=== block 1 ===
==> src/rtl/cpu_bus_pkg.sv <==
// Shared types and constants for the CPU Avalon-MM bus arbiter.
package cpu_bus_pkg;

    localparam int DEFAULT_ADDR_W = 32;
    localparam int DEFAULT_DATA_W = 32;

    // Instruction fetches always read the whole word.
    localparam logic [3:0] FETCH_BYTEENABLE = 4'hF;

    typedef enum logic [1:0] {
        IDLE,
        GRANT_I,
        GRANT_D
    } arb_state_t;

endpackage

==> src/rtl/bus_timeout_counter.sv <==
// Saturating waitrequest counter with a sticky hang flag; the flag clears only on reset.
module bus_timeout_counter #(
    parameter int TIMEOUT_CYCLES = 1000
) (
    input  logic clk,
    input  logic reset,
    input  logic waiting,
    input  logic done,
    output logic bus_timeout
);

    localparam int CNT_W = $clog2(TIMEOUT_CYCLES + 1);
    localparam logic [CNT_W-1:0] LIMIT = CNT_W'(TIMEOUT_CYCLES);

    logic [CNT_W-1:0] wait_count;

    // Counting stops at LIMIT so a long hang cannot wrap the count back below the threshold.
    always_ff @(posedge clk) begin
        if (reset) begin
            wait_count  <= '0;
            bus_timeout <= 1'b0;
        end else if (done) begin
            wait_count <= '0;
        end else if (waiting && (wait_count != LIMIT)) begin
            wait_count <= wait_count + CNT_W'(1);
            if (wait_count + CNT_W'(1) == LIMIT) begin
                bus_timeout <= 1'b1;
            end
        end
    end

endmodule

==> src/rtl/avalon_mem_arbiter.sv <==
// Two-requester Avalon-MM arbiter (fetch + data) with registered bus outputs.
// Optional macro ARB_ROUND_ROBIN_EN: alternate on simultaneous requests instead of data-first.
module avalon_mem_arbiter
    import cpu_bus_pkg::*;
#(
    parameter int ADDR_W         = DEFAULT_ADDR_W,
    parameter int DATA_W         = DEFAULT_DATA_W,
    parameter int TIMEOUT_CYCLES = 1000
) (
    input  logic                clk,
    input  logic                reset,
    input  logic                if_read,
    input  logic [ADDR_W-1:0]   if_address,
    output logic [DATA_W-1:0]   if_readdata,
    output logic                if_waitrequest,
    input  logic                d_read,
    input  logic                d_write,
    input  logic [ADDR_W-1:0]   d_address,
    input  logic [DATA_W-1:0]   d_writedata,
    input  logic [DATA_W/8-1:0] d_byteenable,
    output logic [DATA_W-1:0]   d_readdata,
    output logic                d_waitrequest,
    output logic [ADDR_W-1:0]   address,
    output logic                read,
    output logic                write,
    output logic [DATA_W-1:0]   writedata,
    output logic [DATA_W/8-1:0] byteenable,
    input  logic                waitrequest,
    input  logic [DATA_W-1:0]   readdata,
    output logic                bus_timeout
);

    localparam int BE_W = DATA_W / 8;

    arb_state_t state, next_state;
    logic       d_request;
    logic       pick_data;
    logic       granted;

    assign d_request = d_read | d_write;
    assign granted   = (state != IDLE);

`ifdef ARB_ROUND_ROBIN_EN
    logic last_grant_data;

    // On a tie the requester that was not served last wins; a lone request always wins.
    assign pick_data = d_request & (~if_read | ~last_grant_data);

    always_ff @(posedge clk) begin
        if (reset) begin
            last_grant_data <= 1'b0;
        end else if (state == IDLE && next_state != IDLE) begin
            last_grant_data <= (next_state == GRANT_D);
        end
    end
`else
    assign pick_data = d_request;
`endif

    always_ff @(posedge clk) begin
        if (reset) begin
            state <= IDLE;
        end else begin
            state <= next_state;
        end
    end

    always_comb begin
        next_state = state;
        case (state)
            IDLE: begin
                if (pick_data) begin
                    next_state = GRANT_D;
                end else if (if_read) begin
                    next_state = GRANT_I;
                end
            end
            GRANT_I, GRANT_D: begin
                if (!waitrequest) begin
                    next_state = IDLE;
                end
            end
            default: next_state = IDLE;
        endcase
    end

    // Bus signals are captured once on entry to a grant and then held until completion.
    always_ff @(posedge clk) begin
        if (reset) begin
            address    <= '0;
            read       <= 1'b0;
            write      <= 1'b0;
            writedata  <= '0;
            byteenable <= '0;
        end else if (state == IDLE) begin
            if (next_state == GRANT_D) begin
                address    <= d_address;
                write      <= d_write;
                read       <= d_read & ~d_write;
                writedata  <= d_writedata;
                byteenable <= d_byteenable;
            end else if (next_state == GRANT_I) begin
                address    <= if_address;
                write      <= 1'b0;
                read       <= 1'b1;
                byteenable <= BE_W'(FETCH_BYTEENABLE);
            end
        end else if (!waitrequest) begin
            read  <= 1'b0;
            write <= 1'b0;
        end
    end

    assign if_readdata    = (state == GRANT_I) ? readdata : '0;
    assign d_readdata     = (state == GRANT_D) ? readdata : '0;
    assign if_waitrequest = if_read   & ~((state == GRANT_I) & ~waitrequest);
    assign d_waitrequest  = d_request & ~((state == GRANT_D) & ~waitrequest);

    bus_timeout_counter #(
        .TIMEOUT_CYCLES(TIMEOUT_CYCLES)
    ) u_timeout (
        .clk        (clk),
        .reset      (reset),
        .waiting    (granted & waitrequest),
        .done       (granted & ~waitrequest),
        .bus_timeout(bus_timeout)
    );

endmodule

==> config.mk <==
export PLATFORM = sky130hd
export DESIGN_NAME = avalon_mem_arbiter
export DESIGN_NICKNAME = d
export VERILOG_FILES = /design/src/rtl/cpu_bus_pkg.sv /design/src/rtl/bus_timeout_counter.sv /design/src/rtl/avalon_mem_arbiter.sv
export SDC_FILE = /design/constraint.sdc
export NUM_CORES = 1
export LEC_CHECK = 0
export ABC_AREA = 1
export CAP_MARGIN = 5
export CORE_MARGIN = 1.5
export CORE_UTILIZATION = 35
export DETAILED_ROUTE_END_ITERATION = 8
export PLACE_DENSITY = 0.79
export SETUP_SLACK_MARGIN = 0.05
export SLEW_MARGIN = 30
export SYNTH_ARGS = -nofsm -noshare
export SYNTH_HDL_FRONTEND = slang
export SYNTH_SLANG_ARGS = --single-unit
export TNS_END_PERCENT = 10
==> constraint.sdc <==
create_clock -name clk -period 2.45 [get_ports clk]
set_input_delay 0.3675 -clock clk [delete_from_list [all_inputs] [get_ports clk]]
set_output_delay 0.3675 -clock clk [all_outputs]
set_load 0.1 [all_outputs]
==> block_1/layer_met3.png <==
Cells faint in the background.
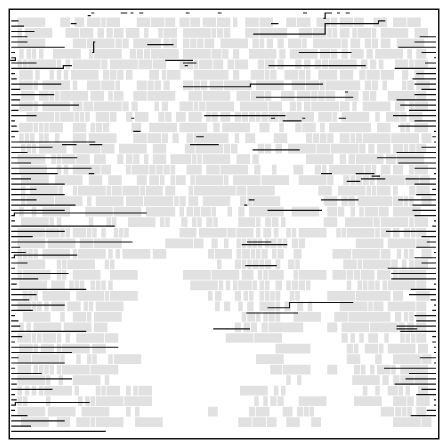
nets with wire on the layer: 185
longest straight run: 34.0 µm
main direction: horizontal
routing usage on met3: 8.452%
Routed Wire Length: 15400 µm

==> block_1/detail.png <==
Region (35, 35) to (75, 75) µm. Cells in gray, sequential cells in the stronger gray; small squares are vias.
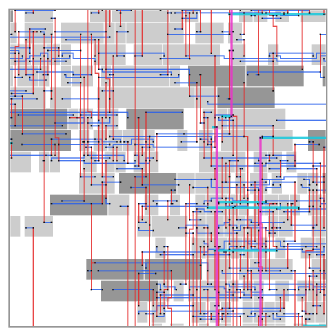
[red] metal 2
[blue] metal 1
[cyan] metal 3
[magenta] metal 4
netlist names of flops here include: `u_timeout.wait_count` (5), `state` (2)
sequential cells in the window: 11
cells with their middle in the window: 143
most frequent: nand2_1 (33), inv_1 (15), a21oi_1 (13)

==> results.yml <==
# generated from flow reports
synthesis:
  yosysTopAreaCell: "dfxtp_1"
  adder_share_pct: 2.779
  synth_top_cell_by_count: "nand2_1"
  common_cells: "nand2_1, inv_1, a21oi_1, dfxtp_1, nor2_1"
  ys_cells: 619
  synthMuxAreaShare_pct: 0
  aoi_share_pct: 20.87
  yosys.stat.seqShare_pct: 41.00
  synth_chip_area_um2: 4053
  top_logic_kind: "simple AND/OR/NAND/NOR gates"
  edf_count: 0
  synthCells: 619
  yosys_warnings: 0
power_and_ir_drop:
  pwr_density_cell_nw_per_um2: 818.8
  p_comb_mw: 3.17
  pg_clk_mw: 1.62
  p_int_mw: 3.469
  finalPower_mw: 6.449
  comb_power_share_pct: 49.1
  ir_worst_vdd_uv: 790.5
cells_and_area:
  n_clock_buffer: 11
  final_area_um2: 7876
  final_util_pct: 69.27
  drive_gt1_share_pct: 20.70
  flop_area_um2: 1664
  logic_area_um2: 1894
  comb_share_pct: 24.05
  stdcell_count: 1032
  n_antenna_cell: 0
  inv_count: 92
floorplan:
  die_height_um: 110.6
  taps: 143
timing:
  setup_violations: 0
  worstMarginPinSlew_ns: 0.5885
  max_freq_ghz: 0.4493
  rsz0062_at_grt: "false"
worst_setup_path:
  critPathKind: "reg -> reg"
  cpMostUsedCell: "a21oi_1"
  crit_chain: "inv_1, ha_1, a32o_1, o211ai_1, ha_2, nor2_4, inv_2, buf_12, a21oi_1, a21oi_1"
  required_ns: 2.67
  crit_path_max_fanout: 13
  endpoint: "address[22]"
  path_depth: 10
global_routing:
  use_met1_pct: 28.43
  grt_max_degree: 37
  met2_usage_pct: 42.55
clock_tree:
  cts_tree: "yes"
  ctsHoldBuffers: 0
  cts.sinks: 83
  clk_latency_ns: 0.34
run:
  warning_count: 33
routing:
  drt_iter0_drc: 368
  dr_wl_met2_um: 7506
  vias_per_cell: 4.813
placed_design:
  dpl_cell_area_um2: 7511
  dp_worst_setup_slack_ns: -0.01806
  port_buffers: 274
min_path:
  min_from: "u_timeout.bus_timeout"
status:
  outcome: "finished, final reports clean"

=== block 2 ===
==> block_2/wires.png <==
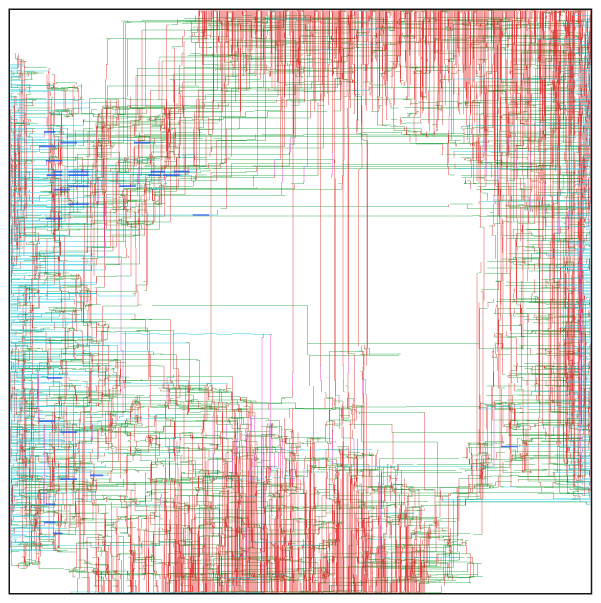
File: src/rtl/cache_arbiter.sv
// Arbitrates I-cache and D-cache line misses onto one memory port.
// D-cache wins by default; a starvation counter forces I-cache through.
module cache_arbiter #(
  parameter int LINE_W       = 256,
  parameter int ADDR_W       = 32,
  parameter int STARVE_LIMIT = 4
) (
  input  logic              clk,
  input  logic              rst_n,
  input  logic              i_pmem_read,
  input  logic [ADDR_W-1:0] i_pmem_address,
  output logic [LINE_W-1:0] i_pmem_rdata,
  output logic              i_pmem_resp,
  input  logic              d_pmem_read,
  input  logic              d_pmem_write,
  input  logic [ADDR_W-1:0] d_pmem_address,
  input  logic [LINE_W-1:0] d_pmem_wdata,
  output logic [LINE_W-1:0] d_pmem_rdata,
  output logic              d_pmem_resp,
  output logic              pmem_read,
  output logic              pmem_write,
  output logic [ADDR_W-1:0] pmem_address,
  output logic [LINE_W-1:0] pmem_wdata,
  input  logic [LINE_W-1:0] pmem_rdata,
  input  logic              pmem_resp
);

  localparam int CW = $clog2(STARVE_LIMIT + 1);
  localparam logic [CW-1:0] LIMIT = CW'(STARVE_LIMIT);

  typedef enum logic [1:0] {
    IDLE,
    SERVE_I,
    SERVE_D,
    RECOVER
  } state_e;

  state_e            state_q;
  logic [CW-1:0]     starve_q;
  logic [CW-1:0]     starve_inc;
  logic [ADDR_W-1:0] addr_q;
  logic [LINE_W-1:0] wdata_q;
  logic              rd_q;
  logic              wr_q;
  logic              d_pend;
  logic              force_i;
  logic              grant_d;

  assign d_pend  = d_pmem_read | d_pmem_write;
  assign force_i = i_pmem_read && (starve_q == LIMIT);
  assign grant_d = d_pend && !force_i;

  assign starve_inc = (starve_q == LIMIT) ? starve_q
                                          : starve_q + CW'(1);

  always_ff @(posedge clk or negedge rst_n) begin
    if (!rst_n) begin
      state_q  <= IDLE;
      starve_q <= '0;
      addr_q   <= '0;
      wdata_q  <= '0;
      rd_q     <= 1'b0;
      wr_q     <= 1'b0;
    end else begin
      unique case (state_q)
        IDLE: begin
          if (grant_d) begin
            state_q  <= SERVE_D;
            addr_q   <= d_pmem_address;
            wdata_q  <= d_pmem_wdata;
            rd_q     <= ~d_pmem_write;
            wr_q     <= d_pmem_write;
            starve_q <= i_pmem_read ? starve_inc : '0;
          end else if (i_pmem_read) begin
            state_q  <= SERVE_I;
            addr_q   <= i_pmem_address;
            wdata_q  <= '0;
            rd_q     <= 1'b1;
            wr_q     <= 1'b0;
            starve_q <= '0;
          end
        end
        SERVE_I, SERVE_D: begin
          if (pmem_resp) begin
            state_q <= RECOVER;
            rd_q    <= 1'b0;
            wr_q    <= 1'b0;
          end
        end
        RECOVER: state_q <= IDLE;
        default: state_q <= IDLE;
      endcase
    end
  end

  assign pmem_read    = rd_q;
  assign pmem_write   = wr_q;
  assign pmem_address = addr_q;
  assign pmem_wdata   = wdata_q;

  assign i_pmem_resp = (state_q == SERVE_I) & pmem_resp;
  assign d_pmem_resp = (state_q == SERVE_D) & pmem_resp;

  // Data passes straight through; forced low so reset clears every output.
  assign i_pmem_rdata = rst_n ? pmem_rdata : '0;
  assign d_pmem_rdata = rst_n ? pmem_rdata : '0;

endmodule

File: config.mk
export PLATFORM = sky130hd
export DESIGN_NAME = cache_arbiter
export DESIGN_NICKNAME = d
export VERILOG_FILES = /design/src/rtl/cache_arbiter.sv
export SDC_FILE = /design/constraint.sdc
export NUM_CORES = 1
export LEC_CHECK = 0
export ABC_AREA = 1
export CORE_AREA = 3 3 543 545
export DETAILED_ROUTE_END_ITERATION = 12
export DIE_AREA = 0 0 546 548
export PLACE_DENSITY_LB_ADDON = 0.08
export SETUP_SLACK_MARGIN = 0.3
export SLEW_MARGIN = 25
export SYNTH_ARGS = -nofsm -noshare
export SYNTH_HDL_FRONTEND = slang
export SYNTH_SLANG_ARGS = --single-unit
File: constraint.sdc
create_clock -name clk -period 2.1 [get_ports clk]
set_input_delay 0.63 -clock clk [delete_from_list [all_inputs] [get_ports clk]]
set_output_delay 0.63 -clock clk [all_outputs]
set_load 0.1 [all_outputs]
==> results.yml <==
# generated from flow reports
routing:
  drtAntennaViolNets: 0
  dr_wl_met2_um: 100300
  wl_per_cell_um: 25.60
  drt_iter0_drc: 770
  vias: 19390
  wl_met1_um: 68170
  vias_per_cell: 2.607
  routed_wl_um: 190500
  route.met3.wl_um: 18280
status:
  violations: "setup timing"
  outcome: "finished, violations left"
worst_setup_path:
  critPathKind: "in -> out"
  endpoint: "d_pmem_rdata[172]"
  cp-startpoint: "rst_n"
  arrival_ns: 1.81
  crit_path_max_fanout: 17
  critPathCaptureType: "primary output"
  cp-start-kind: "input pin"
  crit_chain: "buf_12, buf_12, buf_16, buf_4, nand2_2, clkinvlp_4, buf_12"
timing:
  setup_violations: 520
  worstMarginPinSlew_ns: 0.6812
  setup_ws_ns: -0.3389
  min_period_over_period_pct: 116.1
  max_freq_ghz: 0.4100
  layout_min_cycle_time_ns: 2.439
  holdWs_ns: 0.2363
cells_and_area:
  lay_top_count: "buf_12"
  final_area_um2: 47820
  stdcell_count: 7439
  n_clock_buffer: 75
  comb_share_pct: 14.46
  final_util_pct: 16.46
  flop_area_um2: 7382
  largest_reg_flops: 256
  clk_share_pct: 3.346
  buf_share_pct: 52.03
  n_antenna_cell: 14
floorplan:
  core_area_um2: 290600
  initial_core_util_pct: 5.592
  die_w_um: 546
synthesis:
  ys_cells: 2217
  synthCells: 2217
  synth-main-ff-cell: "dfrtp_1"
  edf_count: 0
  area_leaders: "dfrtp_1, nand2_1, buf_4, nand3_1, inv_1"
  adder_share_pct: 0.4620
  ys.flops: 295
  common_cells: "nand2_1, inv_1, dfrtp_1, nand3_1, buf_4"
  yosysTopAreaCell: "dfrtp_1"
  syn_avg_cell_area_um2: 7.330
clock_tree:
  post_cts_buffers: 16
  clk_latency_ns: 0.68
global_routing:
  grt_use_met3_pct: 5.399
  met2_usage_pct: 23.03
  grt_pass1_vias: 20940
  use_met1_pct: 12.81
  grt_pass1_wl_um: 241000
placed_design:
  dpl_cell_area_um2: 45250
  dp_worst_setup_slack_ns: -0.7458
  port_buffers: 1385
  post-dp-hpwl_um: 168400
run:
  drv_cap: 0
power_and_ir_drop:
  seq_power_mw: 11.3
  clkPwrFrac_pct: 12.5
Notes on block_2/wires.png above:
[blue] metal 5 | wire length: 362 µm
[cyan] metal 3 | wire length: 18300 µm
[magenta] metal 4 | wire length: 3310 µm
[red] metal 2 | wire length: 100 mm
[green] metal 1 | wire length: 68.2 mm


=== block 3 ===
--- config.mk ---
export PLATFORM = sky130hd
export DESIGN_NAME = dc_back_pressure_mc
export DESIGN_NICKNAME = d
export VERILOG_FILES = /design/src/rtl/dc_bp_pkg.sv /design/src/rtl/dc_back_pressure_mc_channel.sv /design/src/rtl/dc_back_pressure_mc.sv
export SDC_FILE = /design/constraint.sdc
export NUM_CORES = 1
export LEC_CHECK = 0
export CAP_MARGIN = 20
export CORE_AREA = 2 2 208 210
export CTS_BUF_LIST = sky130_fd_sc_hd__clkbuf_8 sky130_fd_sc_hd__clkbuf_16
export DETAILED_ROUTE_END_ITERATION = 16
export DIE_AREA = 0 0 210 212
export GPL_TIMING_DRIVEN = 0
export HOLD_SLACK_MARGIN = 0.12
export PLACE_DENSITY = 0.68
export SYNTH_ARGS = -nofsm -noshare
export SYNTH_HDL_FRONTEND = slang
export SYNTH_SLANG_ARGS = --single-unit
--- constraint.sdc ---
create_clock -name clk -period 2.95 [get_ports clk]
set_clock_uncertainty 0.1 [all_clocks]
set_input_delay 0.7375 -clock clk [delete_from_list [all_inputs] [get_ports clk]]
set_output_delay 0.7375 -clock clk [all_outputs]
set_load 0.02 [all_outputs]
--- src/rtl/dc_bp_pkg.sv ---
// Shared types and helpers for the dual-clock FIFO back-pressure monitor.
//   bp_state_t : per-channel CSR polling state
//   CSR_DATA_W : Avalon-MM CSR data width
//   hyst_next  : next almost_full value for a freshly read fill level
package dc_bp_pkg;

  localparam int unsigned CSR_DATA_W = 32;

  typedef enum logic [1:0] {
    ST_ISSUE = 2'd0,
    ST_WAIT  = 2'd1,
    ST_GAP   = 2'd2
  } bp_state_t;

  // Between the two thresholds the previous decision is held.
  function automatic logic hyst_next(
    input logic [CSR_DATA_W-1:0] lvl,
    input logic                  cur,
    input logic [CSR_DATA_W-1:0] hi,
    input logic [CSR_DATA_W-1:0] lo
  );
    logic res;
    res = cur;
    if (lvl >= hi) begin
      res = 1'b1;
    end else if (lvl <= lo) begin
      res = 1'b0;
    end
    return res;
  endfunction

endpackage

--- src/rtl/dc_back_pressure_mc_channel.sv ---
// Single-channel fill-level poller with hysteretic almost_full.
// Repeatedly reads the FIFO fill-level CSR over an Avalon-MM read master,
// tracks the last valid level, and raises almost_full with hysteresis.
// A read whose response does not arrive within TIMEOUT cycles sets a sticky
// timeout_err and forces almost_full high until the next valid read.
// Ports:
//   clk, rst           : core clock, synchronous active-high reset
//   csr_read           : read request (registered)
//   csr_waitrequest    : slave stall
//   csr_readdata       : fill level returned by the slave
//   csr_readdatavalid  : read response strobe
//   almost_full        : back-pressure to the producer
//   timeout_err        : sticky read-timeout flag
//   level              : last valid fill level
//   assert_cnt         : saturating count of almost_full rising edges
module dc_bp_channel
  import dc_bp_pkg::*;
#(
  parameter int unsigned HIGH_LEVEL = 490,
  parameter int unsigned LOW_LEVEL  = 450,
  parameter int unsigned POLL_GAP   = 0,
  parameter int unsigned TIMEOUT    = 64,
  parameter int unsigned CNT_W      = 32
) (
  input  logic                  clk,
  input  logic                  rst,
  output logic                  csr_read,
  input  logic                  csr_waitrequest,
  input  logic [CSR_DATA_W-1:0] csr_readdata,
  input  logic                  csr_readdatavalid,
  output logic                  almost_full,
  output logic                  timeout_err,
  output logic [CSR_DATA_W-1:0] level,
  output logic [CNT_W-1:0]      assert_cnt
);

  localparam int unsigned TMR_W = (TIMEOUT > 2)  ? $clog2(TIMEOUT)  : 1;
  localparam int unsigned GAP_W = (POLL_GAP > 2) ? $clog2(POLL_GAP) : 1;
  localparam bp_state_t   ST_AFTER = (POLL_GAP > 0) ? ST_GAP : ST_ISSUE;

  bp_state_t        st, st_next;
  logic [TMR_W-1:0] timer, timer_next;
  logic [GAP_W-1:0] gap_cnt, gap_next;
  logic             af_next;
  logic             capture;
  logic             tout_hit;

  always_comb begin
    st_next    = st;
    timer_next = timer;
    gap_next   = gap_cnt;
    af_next    = almost_full;
    capture    = 1'b0;
    tout_hit   = 1'b0;
    case (st)
      ST_ISSUE: begin
        // csr_read is low for the first cycle out of reset, so it gates acceptance.
        if (csr_read && !csr_waitrequest) begin
          st_next    = ST_WAIT;
          timer_next = '0;
        end
      end
      ST_WAIT: begin
        if (csr_readdatavalid) begin
          capture  = 1'b1;
          af_next  = hyst_next(csr_readdata, almost_full,
                               CSR_DATA_W'(HIGH_LEVEL), CSR_DATA_W'(LOW_LEVEL));
          st_next  = ST_AFTER;
          gap_next = '0;
        end else if (timer == TMR_W'(TIMEOUT - 1)) begin
          // Fail-safe: with no fresh level, assume the FIFO may be full.
          tout_hit = 1'b1;
          af_next  = 1'b1;
          st_next  = ST_AFTER;
          gap_next = '0;
        end else begin
          timer_next = timer + TMR_W'(1);
        end
      end
      ST_GAP: begin
        if (gap_cnt == GAP_W'(POLL_GAP - 1)) begin
          st_next = ST_ISSUE;
        end else begin
          gap_next = gap_cnt + GAP_W'(1);
        end
      end
      default: st_next = ST_ISSUE;
    endcase
  end

  always_ff @(posedge clk) begin
    if (rst) begin
      st          <= ST_ISSUE;
      csr_read    <= 1'b0;
      timer       <= '0;
      gap_cnt     <= '0;
      almost_full <= 1'b0;
      timeout_err <= 1'b0;
      level       <= '0;
      assert_cnt  <= '0;
    end else begin
      st          <= st_next;
      csr_read    <= (st_next == ST_ISSUE);
      timer       <= timer_next;
      gap_cnt     <= gap_next;
      almost_full <= af_next;
      if (tout_hit) begin
        timeout_err <= 1'b1;
      end
      if (capture) begin
        level <= csr_readdata;
      end
      if (af_next && !almost_full && (assert_cnt != '1)) begin
        assert_cnt <= assert_cnt + CNT_W'(1);
      end
    end
  end

endmodule

--- src/rtl/dc_back_pressure_mc.sv ---
// Multi-channel hysteretic back-pressure generator for dual-clock FIFOs.
// Each channel independently polls its FIFO's fill-level CSR and drives a
// per-channel almost_full; almost_full_any is the registered OR of them.
// Ports:
//   clk, rst            : core clock, synchronous active-high reset
//   csr_address         : per-channel CSR address (constant LEVEL_ADDR)
//   csr_read            : per-channel read request
//   csr_write           : tied low
//   csr_writedata       : tied low
//   csr_waitrequest     : per-channel slave stall
//   csr_readdata        : per-channel fill level (32 bits each)
//   csr_readdatavalid   : per-channel response strobe
//   almost_full         : per-channel back-pressure
//   almost_full_any     : OR of almost_full, one cycle later
//   timeout_err         : per-channel sticky read-timeout flag
//   level               : per-channel last valid fill level
//   assert_cnt          : per-channel almost_full rising-edge counters
module dc_back_pressure_mc
  import dc_bp_pkg::*;
#(
  parameter int unsigned NUM_CH     = 4,
  parameter int unsigned HIGH_LEVEL = 490,
  parameter int unsigned LOW_LEVEL  = 450,
  parameter int unsigned ADDR_W     = 1,
  parameter int unsigned LEVEL_ADDR = 0,
  parameter int unsigned POLL_GAP   = 0,
  parameter int unsigned TIMEOUT    = 64,
  parameter int unsigned CNT_W      = 32
) (
  input  logic                           clk,
  input  logic                           rst,
  output logic [NUM_CH*ADDR_W-1:0]       csr_address,
  output logic [NUM_CH-1:0]              csr_read,
  output logic [NUM_CH-1:0]              csr_write,
  output logic [NUM_CH*CSR_DATA_W-1:0]   csr_writedata,
  input  logic [NUM_CH-1:0]              csr_waitrequest,
  input  logic [NUM_CH*CSR_DATA_W-1:0]   csr_readdata,
  input  logic [NUM_CH-1:0]              csr_readdatavalid,
  output logic [NUM_CH-1:0]              almost_full,
  output logic                           almost_full_any,
  output logic [NUM_CH-1:0]              timeout_err,
  output logic [NUM_CH*CSR_DATA_W-1:0]   level,
  output logic [NUM_CH*CNT_W-1:0]        assert_cnt
);

  assign csr_write     = '0;
  assign csr_writedata = '0;

  for (genvar g = 0; g < NUM_CH; g++) begin : g_ch
    assign csr_address[g*ADDR_W +: ADDR_W] = ADDR_W'(LEVEL_ADDR);

    dc_bp_channel #(
      .HIGH_LEVEL (HIGH_LEVEL),
      .LOW_LEVEL  (LOW_LEVEL),
      .POLL_GAP   (POLL_GAP),
      .TIMEOUT    (TIMEOUT),
      .CNT_W      (CNT_W)
    ) u_ch (
      .clk               (clk),
      .rst               (rst),
      .csr_read          (csr_read[g]),
      .csr_waitrequest   (csr_waitrequest[g]),
      .csr_readdata      (csr_readdata[g*CSR_DATA_W +: CSR_DATA_W]),
      .csr_readdatavalid (csr_readdatavalid[g]),
      .almost_full       (almost_full[g]),
      .timeout_err       (timeout_err[g]),
      .level             (level[g*CSR_DATA_W +: CSR_DATA_W]),
      .assert_cnt        (assert_cnt[g*CNT_W +: CNT_W])
    );
  end

  always_ff @(posedge clk) begin
    if (rst) begin
      almost_full_any <= 1'b0;
    end else begin
      almost_full_any <= |almost_full;
    end
  end

endmodule

==> block_3/metal_density.png <==
The bar under the picture is 50 µm long. 21 x 21 tiles, from white (low) to dark blue (high), scaled to the fullest tile. Values are wire area over tile area, all layers added.
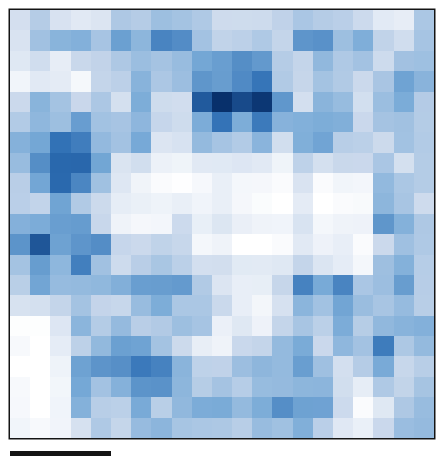
tiles over half the peak: 16%
emptiest ninth of the die: middle
mean over tiles: 0.19
fullest tile: 0.59
GRT Total Usage: 22.01%
total number of vias: 15290
Routed Wire Length: 51760 µm
DR WL/cell: 17.12 µm

==> block_3/clocks.png <==
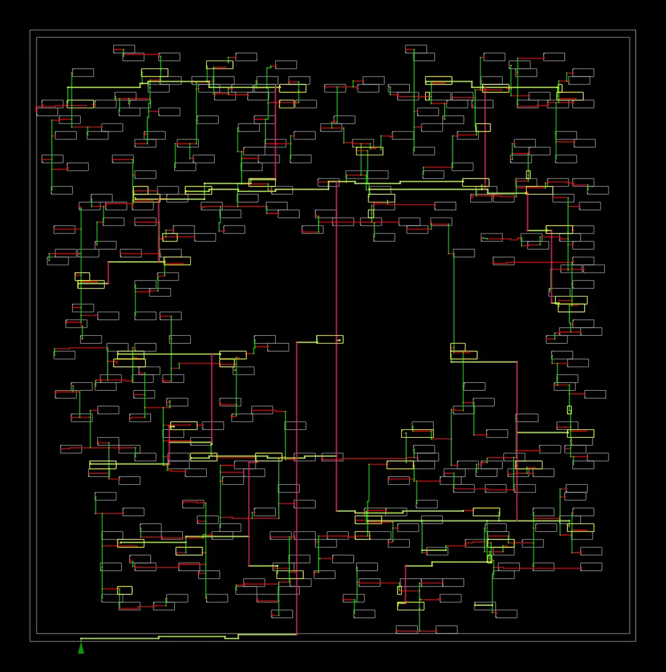
Flops: 305
Late-Pin Clk Latency: 0.54 ns
CTS Buf Count: 37
P_clk: 4.48 mW
clock buffer count: 46

==> results.yml <==
# generated from flow reports
status:
  outcome: "finished, final reports clean"
global_routing:
  use_met1_pct: 26.58
  antenna_found_initial: 2
  grt_busiest_layer: "met2"
routing:
  first_pass_iters: 7
  highest_layer: "met4"
  vias_per_cell: 5.059
worst_setup_path:
  arrival_ns: 3.19
  path_depth: 9
  crit_path_max_fanout: 10
  cpLargestDelayFamily: "AND-OR/OR-AND gates"
  worstReg2RegStart: "g_ch[1].u_ch.st[1]"
  r2r_end: "g_ch[1].u_ch.assert_cnt[1]"
  max_stage_delay_ns: 0.54
cells_and_area:
  n_antenna_cell: 2
  seq_share_pct: 28.26
  clk_share_pct: 5.402
  comb_share_pct: 36.53
  buf_share_pct: 26.11
min_path:
  holdPathStages: 2
power_and_ir_drop:
  ir_worst_vdd_uv: 421.7
  maxPowerGroup: "the clock network"
synthesis:
  ys.flops: 305
  common_cells: "nand2_1, dfxtp_1, a21oi_1, buf_4, nor2_1"
  synth-async-reset-ratio_pct: 0
  synth-main-ff-cell: "dfxtp_1"
  syn-cell-area_um2: 14900
  synth_cell_types: 65
  edf_count: 0
run:
  drv_cap: 0
floorplan:
  die_height_um: 212
  rows: 76
  initial_core_util_pct: 35.04
clock_tree:
  cts.htree.levels: 2
timing:
  relSlewSlack_pct: 35.96
placed_design:
  dp_worst_setup_slack_ns: -1.042

=== block 4 ===
==> src/rtl/alu_issue_ctrl_if.sv <==
// alu_issue_ctrl_if
//   Request/response bundle between the decode stage (master) and
//   alu_issue_ctrl (slave).
//
//   Request:  req_valid, req_ready, opcode, funct, rs_val, rt_val, imm
//   Response: rsp_valid, rsp_ready, rsp_result, rsp_zero, rsp_err
//
// Handshake: a transfer happens on the rising edge where valid && ready.
// A producer holds valid and its payload stable until that edge, and may
// not make valid depend on ready. A consumer may raise or drop ready at
// any time.
interface alu_issue_ctrl_if #(
  parameter int WL = 32
);
  logic          req_valid;
  logic          req_ready;
  logic [5:0]    opcode;
  logic [5:0]    funct;
  logic [WL-1:0] rs_val;
  logic [WL-1:0] rt_val;
  logic [15:0]   imm;
  logic          rsp_valid;
  logic          rsp_ready;
  logic [WL-1:0] rsp_result;
  logic          rsp_zero;
  logic          rsp_err;

  modport master (
    output req_valid, opcode, funct, rs_val, rt_val, imm, rsp_ready,
    input  req_ready, rsp_valid, rsp_result, rsp_zero, rsp_err
  );

  modport slave (
    input  req_valid, opcode, funct, rs_val, rt_val, imm, rsp_ready,
    output req_ready, rsp_valid, rsp_result, rsp_zero, rsp_err
  );
endinterface

==> src/rtl/alu_issue_ctrl.sv <==
// alu_issue_ctrl
//   Issues decoded instructions to an external combinational ALU and
//   returns the registered result. MULTU/DIVU are executed internally as
//   WL-cycle shift-add / restoring-division sequences that update HI/LO.
//
// Ports:
//   clk, rst_n          clock (rising edge), asynchronous active-low reset
//   bus (slave)         request / response handshake bundle
//   alu_srca/srcb/sel   operands and select to the ALU (held outside EXEC)
//   alu_out/alu_zero    ALU result and zero flag
//   hi, lo              HI/LO registers
//   dbg_state           current FSM state (state_t encoding)
module alu_issue_ctrl #(
  parameter int WL = 32,
  parameter int SL = 5
) (
  input  logic          clk,
  input  logic          rst_n,
  alu_issue_ctrl_if.slave bus,
  output logic [WL-1:0] alu_srca,
  output logic [WL-1:0] alu_srcb,
  output logic [SL-1:0] alu_sel,
  input  logic [WL-1:0] alu_out,
  input  logic          alu_zero,
  output logic [WL-1:0] hi,
  output logic [WL-1:0] lo,
  output logic [2:0]    dbg_state
);

  localparam int CW = $clog2(WL) + 1;

  localparam logic [SL-1:0] SEL_ADD = SL'(5'b00000);
  localparam logic [SL-1:0] SEL_SUB = SL'(5'b00001);
  localparam logic [SL-1:0] SEL_SLT = SL'(5'b00010);
  localparam logic [SL-1:0] SEL_AND = SL'(5'b10000);
  localparam logic [SL-1:0] SEL_OR  = SL'(5'b10001);
  localparam logic [SL-1:0] SEL_XOR = SL'(5'b10010);
  localparam logic [SL-1:0] SEL_NOR = SL'(5'b10011);

  typedef enum logic [2:0] {
    S_IDLE = 3'd0,
    S_EXEC = 3'd1,
    S_MUL  = 3'd2,
    S_DIV  = 3'd3,
    S_RESP = 3'd4
  } state_t;

  typedef enum logic [1:0] {
    K_ALU = 2'd0,
    K_MUL = 2'd1,
    K_DIV = 2'd2,
    K_ERR = 2'd3
  } kind_t;

  state_t          state;
  logic            req_ready_q;
  logic            rsp_valid_q;
  logic [WL-1:0]   rsp_result_q;
  logic            rsp_zero_q;
  logic            rsp_err_q;

  // MUL: op_a = multiplicand, op_b = multiplier (shifted right).
  // DIV: op_a = divisor, op_b = dividend shifting out / quotient shifting in.
  logic [2*WL-1:0] acc;
  logic [WL:0]     rem;
  logic [WL-1:0]   op_a;
  logic [WL-1:0]   op_b;
  logic [CW-1:0]   cnt;
  logic            last_iter;

  kind_t           dec_kind;
  logic [SL-1:0]   dec_sel;
  logic [WL-1:0]   dec_srcb;

  logic [WL-1:0]   mul_addend;
  logic [WL:0]     mul_sum;
  logic [2*WL-1:0] mul_next;
  logic [WL:0]     div_shift;
  logic [WL+1:0]   div_diff;
  logic            div_neg;
  logic [WL:0]     rem_next;
  logic [WL-1:0]   quo_next;

  assign bus.req_ready  = req_ready_q;
  assign bus.rsp_valid  = rsp_valid_q;
  assign bus.rsp_result = rsp_result_q;
  assign bus.rsp_zero   = rsp_zero_q;
  assign bus.rsp_err    = rsp_err_q;
  assign dbg_state      = state;
  assign last_iter      = (cnt == CW'(WL - 1));

  always_comb begin
    dec_kind = K_ERR;
    dec_sel  = SEL_ADD;
    dec_srcb = bus.rt_val;
    case (bus.opcode)
      6'h00: begin
        case (bus.funct)
          6'h20: begin dec_kind = K_ALU; dec_sel = SEL_ADD; end
          6'h22: begin dec_kind = K_ALU; dec_sel = SEL_SUB; end
          6'h2A: begin dec_kind = K_ALU; dec_sel = SEL_SLT; end
          6'h24: begin dec_kind = K_ALU; dec_sel = SEL_AND; end
          6'h25: begin dec_kind = K_ALU; dec_sel = SEL_OR;  end
          6'h26: begin dec_kind = K_ALU; dec_sel = SEL_XOR; end
          6'h27: begin dec_kind = K_ALU; dec_sel = SEL_NOR; end
          6'h19: dec_kind = K_MUL;
          6'h1B: dec_kind = K_DIV;
          default: dec_kind = K_ERR;
        endcase
      end
      6'h08: begin
        dec_kind = K_ALU;
        dec_sel  = SEL_ADD;
        dec_srcb = {{(WL-16){bus.imm[15]}}, bus.imm};
      end
      6'h0C: begin
        dec_kind = K_ALU;
        dec_sel  = SEL_AND;
        dec_srcb = {{(WL-16){1'b0}}, bus.imm};
      end
      6'h0D: begin
        dec_kind = K_ALU;
        dec_sel  = SEL_OR;
        dec_srcb = {{(WL-16){1'b0}}, bus.imm};
      end
      6'h04: begin
        dec_kind = K_ALU;
        dec_sel  = SEL_SUB;
      end
      default: dec_kind = K_ERR;
    endcase
  end

  // One shift-add step: add the multiplicand into the upper half when the
  // current multiplier bit is set, then shift the whole accumulator right.
  always_comb begin
    mul_addend = op_b[0] ? op_a : {WL{1'b0}};
    mul_sum    = {1'b0, acc[2*WL-1:WL]} + {1'b0, mul_addend};
    mul_next   = {mul_sum, acc[WL-1:1]};
  end

  // One restoring-division step: shift the next dividend bit into the
  // remainder, try subtracting the divisor, keep the difference if it did
  // not go negative. The quotient bit is the inverted borrow.
  always_comb begin
    div_shift = {rem[WL-1:0], op_b[WL-1]};
    div_diff  = {1'b0, div_shift} - {2'b00, op_a};
    div_neg   = div_diff[WL+1];
    rem_next  = div_neg ? div_shift : div_diff[WL:0];
    quo_next  = {op_b[WL-2:0], ~div_neg};
  end

  always_ff @(posedge clk or negedge rst_n) begin
    if (!rst_n) begin
      state        <= S_IDLE;
      req_ready_q  <= 1'b0;
      rsp_valid_q  <= 1'b0;
      rsp_result_q <= '0;
      rsp_zero_q   <= 1'b0;
      rsp_err_q    <= 1'b0;
      alu_srca     <= '0;
      alu_srcb     <= '0;
      alu_sel      <= '0;
      hi           <= '0;
      lo           <= '0;
      acc          <= '0;
      rem          <= '0;
      op_a         <= '0;
      op_b         <= '0;
      cnt          <= '0;
    end else begin
      case (state)
        S_IDLE: begin
          if (bus.req_valid && req_ready_q) begin
            req_ready_q <= 1'b0;
            case (dec_kind)
              K_ALU: begin
                // ALU operands only change here, so they stay put while
                // MUL/DIV or error responses are in progress.
                alu_srca <= bus.rs_val;
                alu_srcb <= dec_srcb;
                alu_sel  <= dec_sel;
                state    <= S_EXEC;
              end
              K_MUL: begin
                acc   <= '0;
                op_a  <= bus.rs_val;
                op_b  <= bus.rt_val;
                cnt   <= '0;
                state <= S_MUL;
              end
              K_DIV: begin
                rem   <= '0;
                op_a  <= bus.rt_val;
                op_b  <= bus.rs_val;
                cnt   <= '0;
                state <= S_DIV;
              end
              default: begin
                rsp_result_q <= '0;
                rsp_zero_q   <= 1'b0;
                rsp_err_q    <= 1'b1;
                rsp_valid_q  <= 1'b1;
                state        <= S_RESP;
              end
            endcase
          end else begin
            // Also raises ready on the first edge after reset release.
            req_ready_q <= 1'b1;
          end
        end

        S_EXEC: begin
          rsp_result_q <= alu_out;
          rsp_zero_q   <= alu_zero;
          rsp_err_q    <= 1'b0;
          rsp_valid_q  <= 1'b1;
          state        <= S_RESP;
        end

        S_MUL: begin
          acc  <= mul_next;
          op_b <= op_b >> 1;
          cnt  <= cnt + 1'b1;
          if (last_iter) begin
            hi           <= mul_next[2*WL-1:WL];
            lo           <= mul_next[WL-1:0];
            rsp_result_q <= mul_next[WL-1:0];
            rsp_zero_q   <= (mul_next[WL-1:0] == '0);
            rsp_err_q    <= 1'b0;
            rsp_valid_q  <= 1'b1;
            state        <= S_RESP;
          end
        end

        S_DIV: begin
          rem  <= rem_next;
          op_b <= quo_next;
          cnt  <= cnt + 1'b1;
          if (last_iter) begin
            hi           <= rem_next[WL-1:0];
            lo           <= quo_next;
            rsp_result_q <= quo_next;
            rsp_zero_q   <= (quo_next == '0);
            rsp_err_q    <= 1'b0;
            rsp_valid_q  <= 1'b1;
            state        <= S_RESP;
          end
        end

        S_RESP: begin
          // Ready rises together with the return to IDLE so the next
          // request can be taken on the very next edge.
          if (bus.rsp_ready) begin
            rsp_valid_q <= 1'b0;
            req_ready_q <= 1'b1;
            state       <= S_IDLE;
          end
        end

        default: state <= S_IDLE;
      endcase
    end
  end

endmodule

==> src/flat_wrapper.sv <==
// flat-port wrapper written by rule: the top's interface ports become plain ports
module alu_issue_ctrl_flat 
#(
  parameter int WL = 32,
  parameter int SL = 5
)
  (clk, rst_n, alu_srca, alu_srcb, alu_sel, alu_out, alu_zero, hi, lo, dbg_state, bus_req_valid, bus_opcode, bus_funct, bus_rs_val, bus_rt_val, bus_imm, bus_rsp_ready, bus_req_ready, bus_rsp_valid, bus_rsp_result, bus_rsp_zero, bus_rsp_err);
  alu_issue_ctrl_if #(.WL(WL)) bus_i ();
  input  logic clk;
  input  logic rst_n;
  output logic [WL-1:0] alu_srca;
  output logic [WL-1:0] alu_srcb;
  output logic [SL-1:0] alu_sel;
  input  logic [WL-1:0] alu_out;
  input  logic alu_zero;
  output logic [WL-1:0] hi;
  output logic [WL-1:0] lo;
  output logic [2:0] dbg_state;
  input wire logic [$bits(bus_i.req_valid)-1:0] bus_req_valid;
  input wire logic [$bits(bus_i.opcode)-1:0] bus_opcode;
  input wire logic [$bits(bus_i.funct)-1:0] bus_funct;
  input wire logic [$bits(bus_i.rs_val)-1:0] bus_rs_val;
  input wire logic [$bits(bus_i.rt_val)-1:0] bus_rt_val;
  input wire logic [$bits(bus_i.imm)-1:0] bus_imm;
  input wire logic [$bits(bus_i.rsp_ready)-1:0] bus_rsp_ready;
  output wire logic [$bits(bus_i.req_ready)-1:0] bus_req_ready;
  output wire logic [$bits(bus_i.rsp_valid)-1:0] bus_rsp_valid;
  output wire logic [$bits(bus_i.rsp_result)-1:0] bus_rsp_result;
  output wire logic [$bits(bus_i.rsp_zero)-1:0] bus_rsp_zero;
  output wire logic [$bits(bus_i.rsp_err)-1:0] bus_rsp_err;
  assign bus_i.req_valid = bus_req_valid;
  assign bus_i.opcode = bus_opcode;
  assign bus_i.funct = bus_funct;
  assign bus_i.rs_val = bus_rs_val;
  assign bus_i.rt_val = bus_rt_val;
  assign bus_i.imm = bus_imm;
  assign bus_i.rsp_ready = bus_rsp_ready;
  assign bus_req_ready = bus_i.req_ready;
  assign bus_rsp_valid = bus_i.rsp_valid;
  assign bus_rsp_result = bus_i.rsp_result;
  assign bus_rsp_zero = bus_i.rsp_zero;
  assign bus_rsp_err = bus_i.rsp_err;
  alu_issue_ctrl #(.WL(WL), .SL(SL)) u_core (.clk(clk), .rst_n(rst_n), .bus(bus_i), .alu_srca(alu_srca), .alu_srcb(alu_srcb), .alu_sel(alu_sel), .alu_out(alu_out), .alu_zero(alu_zero), .hi(hi), .lo(lo), .dbg_state(dbg_state));
endmodule
==> config.mk <==
export PLATFORM = sky130hd
export DESIGN_NAME = alu_issue_ctrl_flat
export DESIGN_NICKNAME = d
export VERILOG_FILES = /design/src/rtl/alu_issue_ctrl_if.sv /design/src/rtl/alu_issue_ctrl.sv /design/src/flat_wrapper.sv
export SDC_FILE = /design/constraint.sdc
export NUM_CORES = 1
export LEC_CHECK = 0
export ABC_AREA = 1
export CAP_MARGIN = 20
export CORE_ASPECT_RATIO = 0.6
export CORE_UTILIZATION = 33
export CTS_CLUSTER_DIAMETER = 60
export CTS_CLUSTER_SIZE = 24
export DETAILED_ROUTE_END_ITERATION = 16
export PLACE_DENSITY = 0.65
export SYNTH_ARGS = -nofsm -noshare
export SYNTH_HDL_FRONTEND = slang
export SYNTH_SLANG_ARGS = --single-unit
==> constraint.sdc <==
create_clock -name clk -period 2.4 [get_ports clk]
set_input_delay 0.72 -clock clk [delete_from_list [all_inputs] [get_ports clk]]
set_output_delay 0.72 -clock clk [all_outputs]
set_load 0.01 [all_outputs]
==> block_4/clocks.png <==
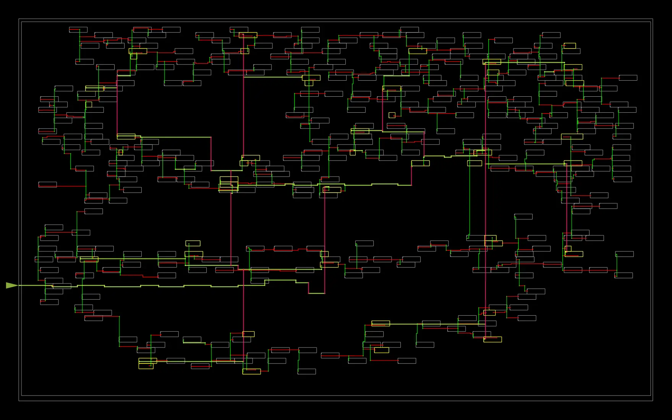
P_clk: 5.06 mW
CTS Buf Count: 26

==> results.yml <==
# generated from flow reports
status:
  outcome: "finished, violations left"
  violations: "setup timing"
clock_tree:
  cts_repair_resize_count: 369
  ctsHoldBuffers: 1
  clk_latency_ns: 0.61
  post_cts_buffers: 47
  cts_tree: "yes"
floorplan:
  die_w_um: 323.1
  io-pin-count: 301
  fp.dieArea_um2: 62890
  rows: 70
  die_height_um: 194.7
  initial_core_util_pct: 33.44
worst_setup_path:
  worstReg2RegStart: "u_core.op_b[0]"
  cpLargestDelayFamily: "AND-OR/OR-AND gates"
  crit_chain: "buf_8, inv_4, nor2_4, nand3_2, nor3_2, inv_1, o21ai_2, o21a_4, a21oi_4, buf_6, inv_4, ha_4, buf_8, buf_12, o211ai_1, a41oi_2"
  cp-startpoint: "bus_funct[3]"
  required_ns: 2.85
  crit_path_max_fanout: 8
  slowest_stage: "o211ai_1"
  reg2reg_slack_ns: -0.07
  path_depth: 16
  path_buffers: 7
routing:
  route.met3.wl_um: 12100
  drtAntennaViolNets: 0
  wl_per_cell_um: 20.66
  drc: 0
  drt_iter0_drc: 2475
  vias_per_cell: 5.165
  routed_wl_um: 91730
timing:
  layout_min_cycle_time_ns: 2.522
  setup_violations: 51
  rsz0062_at_grt: "true"
  setup_ws_ns: -0.1222
synthesis:
  yosysTopAreaCellShare_pct: 41.07
  synth-main-ff-cell: "dfrtp_1"
  synthMuxAreaShare_pct: 0
  aoi_share_pct: 16.67
  yosys.stat.seqShare_pct: 41.07
  area_leaders: "dfrtp_1, nand2_1, inv_1, o21ai_0, ha_1"
  synth_chip_area_um2: 20410
  adder_share_pct: 4.425
  synth_cell_types: 49
  simple_gate_area_share_pct: 26.90
  yosysTopAreaCell: "dfrtp_1"
  ys_cells: 2842
cells_and_area:
  logic_gate_count: 2008
  lay_top_count: "nand2_1"
  syn_to_final_growth_pct: 58.94
  seq_share_pct: 25.85
  logic_area_um2: 12670
  inv_count: 383
  buffers: 838
  final_util_pct: 53.15
placed_design:
  gp_congestion: 1.041
  post-dp-hpwl_um: 68870
global_routing:
  grt_pass1_wl_um: 132100
  antenna_found_initial: 2
min_path:
  holdPathStages: 2
  min_path_type: "reg -> reg"
power_and_ir_drop:
  clkPwrFrac_pct: 11.3
  pwr_density_cell_nw_per_um2: 1387
  sw_frac_of_total_pct: 46.69
  maxPowerGroup: "combinational logic"
  comb_power_share_pct: 69.3

=== block 5 ===
==> src/rtl/tx_block_sched.sv <==
// rtl/tx_block_sched.sv - PIPE transmit block scheduler: OS/data arbitration, 128b/130b framing, gearbox stall
module tx_block_sched #(
    parameter int DW      = 32,
    parameter bit OS_PRIO = 1'b1
) (
    input  logic            pclk,
    input  logic            reset_n,
    input  logic [2:0]      GEN,
    input  logic [5:0]      PIPEWIDTH,
    input  logic            os_req,
    input  logic [1:0]      os_type,
    input  logic [DW-1:0]   os_data,
    input  logic [DW/8-1:0] os_k,
    input  logic            os_last,
    output logic            os_ack,
    input  logic            dl_valid,
    input  logic [DW-1:0]   dl_data,
    output logic            dl_ready,
    output logic [DW-1:0]   tx_data,
    output logic [DW/8-1:0] tx_k,
    output logic            tx_data_valid,
    output logic [1:0]      tx_sync_header,
    output logic            tx_start_block,
    output logic            tx_turn_off,
    output logic            pattern_reset,
    output logic            frame_err
);
    typedef enum logic [1:0] {IDLE, BLK_DATA, BLK_OS, STALL} state_t;

    state_t          state, state_n;
    logic [3:0]      wcnt, wcnt_n, bcnt, bcnt_n, cpb_last, blk_last;
    logic [2:0]      gen_cur, gen_eff;
    logic [1:0]      cur_type, cur_type_n, typ_now;
    logic            os_done, os_done_n, os_done_eff;
    logic            gen_chg, grant_os, arb, is_os, adv, last, ack, rdy;
    logic [DW-1:0]   data_n;
    logic [DW/8-1:0] k_n;
    logic [1:0]      sync_n;
    logic            valid_n, start_n, turn_off_n, prst_n, ferr_n;

    always_comb begin
        case (PIPEWIDTH)
            6'd8:    begin cpb_last = 4'd15; blk_last = 4'd3;  end
            6'd16:   begin cpb_last = 4'd7;  blk_last = 4'd7;  end
            default: begin cpb_last = 4'd3;  blk_last = 4'd15; end
        endcase
    end

    // IDLE follows GEN directly; elsewhere a GEN change waits for a clean boundary
    assign gen_eff  = (state == IDLE) ? GEN : gen_cur;
    assign gen_chg  = (state != IDLE) && (GEN != gen_cur);
    assign grant_os = os_req && (OS_PRIO || !dl_valid);
    assign last     = (wcnt == cpb_last);

    always_comb begin
        state_n     = state;
        wcnt_n      = wcnt;
        bcnt_n      = bcnt;
        cur_type_n  = cur_type;
        os_done_n   = os_done;
        os_done_eff = 1'b0;
        typ_now     = cur_type;
        arb         = 1'b0;
        is_os       = 1'b0;
        adv         = 1'b0;
        ack         = 1'b0;
        rdy         = 1'b0;
        data_n      = '0;
        k_n         = '0;
        valid_n     = 1'b1;
        sync_n      = 2'b00;
        start_n     = 1'b0;
        turn_off_n  = 1'b0;
        prst_n      = 1'b0;
        ferr_n      = frame_err;
        if (gen_eff >= 3'd3) begin
            if (state == STALL) begin
                valid_n = 1'b0;
                state_n = BLK_DATA;
            end else begin
                arb         = (wcnt == 4'd0);
                is_os       = arb ? grant_os : (state == BLK_OS);
                typ_now     = arb ? os_type : cur_type;
                os_done_eff = arb ? 1'b0 : os_done;
                cur_type_n  = typ_now;
                sync_n      = is_os ? 2'b10 : 2'b01;
                start_n     = arb;
                if (is_os) begin
                    // after an early os_last the block is padded out with IDL
                    if (!os_done_eff && os_req) begin
                        ack    = 1'b1;
                        data_n = os_data;
                        adv    = 1'b1;
                    end else if (os_done_eff) begin
                        adv = 1'b1;
                    end
                end else begin
                    rdy    = dl_valid;
                    data_n = dl_valid ? dl_data : '0;
                    adv    = 1'b1;
                end
                if (ack && os_last) begin
                    os_done_n = 1'b1;
                    if (!last) ferr_n = 1'b1;
                end
                if (adv && last) begin
                    os_done_n = 1'b0;
                    prst_n    = is_os && (typ_now == 2'd2);
                    wcnt_n    = 4'd0;
                    if (gen_chg) begin
                        state_n = IDLE;
                        bcnt_n  = 4'd0;
                    end else if (bcnt == blk_last) begin
                        state_n = STALL;
                        bcnt_n  = 4'd0;
                    end else begin
                        state_n = is_os ? BLK_OS : BLK_DATA;
                        bcnt_n  = bcnt + 4'd1;
                    end
                end else if (adv) begin
                    wcnt_n  = wcnt + 4'd1;
                    state_n = is_os ? BLK_OS : BLK_DATA;
                end
            end
        end else begin
            wcnt_n    = 4'd0;
            bcnt_n    = 4'd0;
            os_done_n = 1'b0;
            if (state == BLK_OS || grant_os) begin
                ack = os_req;
                if (os_req) begin
                    data_n     = os_data;
                    k_n        = os_k;
                    turn_off_n = 1'b1;
                    prst_n     = os_k[0] && (os_data[7:0] == 8'hBC);
                end
                state_n = (os_req && os_last) ? (gen_chg ? IDLE : BLK_DATA) : BLK_OS;
            end else begin
                rdy     = dl_valid;
                data_n  = dl_valid ? dl_data : '0;
                state_n = gen_chg ? IDLE : BLK_DATA;
            end
        end
    end

    assign os_ack   = ack & reset_n;
    assign dl_ready = rdy & reset_n;

    always_ff @(posedge pclk or negedge reset_n) begin
        if (!reset_n) begin
            state          <= IDLE;
            wcnt           <= '0;
            bcnt           <= '0;
            gen_cur        <= '0;
            cur_type       <= '0;
            os_done        <= 1'b0;
            tx_data        <= '0;
            tx_k           <= '0;
            tx_data_valid  <= 1'b0;
            tx_sync_header <= 2'b00;
            tx_start_block <= 1'b0;
            tx_turn_off    <= 1'b0;
            pattern_reset  <= 1'b0;
            frame_err      <= 1'b0;
        end else begin
            state          <= state_n;
            wcnt           <= wcnt_n;
            bcnt           <= bcnt_n;
            if (state == IDLE) gen_cur <= GEN;
            cur_type       <= cur_type_n;
            os_done        <= os_done_n;
            tx_data        <= data_n;
            tx_k           <= k_n;
            tx_data_valid  <= valid_n;
            tx_sync_header <= sync_n;
            tx_start_block <= start_n;
            tx_turn_off    <= turn_off_n;
            pattern_reset  <= prst_n;
            frame_err      <= ferr_n;
        end
    end
endmodule

==> config.mk <==
export PLATFORM = sky130hd
export DESIGN_NAME = tx_block_sched
export DESIGN_NICKNAME = d
export VERILOG_FILES = /design/src/rtl/tx_block_sched.sv
export SDC_FILE = /design/constraint.sdc
export NUM_CORES = 1
export LEC_CHECK = 0
export ABC_AREA = 1
export CAP_MARGIN = 20
export CORE_ASPECT_RATIO = 2
export CORE_MARGIN = 5
export CORE_UTILIZATION = 40
export CTS_CLUSTER_SIZE = 40
export DETAILED_ROUTE_END_ITERATION = 16
export GPL_TIMING_DRIVEN = 0
export PLACE_DENSITY = 0.79
export SETUP_SLACK_MARGIN = 0.4
export SLEW_MARGIN = 20
export SYNTH_ARGS = -nofsm -noshare
export SYNTH_HDL_FRONTEND = slang
export SYNTH_SLANG_ARGS = --single-unit
==> constraint.sdc <==
create_clock -name pclk -period 3 [get_ports pclk]
set_clock_uncertainty 0.15 [all_clocks]
set_input_delay 0.75 -clock pclk [delete_from_list [all_inputs] [get_ports pclk]]
set_output_delay 0.75 -clock pclk [all_outputs]
set_load 0.02 [all_outputs]
==> block_5/clocks.png <==
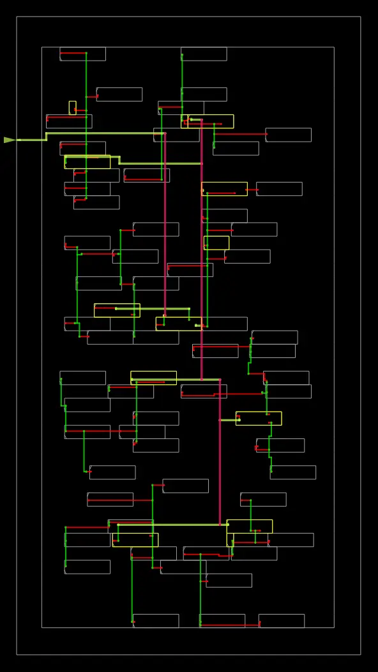
CTS sink count: 59
CTS Buf Count: 9

==> block_5/metal_density.png <==
The bar under the picture is 20 µm long. 14 x 26 tiles, from white (low) to dark blue (high), scaled to the fullest tile. Values are wire area over tile area, all layers added.
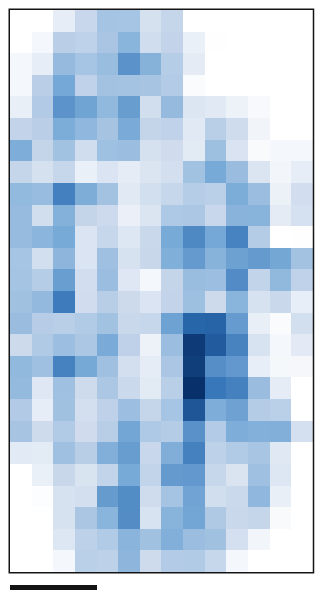
densest ninth of the die: bottom middle
tiles over half the peak: 12%
mean over tiles: 0.15
emptiest ninth of the die: top right
fullest tile: 0.54
nearly empty tiles: 14%
GRT Total Usage: 19.78%
Routed Wire Length: 8309 µm
total number of vias: 2732
DR WL/cell: 14.23 µm

==> results.yml <==
# generated from flow reports
worst_setup_path:
  crit_chain: "clkdlybuf4s15_2, nand2_1, nand2_2, nand2_2, nand2_4, inv_6, o21ai_4, o21ai_4, buf_6, nor2_4, buf_6"
  reg2reg_slack_ns: 1.02
  cp-start-kind: "input pin"
  r2r_end: "tx_data[28]"
clock_tree:
  clk_latency_ns: 0.32
routing:
  vias_per_cell: 4.678
  highest_layer: "met4"
cells_and_area:
  lay_top_count: "clkdlybuf4s50_1"
timing:
  rsz0062_at_grt: "true"
  relSlewSlack_pct: 76.64
  max_freq_ghz: 0.3622
status:
  outcome: "finished, final reports clean"
synthesis:
  yosysTopAreaCell: "dfrtp_1"
  synth_chip_area_um2: 2811
global_routing:
  grt_pass1_vias: 2935

=== block 6 ===
==> block_6/clocks.png <==
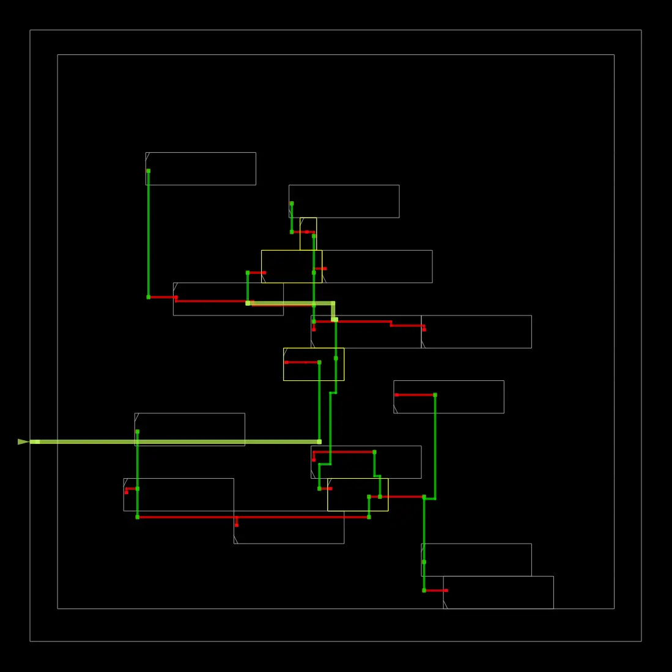
--- config.mk ---
export PLATFORM = sky130hd
export DESIGN_NAME = rr_bus_arbiter_mux
export DESIGN_NICKNAME = d
export VERILOG_FILES = /design/src/rtl/busmux_pkg.sv /design/src/rtl/rr_pick.sv /design/src/rtl/rr_bus_arbiter_mux.sv
export SDC_FILE = /design/constraint.sdc
export NUM_CORES = 1
export LEC_CHECK = 0
export CAP_MARGIN = 25
export CORE_MARGIN = 2
export CORE_UTILIZATION = 40
export CTS_BUF_LIST = sky130_fd_sc_hd__clkbuf_8
export DETAILED_ROUTE_END_ITERATION = 12
export PLACE_DENSITY = 0.86
export SETUP_SLACK_MARGIN = 0.05
export SYNTH_ARGS = -nofsm -noshare
export SYNTH_HDL_FRONTEND = slang
export SYNTH_SLANG_ARGS = --single-unit
--- constraint.sdc ---
create_clock -name clk -period 4 [get_ports clk]
set_input_delay 0.6 -clock clk [delete_from_list [all_inputs] [get_ports clk]]
set_output_delay 0.6 -clock clk [all_outputs]
set_load 0.02 [all_outputs]
--- src/rtl/busmux_pkg.sv ---
// Shared types and constants for the round-robin bus arbiter mux.
// Optional burst ownership is enabled by defining BUSMUX_LOCK_EN.
package busmux_pkg;

  typedef enum logic {
    IDLE = 1'b0,
    HOLD = 1'b1
  } state_t;

  localparam int DEF_WIDTH    = 8;
  localparam int DEF_CHANNELS = 4;

  function automatic int clog2(input int n);
    int r;
    for (r = 0; (1 << r) < n; r++) begin
    end
    return r;
  endfunction

endpackage

--- src/rtl/rr_pick.sv ---
// Rotate-priority picker: first requesting channel at or after ptr, wrapping modulo CHANNELS.
// Purely combinational; any=0 gives idx=0 and an all-zero one-hot.
module rr_pick
  import busmux_pkg::*;
#(
  parameter int CHANNELS = DEF_CHANNELS,
  parameter int SEL_W    = clog2(DEF_CHANNELS)
) (
  input  logic [CHANNELS-1:0] req,
  input  logic [SEL_W-1:0]    ptr,
  output logic                any,
  output logic [SEL_W-1:0]    idx,
  output logic [CHANNELS-1:0] onehot
);

  int         j;
  logic [SEL_W-1:0] sel;

  always_comb begin
    any    = |req;
    idx    = '0;
    onehot = '0;
    j      = 0;
    sel    = '0;
    // Scan from farthest to nearest offset so the nearest requester wins last.
    for (int k = CHANNELS - 1; k >= 0; k--) begin
      j = int'(ptr) + k;
      if (j >= CHANNELS) j = j - CHANNELS;
      sel = SEL_W'(j);
      if (req[sel]) idx = sel;
    end
    if (any) onehot[idx] = 1'b1;
  end

endmodule

--- src/rtl/rr_bus_arbiter_mux.sv ---
// N-channel registered bus mux with round-robin arbitration and valid/ready output.
// Define BUSMUX_LOCK_EN to add a lock input that freezes the priority pointer on capture.
module rr_bus_arbiter_mux
  import busmux_pkg::*;
#(
  parameter  int WIDTH    = DEF_WIDTH,
  parameter  int CHANNELS = DEF_CHANNELS,
  localparam int SEL_W    = clog2(CHANNELS)
) (
  input  logic                      clk,
  input  logic                      rst_n,
  input  logic [CHANNELS-1:0]       req,
  input  logic [CHANNELS*WIDTH-1:0] data_in,
`ifdef BUSMUX_LOCK_EN
  input  logic                      lock,
`endif
  output logic [CHANNELS-1:0]       grant,
  output logic                      out_valid,
  input  logic                      out_ready,
  output logic [WIDTH-1:0]          out_data,
  output logic [SEL_W-1:0]          out_idx
);

  state_t           state_q, state_d;
  logic [SEL_W-1:0] ptr_q, ptr_d;
  logic [WIDTH-1:0] data_q;
  logic [SEL_W-1:0] idx_q;
  logic             any;
  logic [SEL_W-1:0] win_idx;
  logic [CHANNELS-1:0] win_onehot;
  logic             capture;
  logic             hold_ptr;

  rr_pick #(
    .CHANNELS (CHANNELS),
    .SEL_W    (SEL_W)
  ) u_pick (
    .req    (req),
    .ptr    (ptr_q),
    .any    (any),
    .idx    (win_idx),
    .onehot (win_onehot)
  );

`ifdef BUSMUX_LOCK_EN
  assign hold_ptr = lock;
`else
  assign hold_ptr = 1'b0;
`endif

  always_comb begin
    state_d = state_q;
    ptr_d   = ptr_q;
    capture = 1'b0;
    // A held word may be replaced in the same cycle it is accepted.
    if ((state_q == IDLE) || out_ready) begin
      capture = any;
      state_d = any ? HOLD : IDLE;
    end
    if (capture && !hold_ptr) begin
      ptr_d = (int'(win_idx) == CHANNELS - 1) ? '0 : win_idx + 1'b1;
    end
    grant = capture ? win_onehot : '0;
  end

  always_ff @(posedge clk or negedge rst_n) begin
    if (!rst_n) begin
      state_q <= IDLE;
      ptr_q   <= '0;
      data_q  <= '0;
      idx_q   <= '0;
    end else begin
      state_q <= state_d;
      ptr_q   <= ptr_d;
      if (capture) begin
        data_q <= data_in[int'(win_idx)*WIDTH +: WIDTH];
        idx_q  <= win_idx;
      end
    end
  end

  assign out_valid = (state_q == HOLD);
  assign out_data  = data_q;
  assign out_idx   = idx_q;

endmodule

==> results.yml <==
# generated from flow reports
routing:
  vias: 971
  highest_layer: "met4"
min_path:
  min_path_type: "reg -> reg"
global_routing:
  antenna_found_initial: 0
  use_met1_pct: 24.91
  grt_max_degree: 19
  grt_pass1_vias: 1044
synthesis:
  adder_share_pct: 1.414
  aoi_share_pct: 22.35
power_and_ir_drop:
  seq_power_mw: 0.208
worst_setup_path:
  endpoint: "grant[2]"
timing:
  holdWs_ns: 0.4858
  fin_tns_setup_ns: 0
cells_and_area:
  logic_area_um2: 505.5
  logic_gate_count: 81
status:
  outcome: "finished, final reports clean"
clock_tree:
  cts_tree: "yes"
## Picture notes: block_6/clocks.png
CTS Buf Count: 3
Final Skew: 0.004225 ns
P_clk: 0.113 mW
Late-Pin Clk Latency: 0.24 ns
Flops: 13


=== block 7 ===
$ cat src/rtl/led_pkg.sv
// led_pkg: shared blinker state encoding and default 24 MHz timing constants
package led_pkg;
  typedef enum logic [1:0] {IDLE, ON, OFF} state_t;
  localparam int CLK_HZ = 24_000_000;
  localparam int DEF_ON_CYCLES = CLK_HZ / 10;
  localparam int DEF_OFF_CYCLES = CLK_HZ / 10;
endpackage

$ cat src/rtl/sat_counter.sv
// sat_counter: saturating up/down counter; drop flags an increment lost at full scale
module sat_counter #(
  parameter int W = 4
) (
  input  logic         i_clk,
  input  logic         i_rst,
  input  logic         inc,
  input  logic         dec,
  output logic [W-1:0] count,
  output logic         drop
);
  assign drop = inc && !dec && (&count);
  always_ff @(posedge i_clk)
    if (i_rst) count <= '0;
    else if (inc && !dec && !(&count)) count <= count + W'(1);
    else if (dec && !inc && count != '0) count <= count - W'(1);
endmodule

$ cat src/rtl/led_pulse_blinker.sv
// led_pulse_blinker: stretches event pulses into ON/OFF LED blinks; LED_BLINK_QUEUE_EN replays events seen mid-blink
module led_pulse_blinker
  import led_pkg::*;
#(
  parameter int ON_CYCLES = DEF_ON_CYCLES,
  parameter int OFF_CYCLES = DEF_OFF_CYCLES,
  parameter int CNT_W = 4
) (
  input  logic i_clk,
  input  logic i_rst,
  input  logic i_pulse,
  output logic o_led_n,
  output logic o_busy,
  output logic o_overflow
);
  localparam int MAX_C = ON_CYCLES > OFF_CYCLES ? ON_CYCLES : OFF_CYCLES;
  localparam int TW = $clog2(MAX_C + 1);
  state_t state, state_n;
  logic [TW-1:0] timer, timer_n;
  logic free, start, enq, pend_nz, drop, on_done;
`ifdef LED_BLINK_QUEUE_EN
  logic [CNT_W-1:0] pending;
  sat_counter #(.W(CNT_W)) u_pending (
    .i_clk(i_clk),
    .i_rst(i_rst),
    .inc(enq),
    .dec(start && !i_pulse),
    .count(pending),
    .drop(drop)
  );
  assign pend_nz = |pending;
`else
  logic unused_cnt_w;
  assign unused_cnt_w = CNT_W > 0;
  assign pend_nz = 1'b0;
  assign drop = enq;
`endif
  // free: the FSM may begin a new blink this cycle (idle or last OFF cycle)
  always_comb begin
    free = state == IDLE || (state == OFF && timer == '0);
    on_done = state == ON && timer == '0;
    start = free && (i_pulse || pend_nz);
    enq = i_pulse && !free;
    state_n = start ? ON : on_done ? OFF : free ? IDLE : state;
    timer_n = start ? TW'(ON_CYCLES - 1) : on_done ? TW'(OFF_CYCLES - 1) :
              (timer == '0) ? timer : timer - TW'(1);
  end
  always_ff @(posedge i_clk)
    if (i_rst) begin
      state <= IDLE;
      timer <= '0;
      o_led_n <= 1'b1;
      o_overflow <= 1'b0;
    end else begin
      state <= state_n;
      timer <= timer_n;
      o_led_n <= state_n != ON;
      o_overflow <= drop;
    end
  assign o_busy = state != IDLE || pend_nz;
endmodule
$ cat config.mk
export PLATFORM = sky130hd
export DESIGN_NAME = led_pulse_blinker
export DESIGN_NICKNAME = d
export VERILOG_FILES = /design/src/rtl/led_pkg.sv /design/src/rtl/sat_counter.sv /design/src/rtl/led_pulse_blinker.sv
export SDC_FILE = /design/constraint.sdc
export NUM_CORES = 1
export LEC_CHECK = 0
export CORE_MARGIN = 5
export CORE_UTILIZATION = 53
export CTS_CLUSTER_SIZE = 24
export DETAILED_ROUTE_END_ITERATION = 10
export PLACE_DENSITY = 0.86
export SKIP_LAST_GASP = 1
export SLEW_MARGIN = 20
export SYNTH_ARGS = -nofsm -noshare
export SYNTH_HDL_FRONTEND = slang
export SYNTH_SLANG_ARGS = --single-unit
$ cat constraint.sdc
create_clock -name i_clk -period 1.85 [get_ports i_clk]
set_input_delay 0.2775 -clock i_clk [delete_from_list [all_inputs] [get_ports i_clk]]
set_output_delay 0.2775 -clock i_clk [all_outputs]
set_load 0.01 [all_outputs]
==> block_7/detail.png <==
Region (11, 11) to (51, 51) µm. Cells in gray, sequential cells in the stronger gray; small squares are vias.
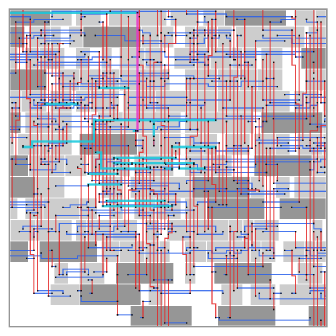
[cyan] metal 3
[magenta] metal 4
[blue] metal 1
[red] metal 2
sequential cells in the window: 16
most frequent: buf_4 (14), dfxtp_1 (12)
cells with their middle in the window: 135
netlist names of flops here include: `timer` (14)

==> block_7/clocks.png <==
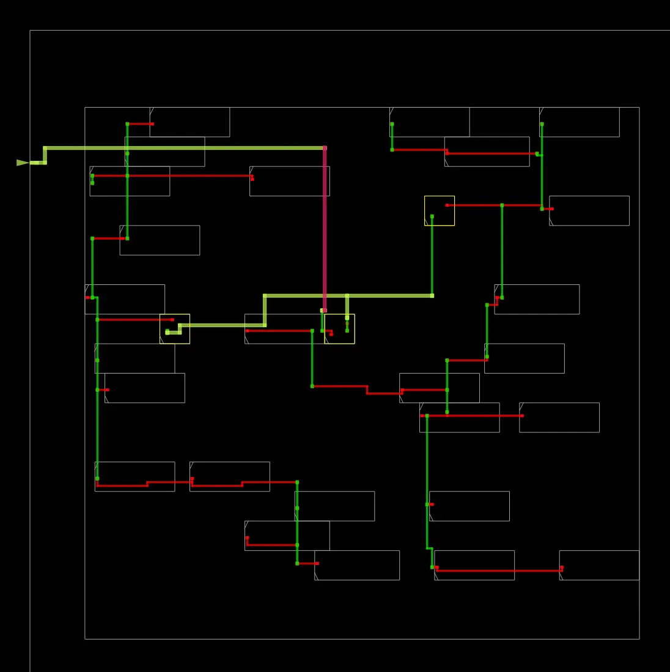
CTS Buf Count: 3
Flops: 26
Late-Pin Clk Latency: 0.32 ns

==> results.yml <==
# generated from flow reports
power_and_ir_drop:
  p_sw_mw: 0.4701
  p_int_mw: 0.9188
  sw_frac_of_total_pct: 33.85
  finalPower_mw: 1.389
  clkPwrFrac_pct: 17.1
  pg_clk_mw: 0.237
cells_and_area:
  mostFrequentLayoutCells: "dfxtp_1, buf_4, nand2_1"
  inv_count: 4
  top_register: "timer"
  stdcell_count: 203
  logic_area_um2: 943.4
  logic_gate_count: 114
  n_antenna_cell: 0
  largestRegisters: "timer x22, state x2"
timing:
  setup_violations: 0
  slew_violations: 0
  fin_skew_ns: 0.009521
worst_setup_path:
  max_stage_delay_ns: 0.43
  cp-startpoint: "timer[2]"
  ff2ff_path_depth: 6
status:
  outcome: "finished, final reports clean"
min_path:
  holdPathStages: 2
run:
  warning_count: 28
global_routing:
  grt_busiest_layer: "met2"
synthesis:
  syn_avg_cell_area_um2: 9.305
  yosys.stat.seqShare_pct: 37.04
  syn-cell-area_um2: 1405
  area_leaders: "dfxtp_1, xnor2_1, xor2_1, a21oi_1, nor3_1"
  adder_share_pct: 1.781
  ys_cells: 151
  synth_cell_types: 41
clock_tree:
  ctsHoldBuffers: 0
  post_cts_buffers: 0
  clk_path_buf_depth: 2
placed_design:
  dp.cells: 196
  dpl_cell_area_um2: 1583
  port_buffers: 5
routing:
  dr_wl_met2_um: 1872
  vias_per_cell: 6.030
  routed_wl_um: 3413
floorplan:
  die_w_um: 61.49

=== block 8 ===
**config.mk**
```make
export PLATFORM = sky130hd
export DESIGN_NAME = uart_rx
export DESIGN_NICKNAME = d
export VERILOG_FILES = /design/src/rtl/uart_rx.sv
export SDC_FILE = /design/constraint.sdc
export NUM_CORES = 1
export LEC_CHECK = 0
export CAP_MARGIN = 15
export CORE_MARGIN = 2
export CORE_UTILIZATION = 50
export CTS_BUF_LIST = sky130_fd_sc_hd__clkbuf_4
export DETAILED_ROUTE_END_ITERATION = 16
export GPL_TIMING_DRIVEN = 1
export PLACE_DENSITY = 0.82
export SLEW_MARGIN = 40
export SYNTH_ARGS = -nofsm -noshare
export SYNTH_HDL_FRONTEND = slang
export SYNTH_SLANG_ARGS = --single-unit
```
**constraint.sdc**
```tcl
create_clock -name clk -period 2.1 [get_ports clk]
set_input_delay 0.42 -clock clk [delete_from_list [all_inputs] [get_ports clk]]
set_output_delay 0.42 -clock clk [all_outputs]
set_load 0.05 [all_outputs]
```
**src/rtl/uart_rx.sv**
```systemverilog
// 8N1-style serial receiver: 2-flop input synchronizer, mid-bit sampling driven by an
// oversampling tick, one-cycle valid / framing-error strobes.
module uart_rx #(
  parameter int unsigned DATA_BITS  = 8,
  parameter int unsigned OVERSAMPLE = 16
) (
  input  logic                 clk,
  input  logic                 rst_n,
  input  logic                 sample_tick,
  input  logic                 rx,
  output logic [DATA_BITS-1:0] rx_data,
  output logic                 rx_valid,
  output logic                 frame_err,
  output logic                 busy
);

  localparam int unsigned TickW = $clog2(OVERSAMPLE);
  localparam int unsigned IdxW  = (DATA_BITS > 1) ? $clog2(DATA_BITS) : 1;

  localparam logic [TickW-1:0] HalfLast = TickW'(OVERSAMPLE / 2 - 1);
  localparam logic [TickW-1:0] FullLast = TickW'(OVERSAMPLE - 1);
  localparam logic [IdxW-1:0]  IdxLast  = IdxW'(DATA_BITS - 1);

  typedef enum logic [2:0] {
    StIdle,
    StStart,
    StData,
    StStop,
    StBreak
  } state_e;

  state_e               state_q, state_d;
  logic                 rx_meta_q, rx_sync_q;
  logic [TickW-1:0]     tick_q, tick_d;
  logic [IdxW-1:0]      idx_q, idx_d;
  logic [DATA_BITS-1:0] shift_q, shift_d;
  logic [DATA_BITS-1:0] data_q, data_d;
  logic                 valid_q, valid_d;
  logic                 err_q, err_d;

  always_ff @(posedge clk) begin
    if (!rst_n) begin
      state_q   <= StIdle;
      rx_meta_q <= 1'b1;
      rx_sync_q <= 1'b1;
      tick_q    <= '0;
      idx_q     <= '0;
      shift_q   <= '0;
      data_q    <= '0;
      valid_q   <= 1'b0;
      err_q     <= 1'b0;
    end else begin
      state_q   <= state_d;
      rx_meta_q <= rx;
      rx_sync_q <= rx_meta_q;
      tick_q    <= tick_d;
      idx_q     <= idx_d;
      shift_q   <= shift_d;
      data_q    <= data_d;
      valid_q   <= valid_d;
      err_q     <= err_d;
    end
  end

  always_comb begin
    state_d = state_q;
    tick_d  = tick_q;
    idx_d   = idx_q;
    shift_d = shift_q;
    data_d  = data_q;
    valid_d = 1'b0;
    err_d   = 1'b0;
    if (sample_tick) begin
      case (state_q)
        StIdle: begin
          if (!rx_sync_q) begin
            state_d = StStart;
            tick_d  = '0;
          end
        end
        StStart: begin
          if (tick_q == HalfLast) begin
            // A start bit that is already high again at mid-bit was a glitch.
            if (!rx_sync_q) begin
              state_d = StData;
              tick_d  = '0;
              idx_d   = '0;
            end else begin
              state_d = StIdle;
            end
          end else begin
            tick_d = tick_q + 1'b1;
          end
        end
        StData: begin
          if (tick_q == FullLast) begin
            shift_d = {rx_sync_q, shift_q[DATA_BITS-1:1]};
            tick_d  = '0;
            if (idx_q == IdxLast) begin
              state_d = StStop;
            end else begin
              idx_d = idx_q + 1'b1;
            end
          end else begin
            tick_d = tick_q + 1'b1;
          end
        end
        StStop: begin
          if (tick_q == FullLast) begin
            if (rx_sync_q) begin
              data_d  = shift_q;
              valid_d = 1'b1;
              state_d = StIdle;
            end else begin
              err_d   = 1'b1;
              state_d = StBreak;
            end
          end else begin
            tick_d = tick_q + 1'b1;
          end
        end
        StBreak: begin
          // Wait out a held-low line so it yields one error, not a stream of frames.
          if (rx_sync_q) begin
            state_d = StIdle;
          end
        end
        default: state_d = StIdle;
      endcase
    end
  end

  assign rx_data   = data_q;
  assign rx_valid  = valid_q;
  assign frame_err = err_q;
  assign busy      = (state_q != StIdle);

endmodule

```
==> block_8/wires.png <==
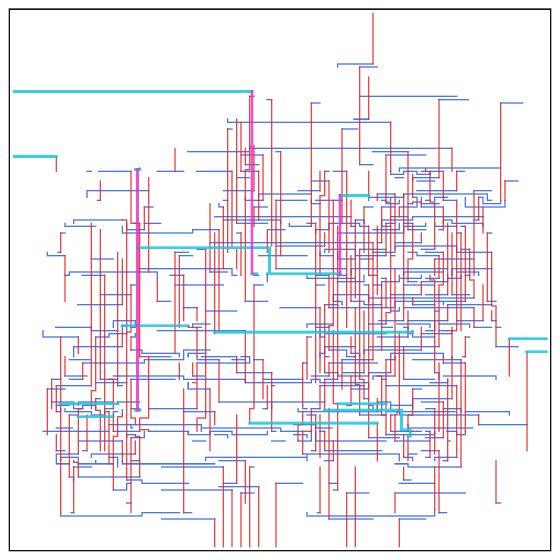
[magenta] metal 4 | wire length: 52.4 µm
[cyan] metal 3 | wire length: 130 µm
[red] metal 2 | wire length: 1340 µm
[blue] metal 1 | wire length: 1250 µm

==> block_8/metal_density.png <==
The bar under the picture is 20 µm long. 11 x 11 tiles, from white (low) to dark blue (high), scaled to the fullest tile. Values are wire area over tile area, all layers added.
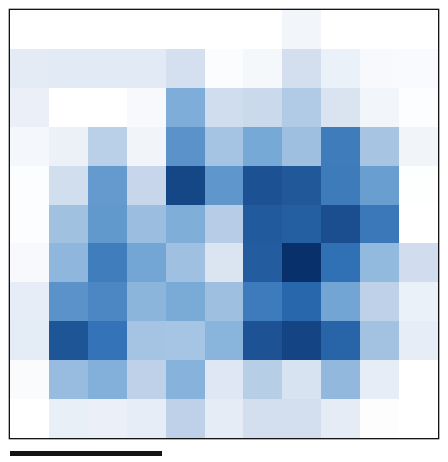
densest ninth of the die: middle
tiles over half the peak: 25%
mean over tiles: 0.14
emptiest ninth of the die: top left
fullest tile: 0.45
nearly empty tiles: 18%
Routed Wire Length: 2772 µm
GRT Total Usage: 18.78%
DR WL/cell: 13.66 µm
total number of vias: 1122

==> results.yml <==
# generated from flow reports
timing:
  relSlewSlack_pct: 66.15
  min_period_over_period_pct: 91.11
  rsz0062_at_grt: "false"
  hold_viol: 0
  layout_min_cycle_time_ns: 1.913
placed_design:
  dp.cells: 196
run:
  drv_cap: 0
power_and_ir_drop:
  finalPower_mw: 1.105
  seq_power_mw: 0.591
global_routing:
  grt_pass1_vias: 1071
  grt_max_degree: 31
  met2_usage_pct: 29.40
min_path:
  holdPathEnd: "rx_sync_q"
status:
  outcome: "finished, final reports clean"
synthesis:
  syn-cell-area_um2: 1376
  syn_nets: 168
  yosysTopAreaCell: "dfxtp_1"
  aoi_share_pct: 13.64
  edf_count: 0
  common_cells: "dfxtp_1, nand2_1, nor2_1, nand3_1, mux2i_1"
  area_leaders: "dfxtp_1, mux2i_1, nand2_1, nand3_1, nor2_1"
floorplan:
  die_height_um: 56.47
  io-pin-count: 15
  die_w_um: 56.47
  taps: 31
  core_area_um2: 2686
cells_and_area:
  seq_cells: 30
  fillers: 238
  n_clock_buffer: 5
  fin_nets: 179
worst_setup_path:
  cp-start-kind: "flip-flop"
  required_ns: 1.68
  critPathKind: "reg -> out"
  reg2reg_slack_ns: 0.22
  cpLargestDelayFamily: "buffers and inverters"
  path_buffers: 1
  r2r_end: "rx_data[4]"
routing:
  drc: 0
  vias_per_cell: 5.527
clock_tree:
  cts.sinks: 30
  cts_repair_resize_count: 0
  cts_root_buf: "clkbuf_4"
  cts_tree: "yes"

=== block 9 ===
==> block_9/metal_density.png <==
The bar under the picture is 20 µm long. 16 x 16 tiles, from white (low) to dark blue (high), scaled to the fullest tile. Values are wire area over tile area, all layers added.
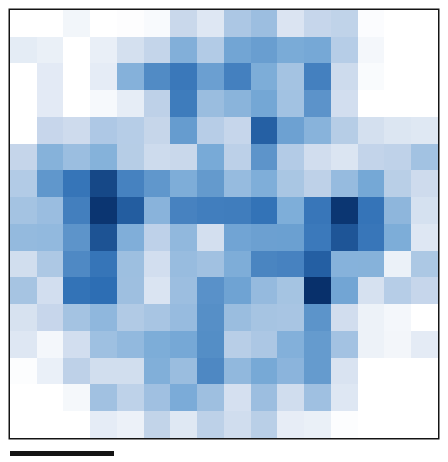
File: src/rtl/mux4_rr_if.sv
// mux4_rr_if: lane and output handshake bundle for mux4_rr_sched.
//   in0..in3 / valid0..valid3 : lane data and lane valid (master -> slave)
//   ready0..ready3            : lane can accept a byte (slave -> master)
//   out / valid_out           : scheduled byte and its valid (slave -> master)
//   out_ready                 : downstream accepts out this cycle (master -> slave)
// Handshake: a lane byte transfers on a rising edge where valid_i & ready_i;
// the output byte transfers on a rising edge where valid_out & out_ready.
// ready_i never depends on valid_i, and valid_out never depends on out_ready.
interface mux4_rr_if #(
  parameter int WIDTH = 8
);
  logic [WIDTH-1:0] in0, in1, in2, in3;
  logic             valid0, valid1, valid2, valid3;
  logic             ready0, ready1, ready2, ready3;
  logic [WIDTH-1:0] out;
  logic             valid_out;
  logic             out_ready;

  modport master (
    output in0, in1, in2, in3,
    output valid0, valid1, valid2, valid3,
    input  ready0, ready1, ready2, ready3,
    input  out, valid_out,
    output out_ready
  );

  modport slave (
    input  in0, in1, in2, in3,
    input  valid0, valid1, valid2, valid3,
    output ready0, ready1, ready2, ready3,
    output out, valid_out,
    input  out_ready
  );
endinterface

File: src/rtl/mux4_rr_sched.sv
// mux4_rr_sched: shares one WIDTH-bit output lane among four input lanes.
// Each lane owns a one-byte hold buffer; buffered bytes are granted either
// round-robin starting at ptr (idle lanes skipped) or strictly in lane order
// 0,1,2,3 (only lane ptr may be granted). The output byte is registered and
// held under downstream backpressure.
// Ports:
//   clkf      : clock, rising edge
//   reset     : asynchronous, active-high reset
//   en        : grant enable (0 blocks new grants; the output can still drain)
//   strict    : 0 = round-robin skipping idle lanes, 1 = strict lane order
//   bus       : lane and output handshakes (mux4_rr_if.slave)
//   lane_out  : source lane of the byte currently on out
//   ptr       : lane holding priority for the next grant
//   gnt_cnt   : total granted bytes, wraps silently
module mux4_rr_sched #(
  parameter int WIDTH = 8,
  parameter int CNTW  = 16
) (
  input  logic            clkf,
  input  logic            reset,
  input  logic            en,
  input  logic            strict,
  mux4_rr_if.slave        bus,
  output logic [1:0]      lane_out,
  output logic [1:0]      ptr,
  output logic [CNTW-1:0] gnt_cnt
);

  logic [WIDTH-1:0] lane_in [4];
  logic [3:0]       lane_valid;
  logic [WIDTH-1:0] hbuf [4];
  logic [3:0]       hfull;
  logic [WIDTH-1:0] out_q;
  logic             valid_out_q;

  logic             load;
  logic             gnt_any;
  logic [1:0]       gnt;
  logic             do_grant;

  assign lane_in[0] = bus.in0;
  assign lane_in[1] = bus.in1;
  assign lane_in[2] = bus.in2;
  assign lane_in[3] = bus.in3;
  assign lane_valid = {bus.valid3, bus.valid2, bus.valid1, bus.valid0};

  // Ready reflects only the hold-buffer state, so a full lane can never be
  // accepted and granted in the same cycle.
  assign bus.ready0 = ~hfull[0];
  assign bus.ready1 = ~hfull[1];
  assign bus.ready2 = ~hfull[2];
  assign bus.ready3 = ~hfull[3];

  assign bus.out       = out_q;
  assign bus.valid_out = valid_out_q;

  // The output register may take a new byte when it is empty or being drained.
  assign load = ~valid_out_q | bus.out_ready;

  // Grant selection. Round-robin scans from offset 3 down to 0 so the lowest
  // offset from ptr that is full is the one left in gnt.
  always_comb begin
    gnt     = ptr;
    gnt_any = 1'b0;
    if (strict) begin
      gnt_any = hfull[ptr];
    end else begin
      for (int k = 3; k >= 0; k--) begin
        if (hfull[ptr + 2'(k)]) begin
          gnt     = ptr + 2'(k);
          gnt_any = 1'b1;
        end
      end
    end
  end

  assign do_grant = load & en & gnt_any;

  // Hold buffers: a grant empties the lane, otherwise an empty lane accepts.
  always_ff @(posedge clkf or posedge reset) begin
    if (reset) begin
      hfull <= '0;
      for (int i = 0; i < 4; i++) hbuf[i] <= '0;
    end else begin
      for (int i = 0; i < 4; i++) begin
        if (do_grant && (gnt == 2'(i))) begin
          hfull[i] <= 1'b0;
        end else if (lane_valid[i] && !hfull[i]) begin
          hfull[i] <= 1'b1;
          hbuf[i]  <= lane_in[i];
        end
      end
    end
  end

  // Output stage, priority pointer and grant counter. out and lane_out keep
  // their last value when nothing new is loaded; ptr moves only on a grant.
  always_ff @(posedge clkf or posedge reset) begin
    if (reset) begin
      out_q       <= '0;
      valid_out_q <= 1'b0;
      lane_out    <= 2'd0;
      ptr         <= 2'd0;
      gnt_cnt     <= '0;
    end else if (do_grant) begin
      out_q       <= hbuf[gnt];
      valid_out_q <= 1'b1;
      lane_out    <= gnt;
      ptr         <= gnt + 2'd1;
      gnt_cnt     <= gnt_cnt + CNTW'(1);
    end else if (load) begin
      valid_out_q <= 1'b0;
    end
  end

endmodule

File: src/flat_wrapper.sv
// flat-port wrapper written by rule: the top's interface ports become plain ports
module mux4_rr_sched_flat 
#(
  parameter int WIDTH = 8,
  parameter int CNTW  = 16
)
  (clkf, reset, en, strict, lane_out, ptr, gnt_cnt, bus_in0, bus_in1, bus_in2, bus_in3, bus_valid0, bus_valid1, bus_valid2, bus_valid3, bus_ready0, bus_ready1, bus_ready2, bus_ready3, bus_out, bus_valid_out, bus_out_ready);
  mux4_rr_if #(.WIDTH(WIDTH)) bus_i ();
  input  logic clkf;
  input  logic reset;
  input  logic en;
  input  logic strict;
  output logic [1:0] lane_out;
  output logic [1:0] ptr;
  output logic [CNTW-1:0] gnt_cnt;
  input wire logic [$bits(bus_i.in0)-1:0] bus_in0;
  input wire logic [$bits(bus_i.in1)-1:0] bus_in1;
  input wire logic [$bits(bus_i.in2)-1:0] bus_in2;
  input wire logic [$bits(bus_i.in3)-1:0] bus_in3;
  input wire logic [$bits(bus_i.valid0)-1:0] bus_valid0;
  input wire logic [$bits(bus_i.valid1)-1:0] bus_valid1;
  input wire logic [$bits(bus_i.valid2)-1:0] bus_valid2;
  input wire logic [$bits(bus_i.valid3)-1:0] bus_valid3;
  output wire logic [$bits(bus_i.ready0)-1:0] bus_ready0;
  output wire logic [$bits(bus_i.ready1)-1:0] bus_ready1;
  output wire logic [$bits(bus_i.ready2)-1:0] bus_ready2;
  output wire logic [$bits(bus_i.ready3)-1:0] bus_ready3;
  output wire logic [$bits(bus_i.out)-1:0] bus_out;
  output wire logic [$bits(bus_i.valid_out)-1:0] bus_valid_out;
  input wire logic [$bits(bus_i.out_ready)-1:0] bus_out_ready;
  assign bus_i.in0 = bus_in0;
  assign bus_i.in1 = bus_in1;
  assign bus_i.in2 = bus_in2;
  assign bus_i.in3 = bus_in3;
  assign bus_i.valid0 = bus_valid0;
  assign bus_i.valid1 = bus_valid1;
  assign bus_i.valid2 = bus_valid2;
  assign bus_i.valid3 = bus_valid3;
  assign bus_ready0 = bus_i.ready0;
  assign bus_ready1 = bus_i.ready1;
  assign bus_ready2 = bus_i.ready2;
  assign bus_ready3 = bus_i.ready3;
  assign bus_out = bus_i.out;
  assign bus_valid_out = bus_i.valid_out;
  assign bus_i.out_ready = bus_out_ready;
  mux4_rr_sched #(.WIDTH(WIDTH), .CNTW(CNTW)) u_core (.clkf(clkf), .reset(reset), .en(en), .strict(strict), .bus(bus_i), .lane_out(lane_out), .ptr(ptr), .gnt_cnt(gnt_cnt));
endmodule
File: config.mk
export PLATFORM = sky130hd
export DESIGN_NAME = mux4_rr_sched_flat
export DESIGN_NICKNAME = d
export VERILOG_FILES = /design/src/rtl/mux4_rr_if.sv /design/src/rtl/mux4_rr_sched.sv /design/src/flat_wrapper.sv
export SDC_FILE = /design/constraint.sdc
export NUM_CORES = 1
export LEC_CHECK = 0
export CORE_MARGIN = 2
export CORE_UTILIZATION = 49
export CTS_CLUSTER_DIAMETER = 40
export DETAILED_ROUTE_END_ITERATION = 10
export GPL_TIMING_DRIVEN = 0
export PLACE_DENSITY = 0.87
export SLEW_MARGIN = 30
export SYNTH_ARGS = -nofsm -noshare
export SYNTH_HDL_FRONTEND = slang
export SYNTH_SLANG_ARGS = --single-unit
File: constraint.sdc
create_clock -name clkf -period 3.1 [get_ports clkf]
set_input_delay 0.62 -clock clkf [delete_from_list [all_inputs] [get_ports clkf]]
set_output_delay 0.62 -clock clkf [all_outputs]
set_load 0.02 [all_outputs]
==> results.yml <==
# generated from flow reports
cells_and_area:
  fillers: 419
  seq_share_pct: 40.02
  largest_reg_flops: 32
  largestClassByArea: "sequential cells"
  buffers: 87
  comb_share_pct: 31.07
  syn_to_final_growth_pct: 35.00
  top_register: "u_core.hbuf"
  logic_gate_count: 128
  mostFrequentLayoutCells: "clkdlybuf4s50_1, dfrtp_1, mux2_2"
  n_antenna_cell: 0
  final_area_um2: 4064
routing:
  drc: 0
  highest_layer: "met4"
  vias_per_cell: 5.354
  drt_iter0_drc: 113
worst_setup_path:
  crit_path_max_fanout: 8
  reg2reg_slack_ns: 0.50
  ff2ff_path_depth: 6
  cpLargestDelayFamily: "multiplexers"
  path_depth: 6
  cp-startpoint: "u_core.ptr[1]"
  cpMostUsedCell: "mux4_2"
  worstReg2RegStart: "u_core.ptr[1]"
synthesis:
  syn_avg_cell_area_um2: 13.94
  synth-xor-area-share_pct: 5.278
  adder_share_pct: 0.4156
  yosysTopAreaCellShare_pct: 54.03
  area_leaders: "dfrtp_1, mux2_2, mux4_2, xnor2_1, mux4_1"
  synth-async-reset-ratio_pct: 100.0
  common_cells: "dfrtp_1, mux2_2, xnor2_1, inv_1, nor2_1"
  synthMuxAreaShare_pct: 23.32
  top_logic_kind: "multiplexers"
  syn_nets: 258
  synth_cell_types: 40
  ys.flops: 65
  simple_gate_area_share_pct: 8.022
  ys_cells: 216
  synth-main-ff-cell: "dfrtp_1"
power_and_ir_drop:
  p_sw_mw: 1.294
  pwr_density_cell_nw_per_um2: 956.3
  ir_worst_vdd_uv: 530.7
  finalPower_mw: 3.886
  pg_clk_mw: 0.738
  p_comb_mw: 1.70
  seq_power_mw: 1.45
  clkPwrFrac_pct: 19.0
  seqPwrFrac_pct: 37.3
timing:
  layout_min_cycle_time_ns: 2.604
  fin_tns_setup_ns: 0
  worstMarginPinSlew_ns: 0.6468
  max_freq_ghz: 0.3840
  setup_violations: 0
placed_design:
  dp.cells: 365
  dpl_cell_area_um2: 3857
  gp_congestion: 0.7800
  dp_worst_setup_slack_ns: 0.1976
floorplan:
  taps: 75
  fp.dieArea_um2: 6786
  core_area_um2: 5921
  initial_core_util_pct: 50.85
status:
  outcome: "finished, final reports clean"
min_path:
  min_path_type: "reg -> reg"
run:
  warning_count: 26
global_routing:
  antenna_found_initial: 0
  use_met1_pct: 27.32
  grt_pass1_wl_um: 10180
clock_tree:
  clk_path_buf_depth: 2
  cts.htree.levels: 3
Notes on block_9/metal_density.png above:
nearly empty tiles: 14%
fullest tile: 0.45
densest ninth of the die: left middle
emptiest ninth of the die: top left
tiles over half the peak: 23%
mean over tiles: 0.15
total number of vias: 2040
DR WL/cell: 16.88 µm
GRT Total Usage: 20.57%
Routed Wire Length: 6430 µm


=== block 10 ===
--- config.mk ---
export PLATFORM = sky130hd
export DESIGN_NAME = mux_arbiter_flat
export DESIGN_NICKNAME = d
export VERILOG_FILES = /design/src/rtl/mux_arbiter_if.sv /design/src/rtl/mux_arbiter.sv /design/src/flat_wrapper.sv
export SDC_FILE = /design/constraint.sdc
export NUM_CORES = 1
export LEC_CHECK = 0
export ABC_AREA = 1
export CAP_MARGIN = 20
export CORE_AREA = 2 2 39 41
export DETAILED_ROUTE_END_ITERATION = 12
export DIE_AREA = 0 0 41 43
export SYNTH_ARGS = -nofsm -noshare
export SYNTH_HDL_FRONTEND = slang
export SYNTH_SLANG_ARGS = --single-unit
--- constraint.sdc ---
create_clock -name clk -period 1.23 [get_ports clk]
set_clock_uncertainty 0.1 [all_clocks]
set_input_delay 0.1845 -clock clk [delete_from_list [all_inputs] [get_ports clk]]
set_output_delay 0.1845 -clock clk [all_outputs]
set_load 0.05 [all_outputs]
--- src/rtl/mux_arbiter_if.sv ---
// Request/grant bundle between requesters, the arbiter and the shared mux.
// The arbiter takes the slave side; requesters and mux take the master side.
interface mux_arbiter_if #(
  parameter int N     = 2,
  parameter int SEL_W = 1
);
  logic [N-1:0]     req;
  logic [N-1:0]     gnt;
  logic [SEL_W-1:0] sel;
  logic             valid;

  modport master (
    output req,
    input  gnt,
    input  sel,
    input  valid
  );

  modport slave (
    input  req,
    output gnt,
    output sel,
    output valid
  );
endinterface

--- src/rtl/mux_arbiter.sv ---
// Round-robin arbiter driving the select of a shared N:1 mux.
// Grants are registered; each grant is capped at MAX_BURST under contention.
module mux_arbiter #(
  parameter int N         = 2,
  parameter int SEL_W     = 1,
  parameter int MAX_BURST = 4
) (
  input  logic          clk,
  input  logic          rst_n,
  mux_arbiter_if.slave  bus
);

  localparam int CNT_W = $clog2(MAX_BURST + 1);

  typedef enum logic {IDLE, BUSY} state_t;

  state_t           state_q;
  logic [N-1:0]     gnt_q;
  logic [SEL_W-1:0] sel_q;
  logic [SEL_W-1:0] last_q;
  logic             valid_q;
  logic [CNT_W-1:0] cnt_q;

  logic [N-1:0]     cand_d;
  logic [SEL_W:0]   idx_d;
  logic [SEL_W-1:0] win_d;
  logic             found_d;
  logic             own_d;
  logic             sat_d;
  logic             take_d;
  logic             drop_d;

  assign bus.gnt   = gnt_q;
  assign bus.sel   = sel_q;
  assign bus.valid = valid_q;

  // Scan candidates from last+1 with wrap; the owner is masked out.
  always_comb begin
    cand_d  = bus.req & ~gnt_q;
    own_d   = |(bus.req & gnt_q);
    sat_d   = (cnt_q == CNT_W'(MAX_BURST));
    found_d = 1'b0;
    win_d   = '0;
    idx_d   = '0;
    for (int k = 1; k <= N; k++) begin
      idx_d = {1'b0, last_q} + (SEL_W+1)'(k);
      if (idx_d >= (SEL_W+1)'(N))
        idx_d = idx_d - (SEL_W+1)'(N);
      if (!found_d && cand_d[idx_d[SEL_W-1:0]]) begin
        found_d = 1'b1;
        win_d   = idx_d[SEL_W-1:0];
      end
    end
  end

  // Decide between a new grant, going idle, or keeping the owner.
  always_comb begin
    take_d = 1'b0;
    drop_d = 1'b0;
    unique case (state_q)
      IDLE: take_d = found_d;
      BUSY: begin
        if (!own_d) begin
          take_d = found_d;
          drop_d = !found_d;
        end else if (sat_d) begin
          take_d = found_d;
        end
      end
      default: ;
    endcase
  end

  // Arbiter state and registered grant/select outputs; sel holds when idle.
  always_ff @(posedge clk or negedge rst_n) begin
    if (!rst_n) begin
      state_q <= IDLE;
      gnt_q   <= '0;
      sel_q   <= '0;
      last_q  <= SEL_W'(N - 1);
      valid_q <= 1'b0;
      cnt_q   <= '0;
    end else if (take_d) begin
      state_q <= BUSY;
      gnt_q   <= {{(N-1){1'b0}}, 1'b1} << win_d;
      sel_q   <= win_d;
      last_q  <= win_d;
      valid_q <= 1'b1;
      cnt_q   <= CNT_W'(1);
    end else if (drop_d) begin
      state_q <= IDLE;
      gnt_q   <= '0;
      valid_q <= 1'b0;
    end else if (state_q == BUSY && !sat_d) begin
      cnt_q   <= cnt_q + CNT_W'(1);
    end
  end

endmodule

--- src/flat_wrapper.sv ---
// flat-port wrapper written by rule: the top's interface ports become plain ports
module mux_arbiter_flat 
#(
  parameter int N         = 2,
  parameter int SEL_W     = 1,
  parameter int MAX_BURST = 4
)
  (clk, rst_n, bus_req, bus_gnt, bus_sel, bus_valid);
  mux_arbiter_if #(.N(N), .SEL_W(SEL_W)) bus_i ();
  input  logic clk;
  input  logic rst_n;
  input wire logic [$bits(bus_i.req)-1:0] bus_req;
  output wire logic [$bits(bus_i.gnt)-1:0] bus_gnt;
  output wire logic [$bits(bus_i.sel)-1:0] bus_sel;
  output wire logic [$bits(bus_i.valid)-1:0] bus_valid;
  assign bus_i.req = bus_req;
  assign bus_gnt = bus_i.gnt;
  assign bus_sel = bus_i.sel;
  assign bus_valid = bus_i.valid;
  mux_arbiter #(.N(N), .SEL_W(SEL_W), .MAX_BURST(MAX_BURST)) u_core (.clk(clk), .rst_n(rst_n), .bus(bus_i));
endmodule
==> block_10/layer_met3.png <==
Cells faint in the background.
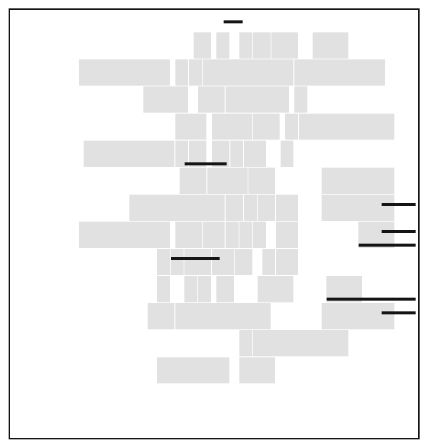
nets with wire on the layer: 7
main direction: horizontal

==> block_10/clocks.png <==
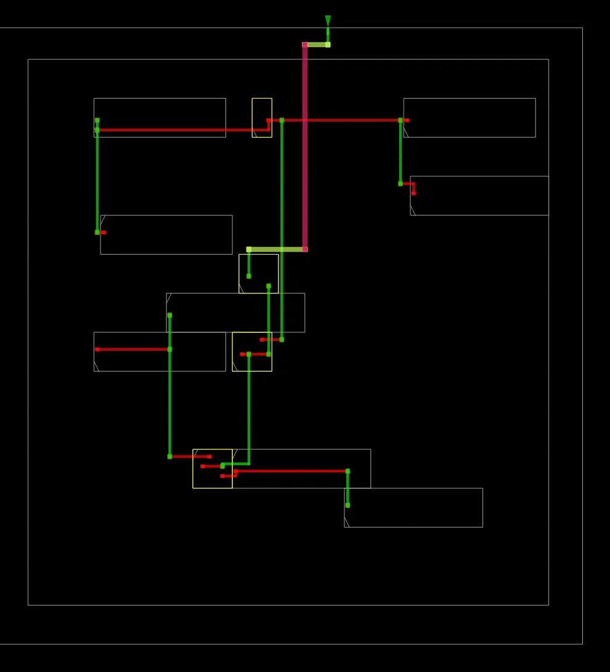
clock buffer count: 4
Flops: 8
CTS Buf Count: 3
P_clk: 0.218 mW

==> results.yml <==
# generated from flow reports
status:
  outcome: "finished, final reports clean"
run:
  drv_cap: 0
power_and_ir_drop:
  sw_frac_of_total_pct: 44.72
  seqPwrFrac_pct: 29.3
  clkPwrFrac_pct: 11.6
  ir_worst_vdd_uv: 1154
timing:
  min_period_over_period_pct: 97.50
  slew_violations: 0
  fin_tns_setup_ns: 0
  setup_ws_ns: 0.03069
  setup_violations: 0
  rsz0062_at_grt: "true"
  layout_min_cycle_time_ns: 1.199
  worstMarginPinSlew_ns: 0.3794
placed_design:
  dp.cells: 75
  gp_congestion: 0.7231
worst_setup_path:
  max_stage_delay_ns: 0.53
  path_depth: 6
  r2r_end: "u_core.bus.sel"
  endpoint: "u_core.bus.sel"
  critPathKind: "in -> reg"
global_routing:
  grt_pass1_vias: 320
  met2_usage_pct: 14.06
cells_and_area:
  fillers: 126
  flop_area_um2: 205.2
  clk_share_pct: 4.015
  stdcell_count: 81
  lay_top_count: "nand2_1"
floorplan:
  fp.dieArea_um2: 1763
synthesis:
  synth_cell_types: 14
  top_logic_kind: "simple AND/OR/NAND/NOR gates"
  area_leaders: "dfrtp_1, nand2_1, nand3_1, dfstp_2, ha_1"
  synthCells: 49
routing:
  drtAntennaViolNets: 0
==> block_10/wires.png <==
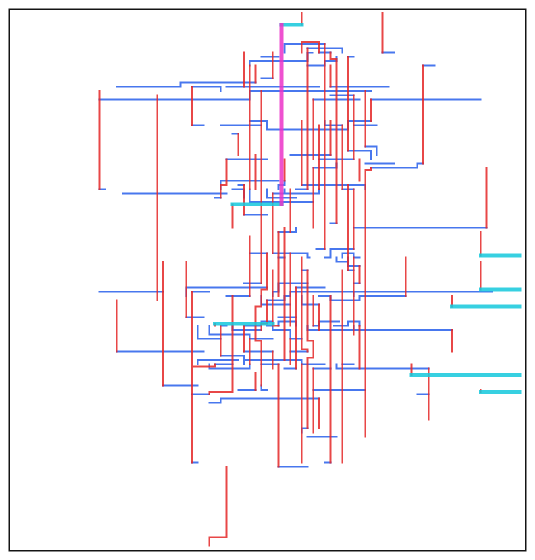
[blue] metal 1 | wire length: 356 µm
[cyan] metal 3 | wire length: 33.5 µm
[magenta] metal 4 | wire length: 14.3 µm
[red] metal 2 | wire length: 444 µm


=== block 11 ===
### src/rtl/serial_pkg.sv
`timescale 1ps/1ps
`default_nettype none
// ============================================================================
// Module  : serial_pkg
// Brief   : Shared types and defaults for the serial frame transmitter.
// Revision: 1.0 - initial release
// ============================================================================
package serial_pkg;

  // Transmitter phase: idle line, start bit, data bits, stop bit
  typedef enum logic [1:0] {
    IDLE  = 2'd0,
    START = 2'd1,
    DATA  = 2'd2,
    STOP  = 2'd3
  } tx_state_t;

  localparam int DEF_WIDTH      = 8;
  localparam int DEF_BIT_CYCLES = 4;

  // Counter width able to hold 0..n-1, never narrower than one bit
  function automatic int width_of(input int n);
    return (n > 1) ? $clog2(n) : 1;
  endfunction

endpackage : serial_pkg
`default_nettype wire

### src/rtl/bit_timer.sv
`timescale 1ps/1ps
`default_nettype none
// ============================================================================
// Module  : bit_timer
// Brief   : Free-running bit-period counter; tick marks the last cycle of
//           each BIT_CYCLES-long period. clr restarts the period.
// Revision: 1.0 - initial release
// ============================================================================
module bit_timer
  import serial_pkg::*;
#(
  parameter int BIT_CYCLES = DEF_BIT_CYCLES
) (
  input  logic CLK,
  input  logic n_res,
  input  logic clr,
  output logic tick
);

  localparam int            CW   = width_of(BIT_CYCLES);
  localparam logic [CW-1:0] LAST = CW'(BIT_CYCLES - 1);

  logic [CW-1:0] cnt;

  // Count 0..BIT_CYCLES-1 and wrap; clr aligns a new period to the accepting edge
  always_ff @(posedge CLK or negedge n_res) begin
    if (!n_res) begin
      cnt <= '0;
    end else if (clr || (cnt == LAST)) begin
      cnt <= '0;
    end else begin
      cnt <= cnt + CW'(1);
    end
  end

  // With BIT_CYCLES=1 the counter sits at zero and tick is permanently high
  assign tick = (cnt == LAST);

endmodule : bit_timer
`default_nettype wire

### src/rtl/serial_tx.sv
`timescale 1ps/1ps
`default_nettype none
// ============================================================================
// Module  : serial_tx
// Brief   : Parallel-in serial-out frame transmitter. Start bit (0), WIDTH
//           data bits LSB first, stop bit (1); each bit lasts BIT_CYCLES
//           clocks. valid/ready intake, one-cycle done pulse on completion.
// Revision: 1.0 - initial release
// ============================================================================
module serial_tx
  import serial_pkg::*;
#(
  parameter int WIDTH      = DEF_WIDTH,
  parameter int BIT_CYCLES = DEF_BIT_CYCLES
) (
  input  logic             CLK,
  input  logic             n_res,
  input  logic [WIDTH-1:0] data_in,
  input  logic             valid,
  output logic             ready,
  output logic             TX,
  output logic             busy,
  output logic             done
);

  localparam int            IW       = width_of(WIDTH);
  localparam logic [IW-1:0] LAST_BIT = IW'(WIDTH - 1);

  tx_state_t        state;
  logic [WIDTH-1:0] shift;
  logic [WIDTH-1:0] shift_nx;
  logic [IW-1:0]    bit_idx;
  logic             accept;
  logic             tick;

  // ready is registered and only high in IDLE, so accept can only fire there
  assign accept   = valid && ready;
  assign shift_nx = shift >> 1;

  bit_timer #(
    .BIT_CYCLES(BIT_CYCLES)
  ) u_bit_timer (
    .CLK  (CLK),
    .n_res(n_res),
    .clr  (accept),
    .tick (tick)
  );

  // Frame sequencer: every output is a register updated alongside the state
  always_ff @(posedge CLK or negedge n_res) begin
    if (!n_res) begin
      state   <= IDLE;
      shift   <= '0;
      bit_idx <= '0;
      TX      <= 1'b1;
      ready   <= 1'b1;
      busy    <= 1'b0;
      done    <= 1'b0;
    end else begin
      done <= 1'b0;
      case (state)
        IDLE: begin
          if (accept) begin
            shift   <= data_in;
            bit_idx <= '0;
            state   <= START;
            TX      <= 1'b0;
            ready   <= 1'b0;
            busy    <= 1'b1;
          end
        end
        START: begin
          if (tick) begin
            state <= DATA;
            TX    <= shift[0];
          end
        end
        DATA: begin
          if (tick) begin
            if (bit_idx == LAST_BIT) begin
              state <= STOP;
              TX    <= 1'b1;
            end else begin
              shift   <= shift_nx;
              TX      <= shift_nx[0];
              bit_idx <= bit_idx + IW'(1);
            end
          end
        end
        STOP: begin
          if (tick) begin
            state <= IDLE;
            ready <= 1'b1;
            busy  <= 1'b0;
            done  <= 1'b1;
          end
        end
        default: begin
          state <= IDLE;
          TX    <= 1'b1;
          ready <= 1'b1;
          busy  <= 1'b0;
        end
      endcase
    end
  end

endmodule : serial_tx
`default_nettype wire

### config.mk
export PLATFORM = sky130hd
export DESIGN_NAME = serial_tx
export DESIGN_NICKNAME = d
export VERILOG_FILES = /design/src/rtl/serial_pkg.sv /design/src/rtl/bit_timer.sv /design/src/rtl/serial_tx.sv
export SDC_FILE = /design/constraint.sdc
export NUM_CORES = 1
export LEC_CHECK = 0
export ABC_AREA = 1
export CELL_PAD_IN_SITES_DETAIL_PLACEMENT = 1
export CELL_PAD_IN_SITES_GLOBAL_PLACEMENT = 2
export CORE_MARGIN = 5
export CORE_UTILIZATION = 31
export CTS_BUF_LIST = sky130_fd_sc_hd__clkbuf_4
export CTS_CLUSTER_DIAMETER = 40
export DETAILED_ROUTE_END_ITERATION = 10
export HOLD_SLACK_MARGIN = 0.06
export PLACE_DENSITY_LB_ADDON = 0.1
export SLEW_MARGIN = 20
export SYNTH_ARGS = -nofsm -noshare
export SYNTH_HDL_FRONTEND = slang
export SYNTH_HIERARCHICAL = 1
export SYNTH_SLANG_ARGS = --single-unit
### constraint.sdc
create_clock -name CLK -period 1.7 [get_ports CLK]
set_input_delay 0.34 -clock CLK [delete_from_list [all_inputs] [get_ports CLK]]
set_output_delay 0.34 -clock CLK [all_outputs]
set_load 0.03 [all_outputs]
==> results.yml <==
# generated from flow reports
clock_tree:
  post_cts_buffers: 0
  ctsHoldBuffers: 0
synthesis:
  syn_nets: 163
  top_logic_kind: "simple AND/OR/NAND/NOR gates"
  area_leaders: "dfrtp_1, nand2_1, ha_1, dfstp_2, inv_1"
cells_and_area:
  largest_reg_flops: 8
  fin_nets: 185
  seq_share_pct: 36.45
worst_setup_path:
  reg2reg_slack_ns: 0.16
  max_stage_delay_ns: 0.66
  r2r_end: "bit_idx[1]"
  ff2ff_path_depth: 9
  cpLargestDelayFamily: "buffers and inverters"
  critPathCaptureType: "primary output"
  arrival_ns: 1.31
power_and_ir_drop:
  p_int_mw: 0.5649
  maxPowerGroup: "registers"
global_routing:
  grt_max_degree: 20
  grt_busiest_layer: "met2"
routing:
  dr_wl_met2_um: 1075
  wl_per_cell_um: 11.56
  drtAntennaViolNets: 0
floorplan:
  fp.dieArea_um2: 4645
  die_height_um: 68.16
status:
  outcome: "finished, final reports clean"
timing:
  max_freq_ghz: 0.6058
  setup_violations: 0
==> block_11/layer_met3.png <==
Cells faint in the background.
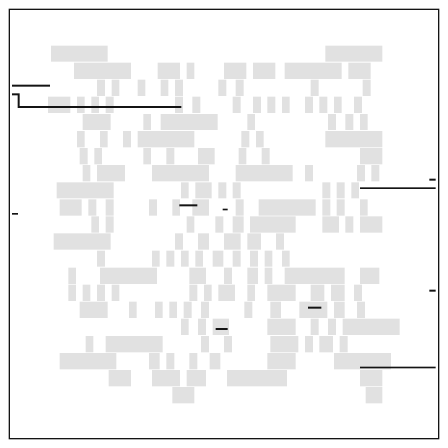
nets with wire on the layer: 9
wire length on this layer: 66.2 µm
longest straight run: 25.8 µm
share of all routed wire: 2.7%

==> block_11/clk_routes.png <==
The bar under the picture is 20 µm long.
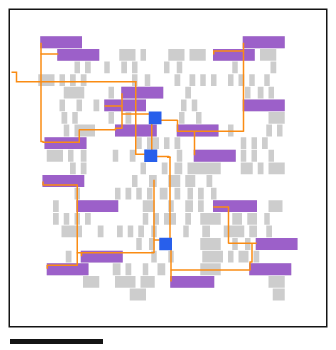
[orange] clock wires | length: 311 µm
[blue] clock drivers | count: 3
[purple] flip-flops | count: 19
flops lie: spread over the die
routed clock nets: 4

==> block_11/detail.png <==
Region (14, 14) to (54, 54) µm. Cells in gray, sequential cells in the stronger gray; small squares are vias.
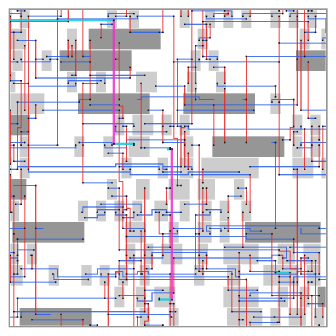
[cyan] metal 3
[blue] metal 1
[magenta] metal 4
[red] metal 2
cells with their middle in the window: 101
netlist names of flops here include: `shift` (4)
most frequent: nand2_1 (55), inv_1 (10), dfrtp_1 (7)
sequential cells in the window: 8


=== block 12 ===
==> block_12/layer_met3.png <==
Cells faint in the background.
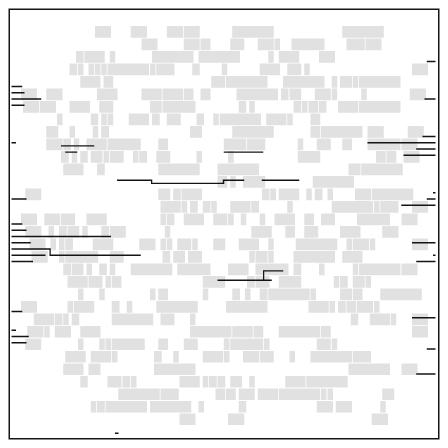
==> block_12/metal_density.png <==
The bar under the picture is 20 µm long. 19 x 19 tiles, from white (low) to dark blue (high), scaled to the fullest tile. Values are wire area over tile area, all layers added.
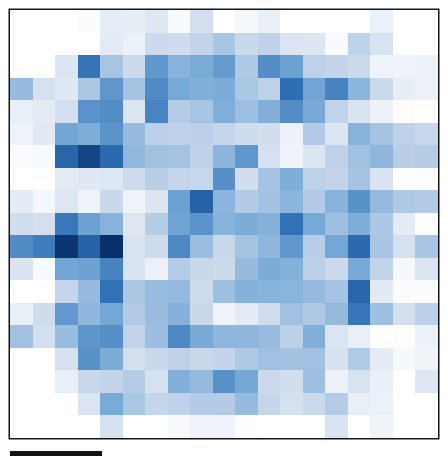
==> src/rtl/rns_modaddsub_pkg.sv <==
// Shared definitions for the RNS modular add/subtract pipeline: op encoding
// and default channel geometry.
package rns_modaddsub_pkg;

  // Operation select carried with each beat.
  localparam logic RNS_OP_SUB = 1'b0;
  localparam logic RNS_OP_ADD = 1'b1;

  // Default geometry: residue/modulus width and number of channels.
  localparam int unsigned RNS_DEF_W   = 3;
  localparam int unsigned RNS_DEF_NCH = 3;

endpackage

==> src/rtl/rns_mod_lane.sv <==
// One RNS channel of the modular add/subtract pipeline.
//   Stage 1: modular complement of b (subtract only), t = a + b' in W+1 bits,
//            range-error detection; registers t, m, err when s1_en.
//   Stage 2: conditional subtract of m; registers r, err when s2_en.
// Ports:
//   clk, rst      clock, asynchronous active-high reset
//   s1_en, s2_en  stage load enables from the top-level flow control
//   op            RNS_OP_SUB / RNS_OP_ADD
//   a, b, m       operand residues and modulus (W bits)
//   r             registered result residue (W bits)
//   err           registered channel error (a>=m | b>=m | m<2)
module rns_mod_lane
  import rns_modaddsub_pkg::*;
#(
  parameter int unsigned W = RNS_DEF_W
) (
  input  logic         clk,
  input  logic         rst,
  input  logic         s1_en,
  input  logic         s2_en,
  input  logic         op,
  input  logic [W-1:0] a,
  input  logic [W-1:0] b,
  input  logic [W-1:0] m,
  output logic [W-1:0] r,
  output logic         err
);

  localparam int unsigned TW = W + 1;

  logic [W-1:0]  b_cmp;
  logic [TW-1:0] t_d;
  logic          err_d;

  logic [TW-1:0] t_q;
  logic [W-1:0]  m_q;
  logic          err1_q;

  logic [W-1:0]  r_d;
  logic [W-1:0]  r_q;
  logic          err2_q;

  // Stage 1: subtract becomes add of the modular complement (m-b, or 0 for b==0),
  // so a valid sum never exceeds 2m-2 and fits in W+1 bits.
  always_comb begin
    b_cmp = b;
    if (op == RNS_OP_SUB) begin
      b_cmp = (b == '0) ? '0 : W'(m - b);
    end
    t_d   = TW'(a) + TW'(b_cmp);
    err_d = (a >= m) | (b >= m) | (m < W'(2));
  end

  // Stage 1 registers.
  always_ff @(posedge clk or posedge rst) begin
    if (rst) begin
      t_q    <= '0;
      m_q    <= '0;
      err1_q <= 1'b0;
    end else if (s1_en) begin
      t_q    <= t_d;
      m_q    <= m;
      err1_q <= err_d;
    end
  end

  // Stage 2: single conditional subtract brings t into 0..m-1.
  always_comb begin
    r_d = W'(t_q);
    if (t_q >= TW'(m_q)) begin
      r_d = W'(t_q - TW'(m_q));
    end
  end

  // Stage 2 registers; held while downstream stalls.
  always_ff @(posedge clk or posedge rst) begin
    if (rst) begin
      r_q    <= '0;
      err2_q <= 1'b0;
    end else if (s2_en) begin
      r_q    <= r_d;
      err2_q <= err1_q;
    end
  end

  assign r   = r_q;
  assign err = err2_q;

endmodule

==> src/rtl/rns_modaddsub_pipe.sv <==
// Multi-channel RNS modular adder/subtractor, two pipeline stages with
// valid/ready flow control. Channel i computes (a_i -/+ b_i) mod m_i.
// Ports:
//   clk, rst             clock, asynchronous active-high reset
//   in_valid, in_ready   input beat handshake
//   op                   0 = subtract, 1 = add (sampled with beat)
//   res_a, res_b         operand residues, NCH*W, channel 0 in LSBs
//   moduli               per-channel modulus, NCH*W (sampled with beat)
//   out_valid, out_ready result handshake
//   out_res              result residues, NCH*W
//   out_err              per-channel range-error flags, NCH
module rns_modaddsub_pipe
  import rns_modaddsub_pkg::*;
#(
  parameter int unsigned W   = RNS_DEF_W,
  parameter int unsigned NCH = RNS_DEF_NCH
) (
  input  logic             clk,
  input  logic             rst,
  input  logic             in_valid,
  output logic             in_ready,
  input  logic             op,
  input  logic [NCH*W-1:0] res_a,
  input  logic [NCH*W-1:0] res_b,
  input  logic [NCH*W-1:0] moduli,
  output logic             out_valid,
  input  logic             out_ready,
  output logic [NCH*W-1:0] out_res,
  output logic [NCH-1:0]   out_err
);

  logic s1_valid;
  logic s2_valid;
  logic s2_adv;
  logic s1_load;
  logic s2_load;

  // Each stage advances when its successor is empty or advancing.
  assign s2_adv   = !s2_valid | out_ready;
  assign in_ready = !s1_valid | s2_adv;
  assign s1_load  = in_valid & in_ready;
  assign s2_load  = s1_valid & s2_adv;

  // Stage occupancy.
  always_ff @(posedge clk or posedge rst) begin
    if (rst) begin
      s1_valid <= 1'b0;
      s2_valid <= 1'b0;
    end else begin
      if (in_ready) begin
        s1_valid <= in_valid;
      end
      if (s2_adv) begin
        s2_valid <= s1_valid;
      end
    end
  end

  assign out_valid = s2_valid;

  // Independent per-channel datapaths sharing the stage enables.
  for (genvar g = 0; g < NCH; g++) begin : g_lane
    rns_mod_lane #(
      .W (W)
    ) u_lane (
      .clk   (clk),
      .rst   (rst),
      .s1_en (s1_load),
      .s2_en (s2_load),
      .op    (op),
      .a     (res_a[g*W +: W]),
      .b     (res_b[g*W +: W]),
      .m     (moduli[g*W +: W]),
      .r     (out_res[g*W +: W]),
      .err   (out_err[g])
    );
  end

endmodule
==> config.mk <==
export PLATFORM = sky130hd
export DESIGN_NAME = rns_modaddsub_pipe
export DESIGN_NICKNAME = d
export VERILOG_FILES = /design/src/rtl/rns_modaddsub_pkg.sv /design/src/rtl/rns_mod_lane.sv /design/src/rtl/rns_modaddsub_pipe.sv
export SDC_FILE = /design/constraint.sdc
export NUM_CORES = 1
export LEC_CHECK = 0
export CELL_PAD_IN_SITES_DETAIL_PLACEMENT = 0
export CELL_PAD_IN_SITES_GLOBAL_PLACEMENT = 2
export CORE_MARGIN = 2
export CORE_UTILIZATION = 36
export CTS_CLUSTER_SIZE = 40
export DETAILED_ROUTE_END_ITERATION = 10
export PLACE_DENSITY_LB_ADDON = 0.12
export REMOVE_ABC_BUFFERS = 1
export SYNTH_ARGS = -nofsm -noshare
export SYNTH_HDL_FRONTEND = slang
export SYNTH_SLANG_ARGS = --single-unit
==> constraint.sdc <==
create_clock -name clk -period 3.6 [get_ports clk]
set_clock_uncertainty 0.15 [all_clocks]
set_input_delay 1.08 -clock clk [delete_from_list [all_inputs] [get_ports clk]]
set_output_delay 1.08 -clock clk [all_outputs]
set_load 0.01 [all_outputs]
==> results.yml <==
# generated from flow reports
timing:
  fin_tns_setup_ns: 0
  min_period_over_period_pct: 96.26
  layout_min_cycle_time_ns: 3.465
synthesis:
  yosysTopAreaCell: "dfrtp_1"
  synth-main-ff-cell: "dfrtp_1"
  synth_chip_area_um2: 2861
  yosys.stat.seqShare_pct: 33.23
  adder_share_pct: 22.04
  ys_cells: 305
  syn_avg_cell_area_um2: 9.382
worst_setup_path:
  cpMostUsedCell: "clkdlybuf4s50_1"
  crit_chain: "clkdlybuf4s50_1, nand3b_4, clkdlybuf4s50_1"
  reg2reg_slack_ns: 1.66
  required_ns: 2.37
  critPathCaptureType: "primary output"
  ff2ff_path_depth: 6
  cpLargestDelayFamily: "buffers and inverters"
  cp-startpoint: "out_ready"
power_and_ir_drop:
  p_comb_mw: 0.690
  maxPowerGroup: "combinational logic"
  finalPower_mw: 1.555
  p_leak_nw: 1.647
floorplan:
  die_w_um: 93.16
  io-pin-count: 46
  core_area_um2: 7727
  taps: 102
placed_design:
  port_buffers: 45
  dp.cells: 449
routing:
  drt_iter0_drc: 100
  first_pass_iters: 4
  highest_layer: "met4"
  wl_met1_um: 3203
  drc: 0
cells_and_area:
  logic_gate_count: 214
  clk_share_pct: 2.190
  logic_area_um2: 1669
  seq_share_pct: 27.29
  mostFrequentLayoutCells: "clkdlybuf4s50_1, inv_1, dfrtp_1"
  fillers: 783
  flop_area_um2: 950.9
  comb_share_pct: 47.90
  buf_share_pct: 14.22
  lay_top_count: "clkdlybuf4s50_1"
global_routing:
  grt_pass1_wl_um: 9998
  gr-total-overflow: 0
  use_met1_pct: 22.78
run:
  warning_count: 28
status:
  outcome: "finished, final reports clean"
Notes on block_12/layer_met3.png above:
main direction: horizontal
nets with wire on the layer: 36
routing usage on met3: 3.062%
total number of vias: 2124
Routed Wire Length: 5794 µm

Notes on block_12/metal_density.png above:
mean over tiles: 0.10
fullest tile: 0.37
tiles over half the peak: 15%
nearly empty tiles: 15%
densest ninth of the die: middle
DR WL/cell: 12.71 µm
GRT Total Usage: 14.82%



==> notes/layouts.md <==
Pictures saved along the way, in no particular order.

Layout detail.
picture 1
Region (15, 44) to (55, 84) µm. Cells in gray, sequential cells in the stronger gray; small squares are vias.
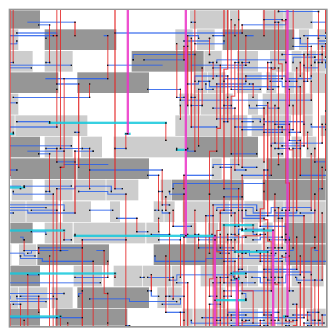
picture 2
Region (27, 27) to (67, 67) µm. Cells in gray, sequential cells in the stronger gray; small squares are vias.
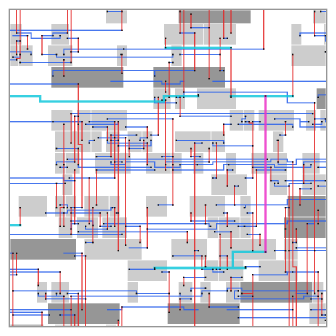
picture 3
Region (142, 77) to (182, 117) µm. Cells in gray, sequential cells in the stronger gray; small squares are vias.
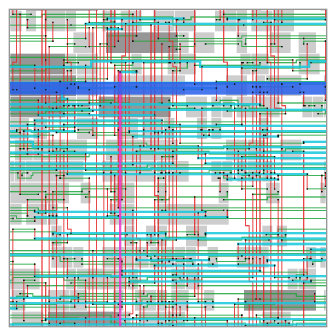
picture 4
Region (21, 21) to (61, 61) µm. Cells in gray, sequential cells in the stronger gray; small squares are vias.
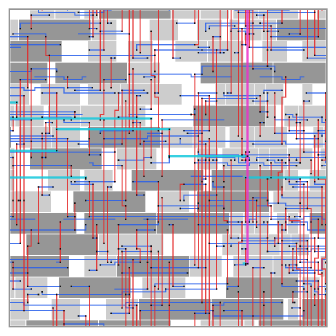
picture 5
Region (85, 86) to (125, 126) µm. Cells in gray, sequential cells in the stronger gray; small squares are vias.
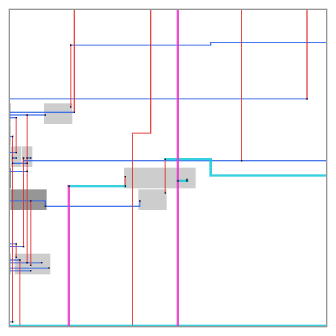
- picture 5 = block 3
- picture 1 = block 5
- picture 3 = block 4
- picture 4 = block 9
- picture 2 = block 12


==> screenshots <==
Clock wires, drivers and flops.
Plate I
The bar under the picture is 50 µm long.
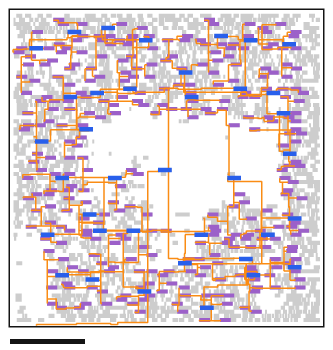
Plate II
The bar under the picture is 20 µm long.
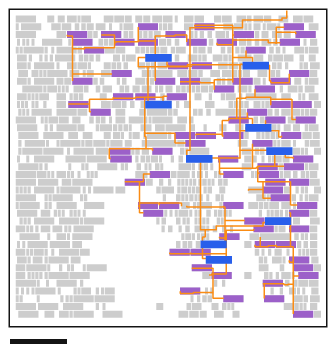
Plate III
The bar under the picture is 10 µm long.
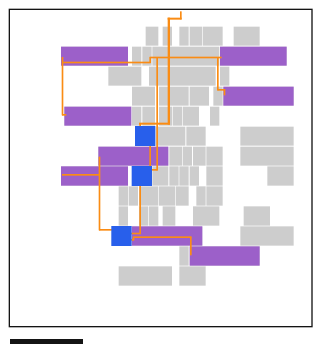
Plate IV
The bar under the picture is 20 µm long.
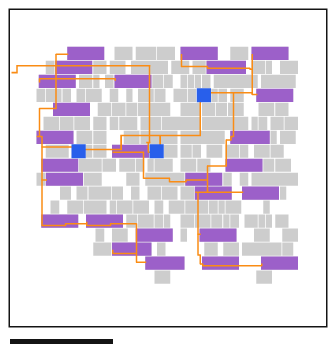
Plate V
The bar under the picture is 20 µm long.
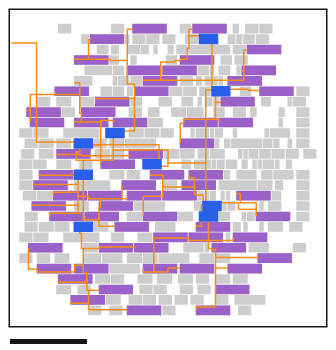
Plate VI
The bar under the picture is 200 µm long.
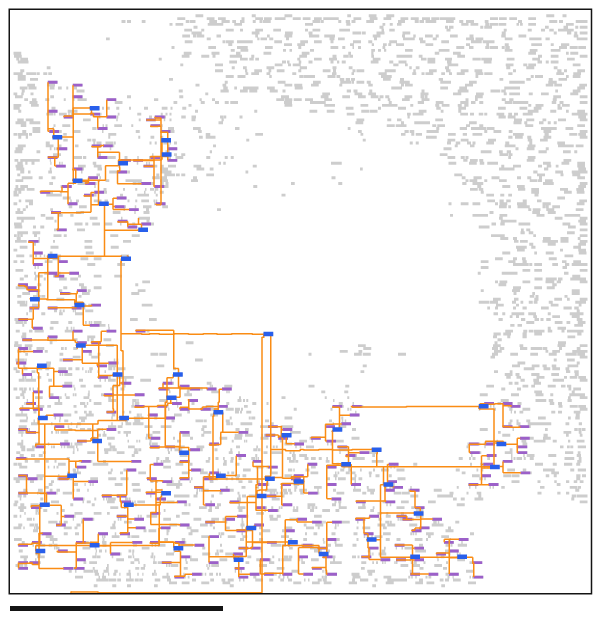
- smallest die: Plate III
- fewest sequential cells: Plate III
| picture | from |
|---|---|
| Plate II | block 1 |
| Plate I | block 3 |
| Plate VI | block 2 |
| Plate IV | block 7 |
| Plate III | block 10 |
| Plate V | block 9 |

Power and IR drop assume default switching activity.
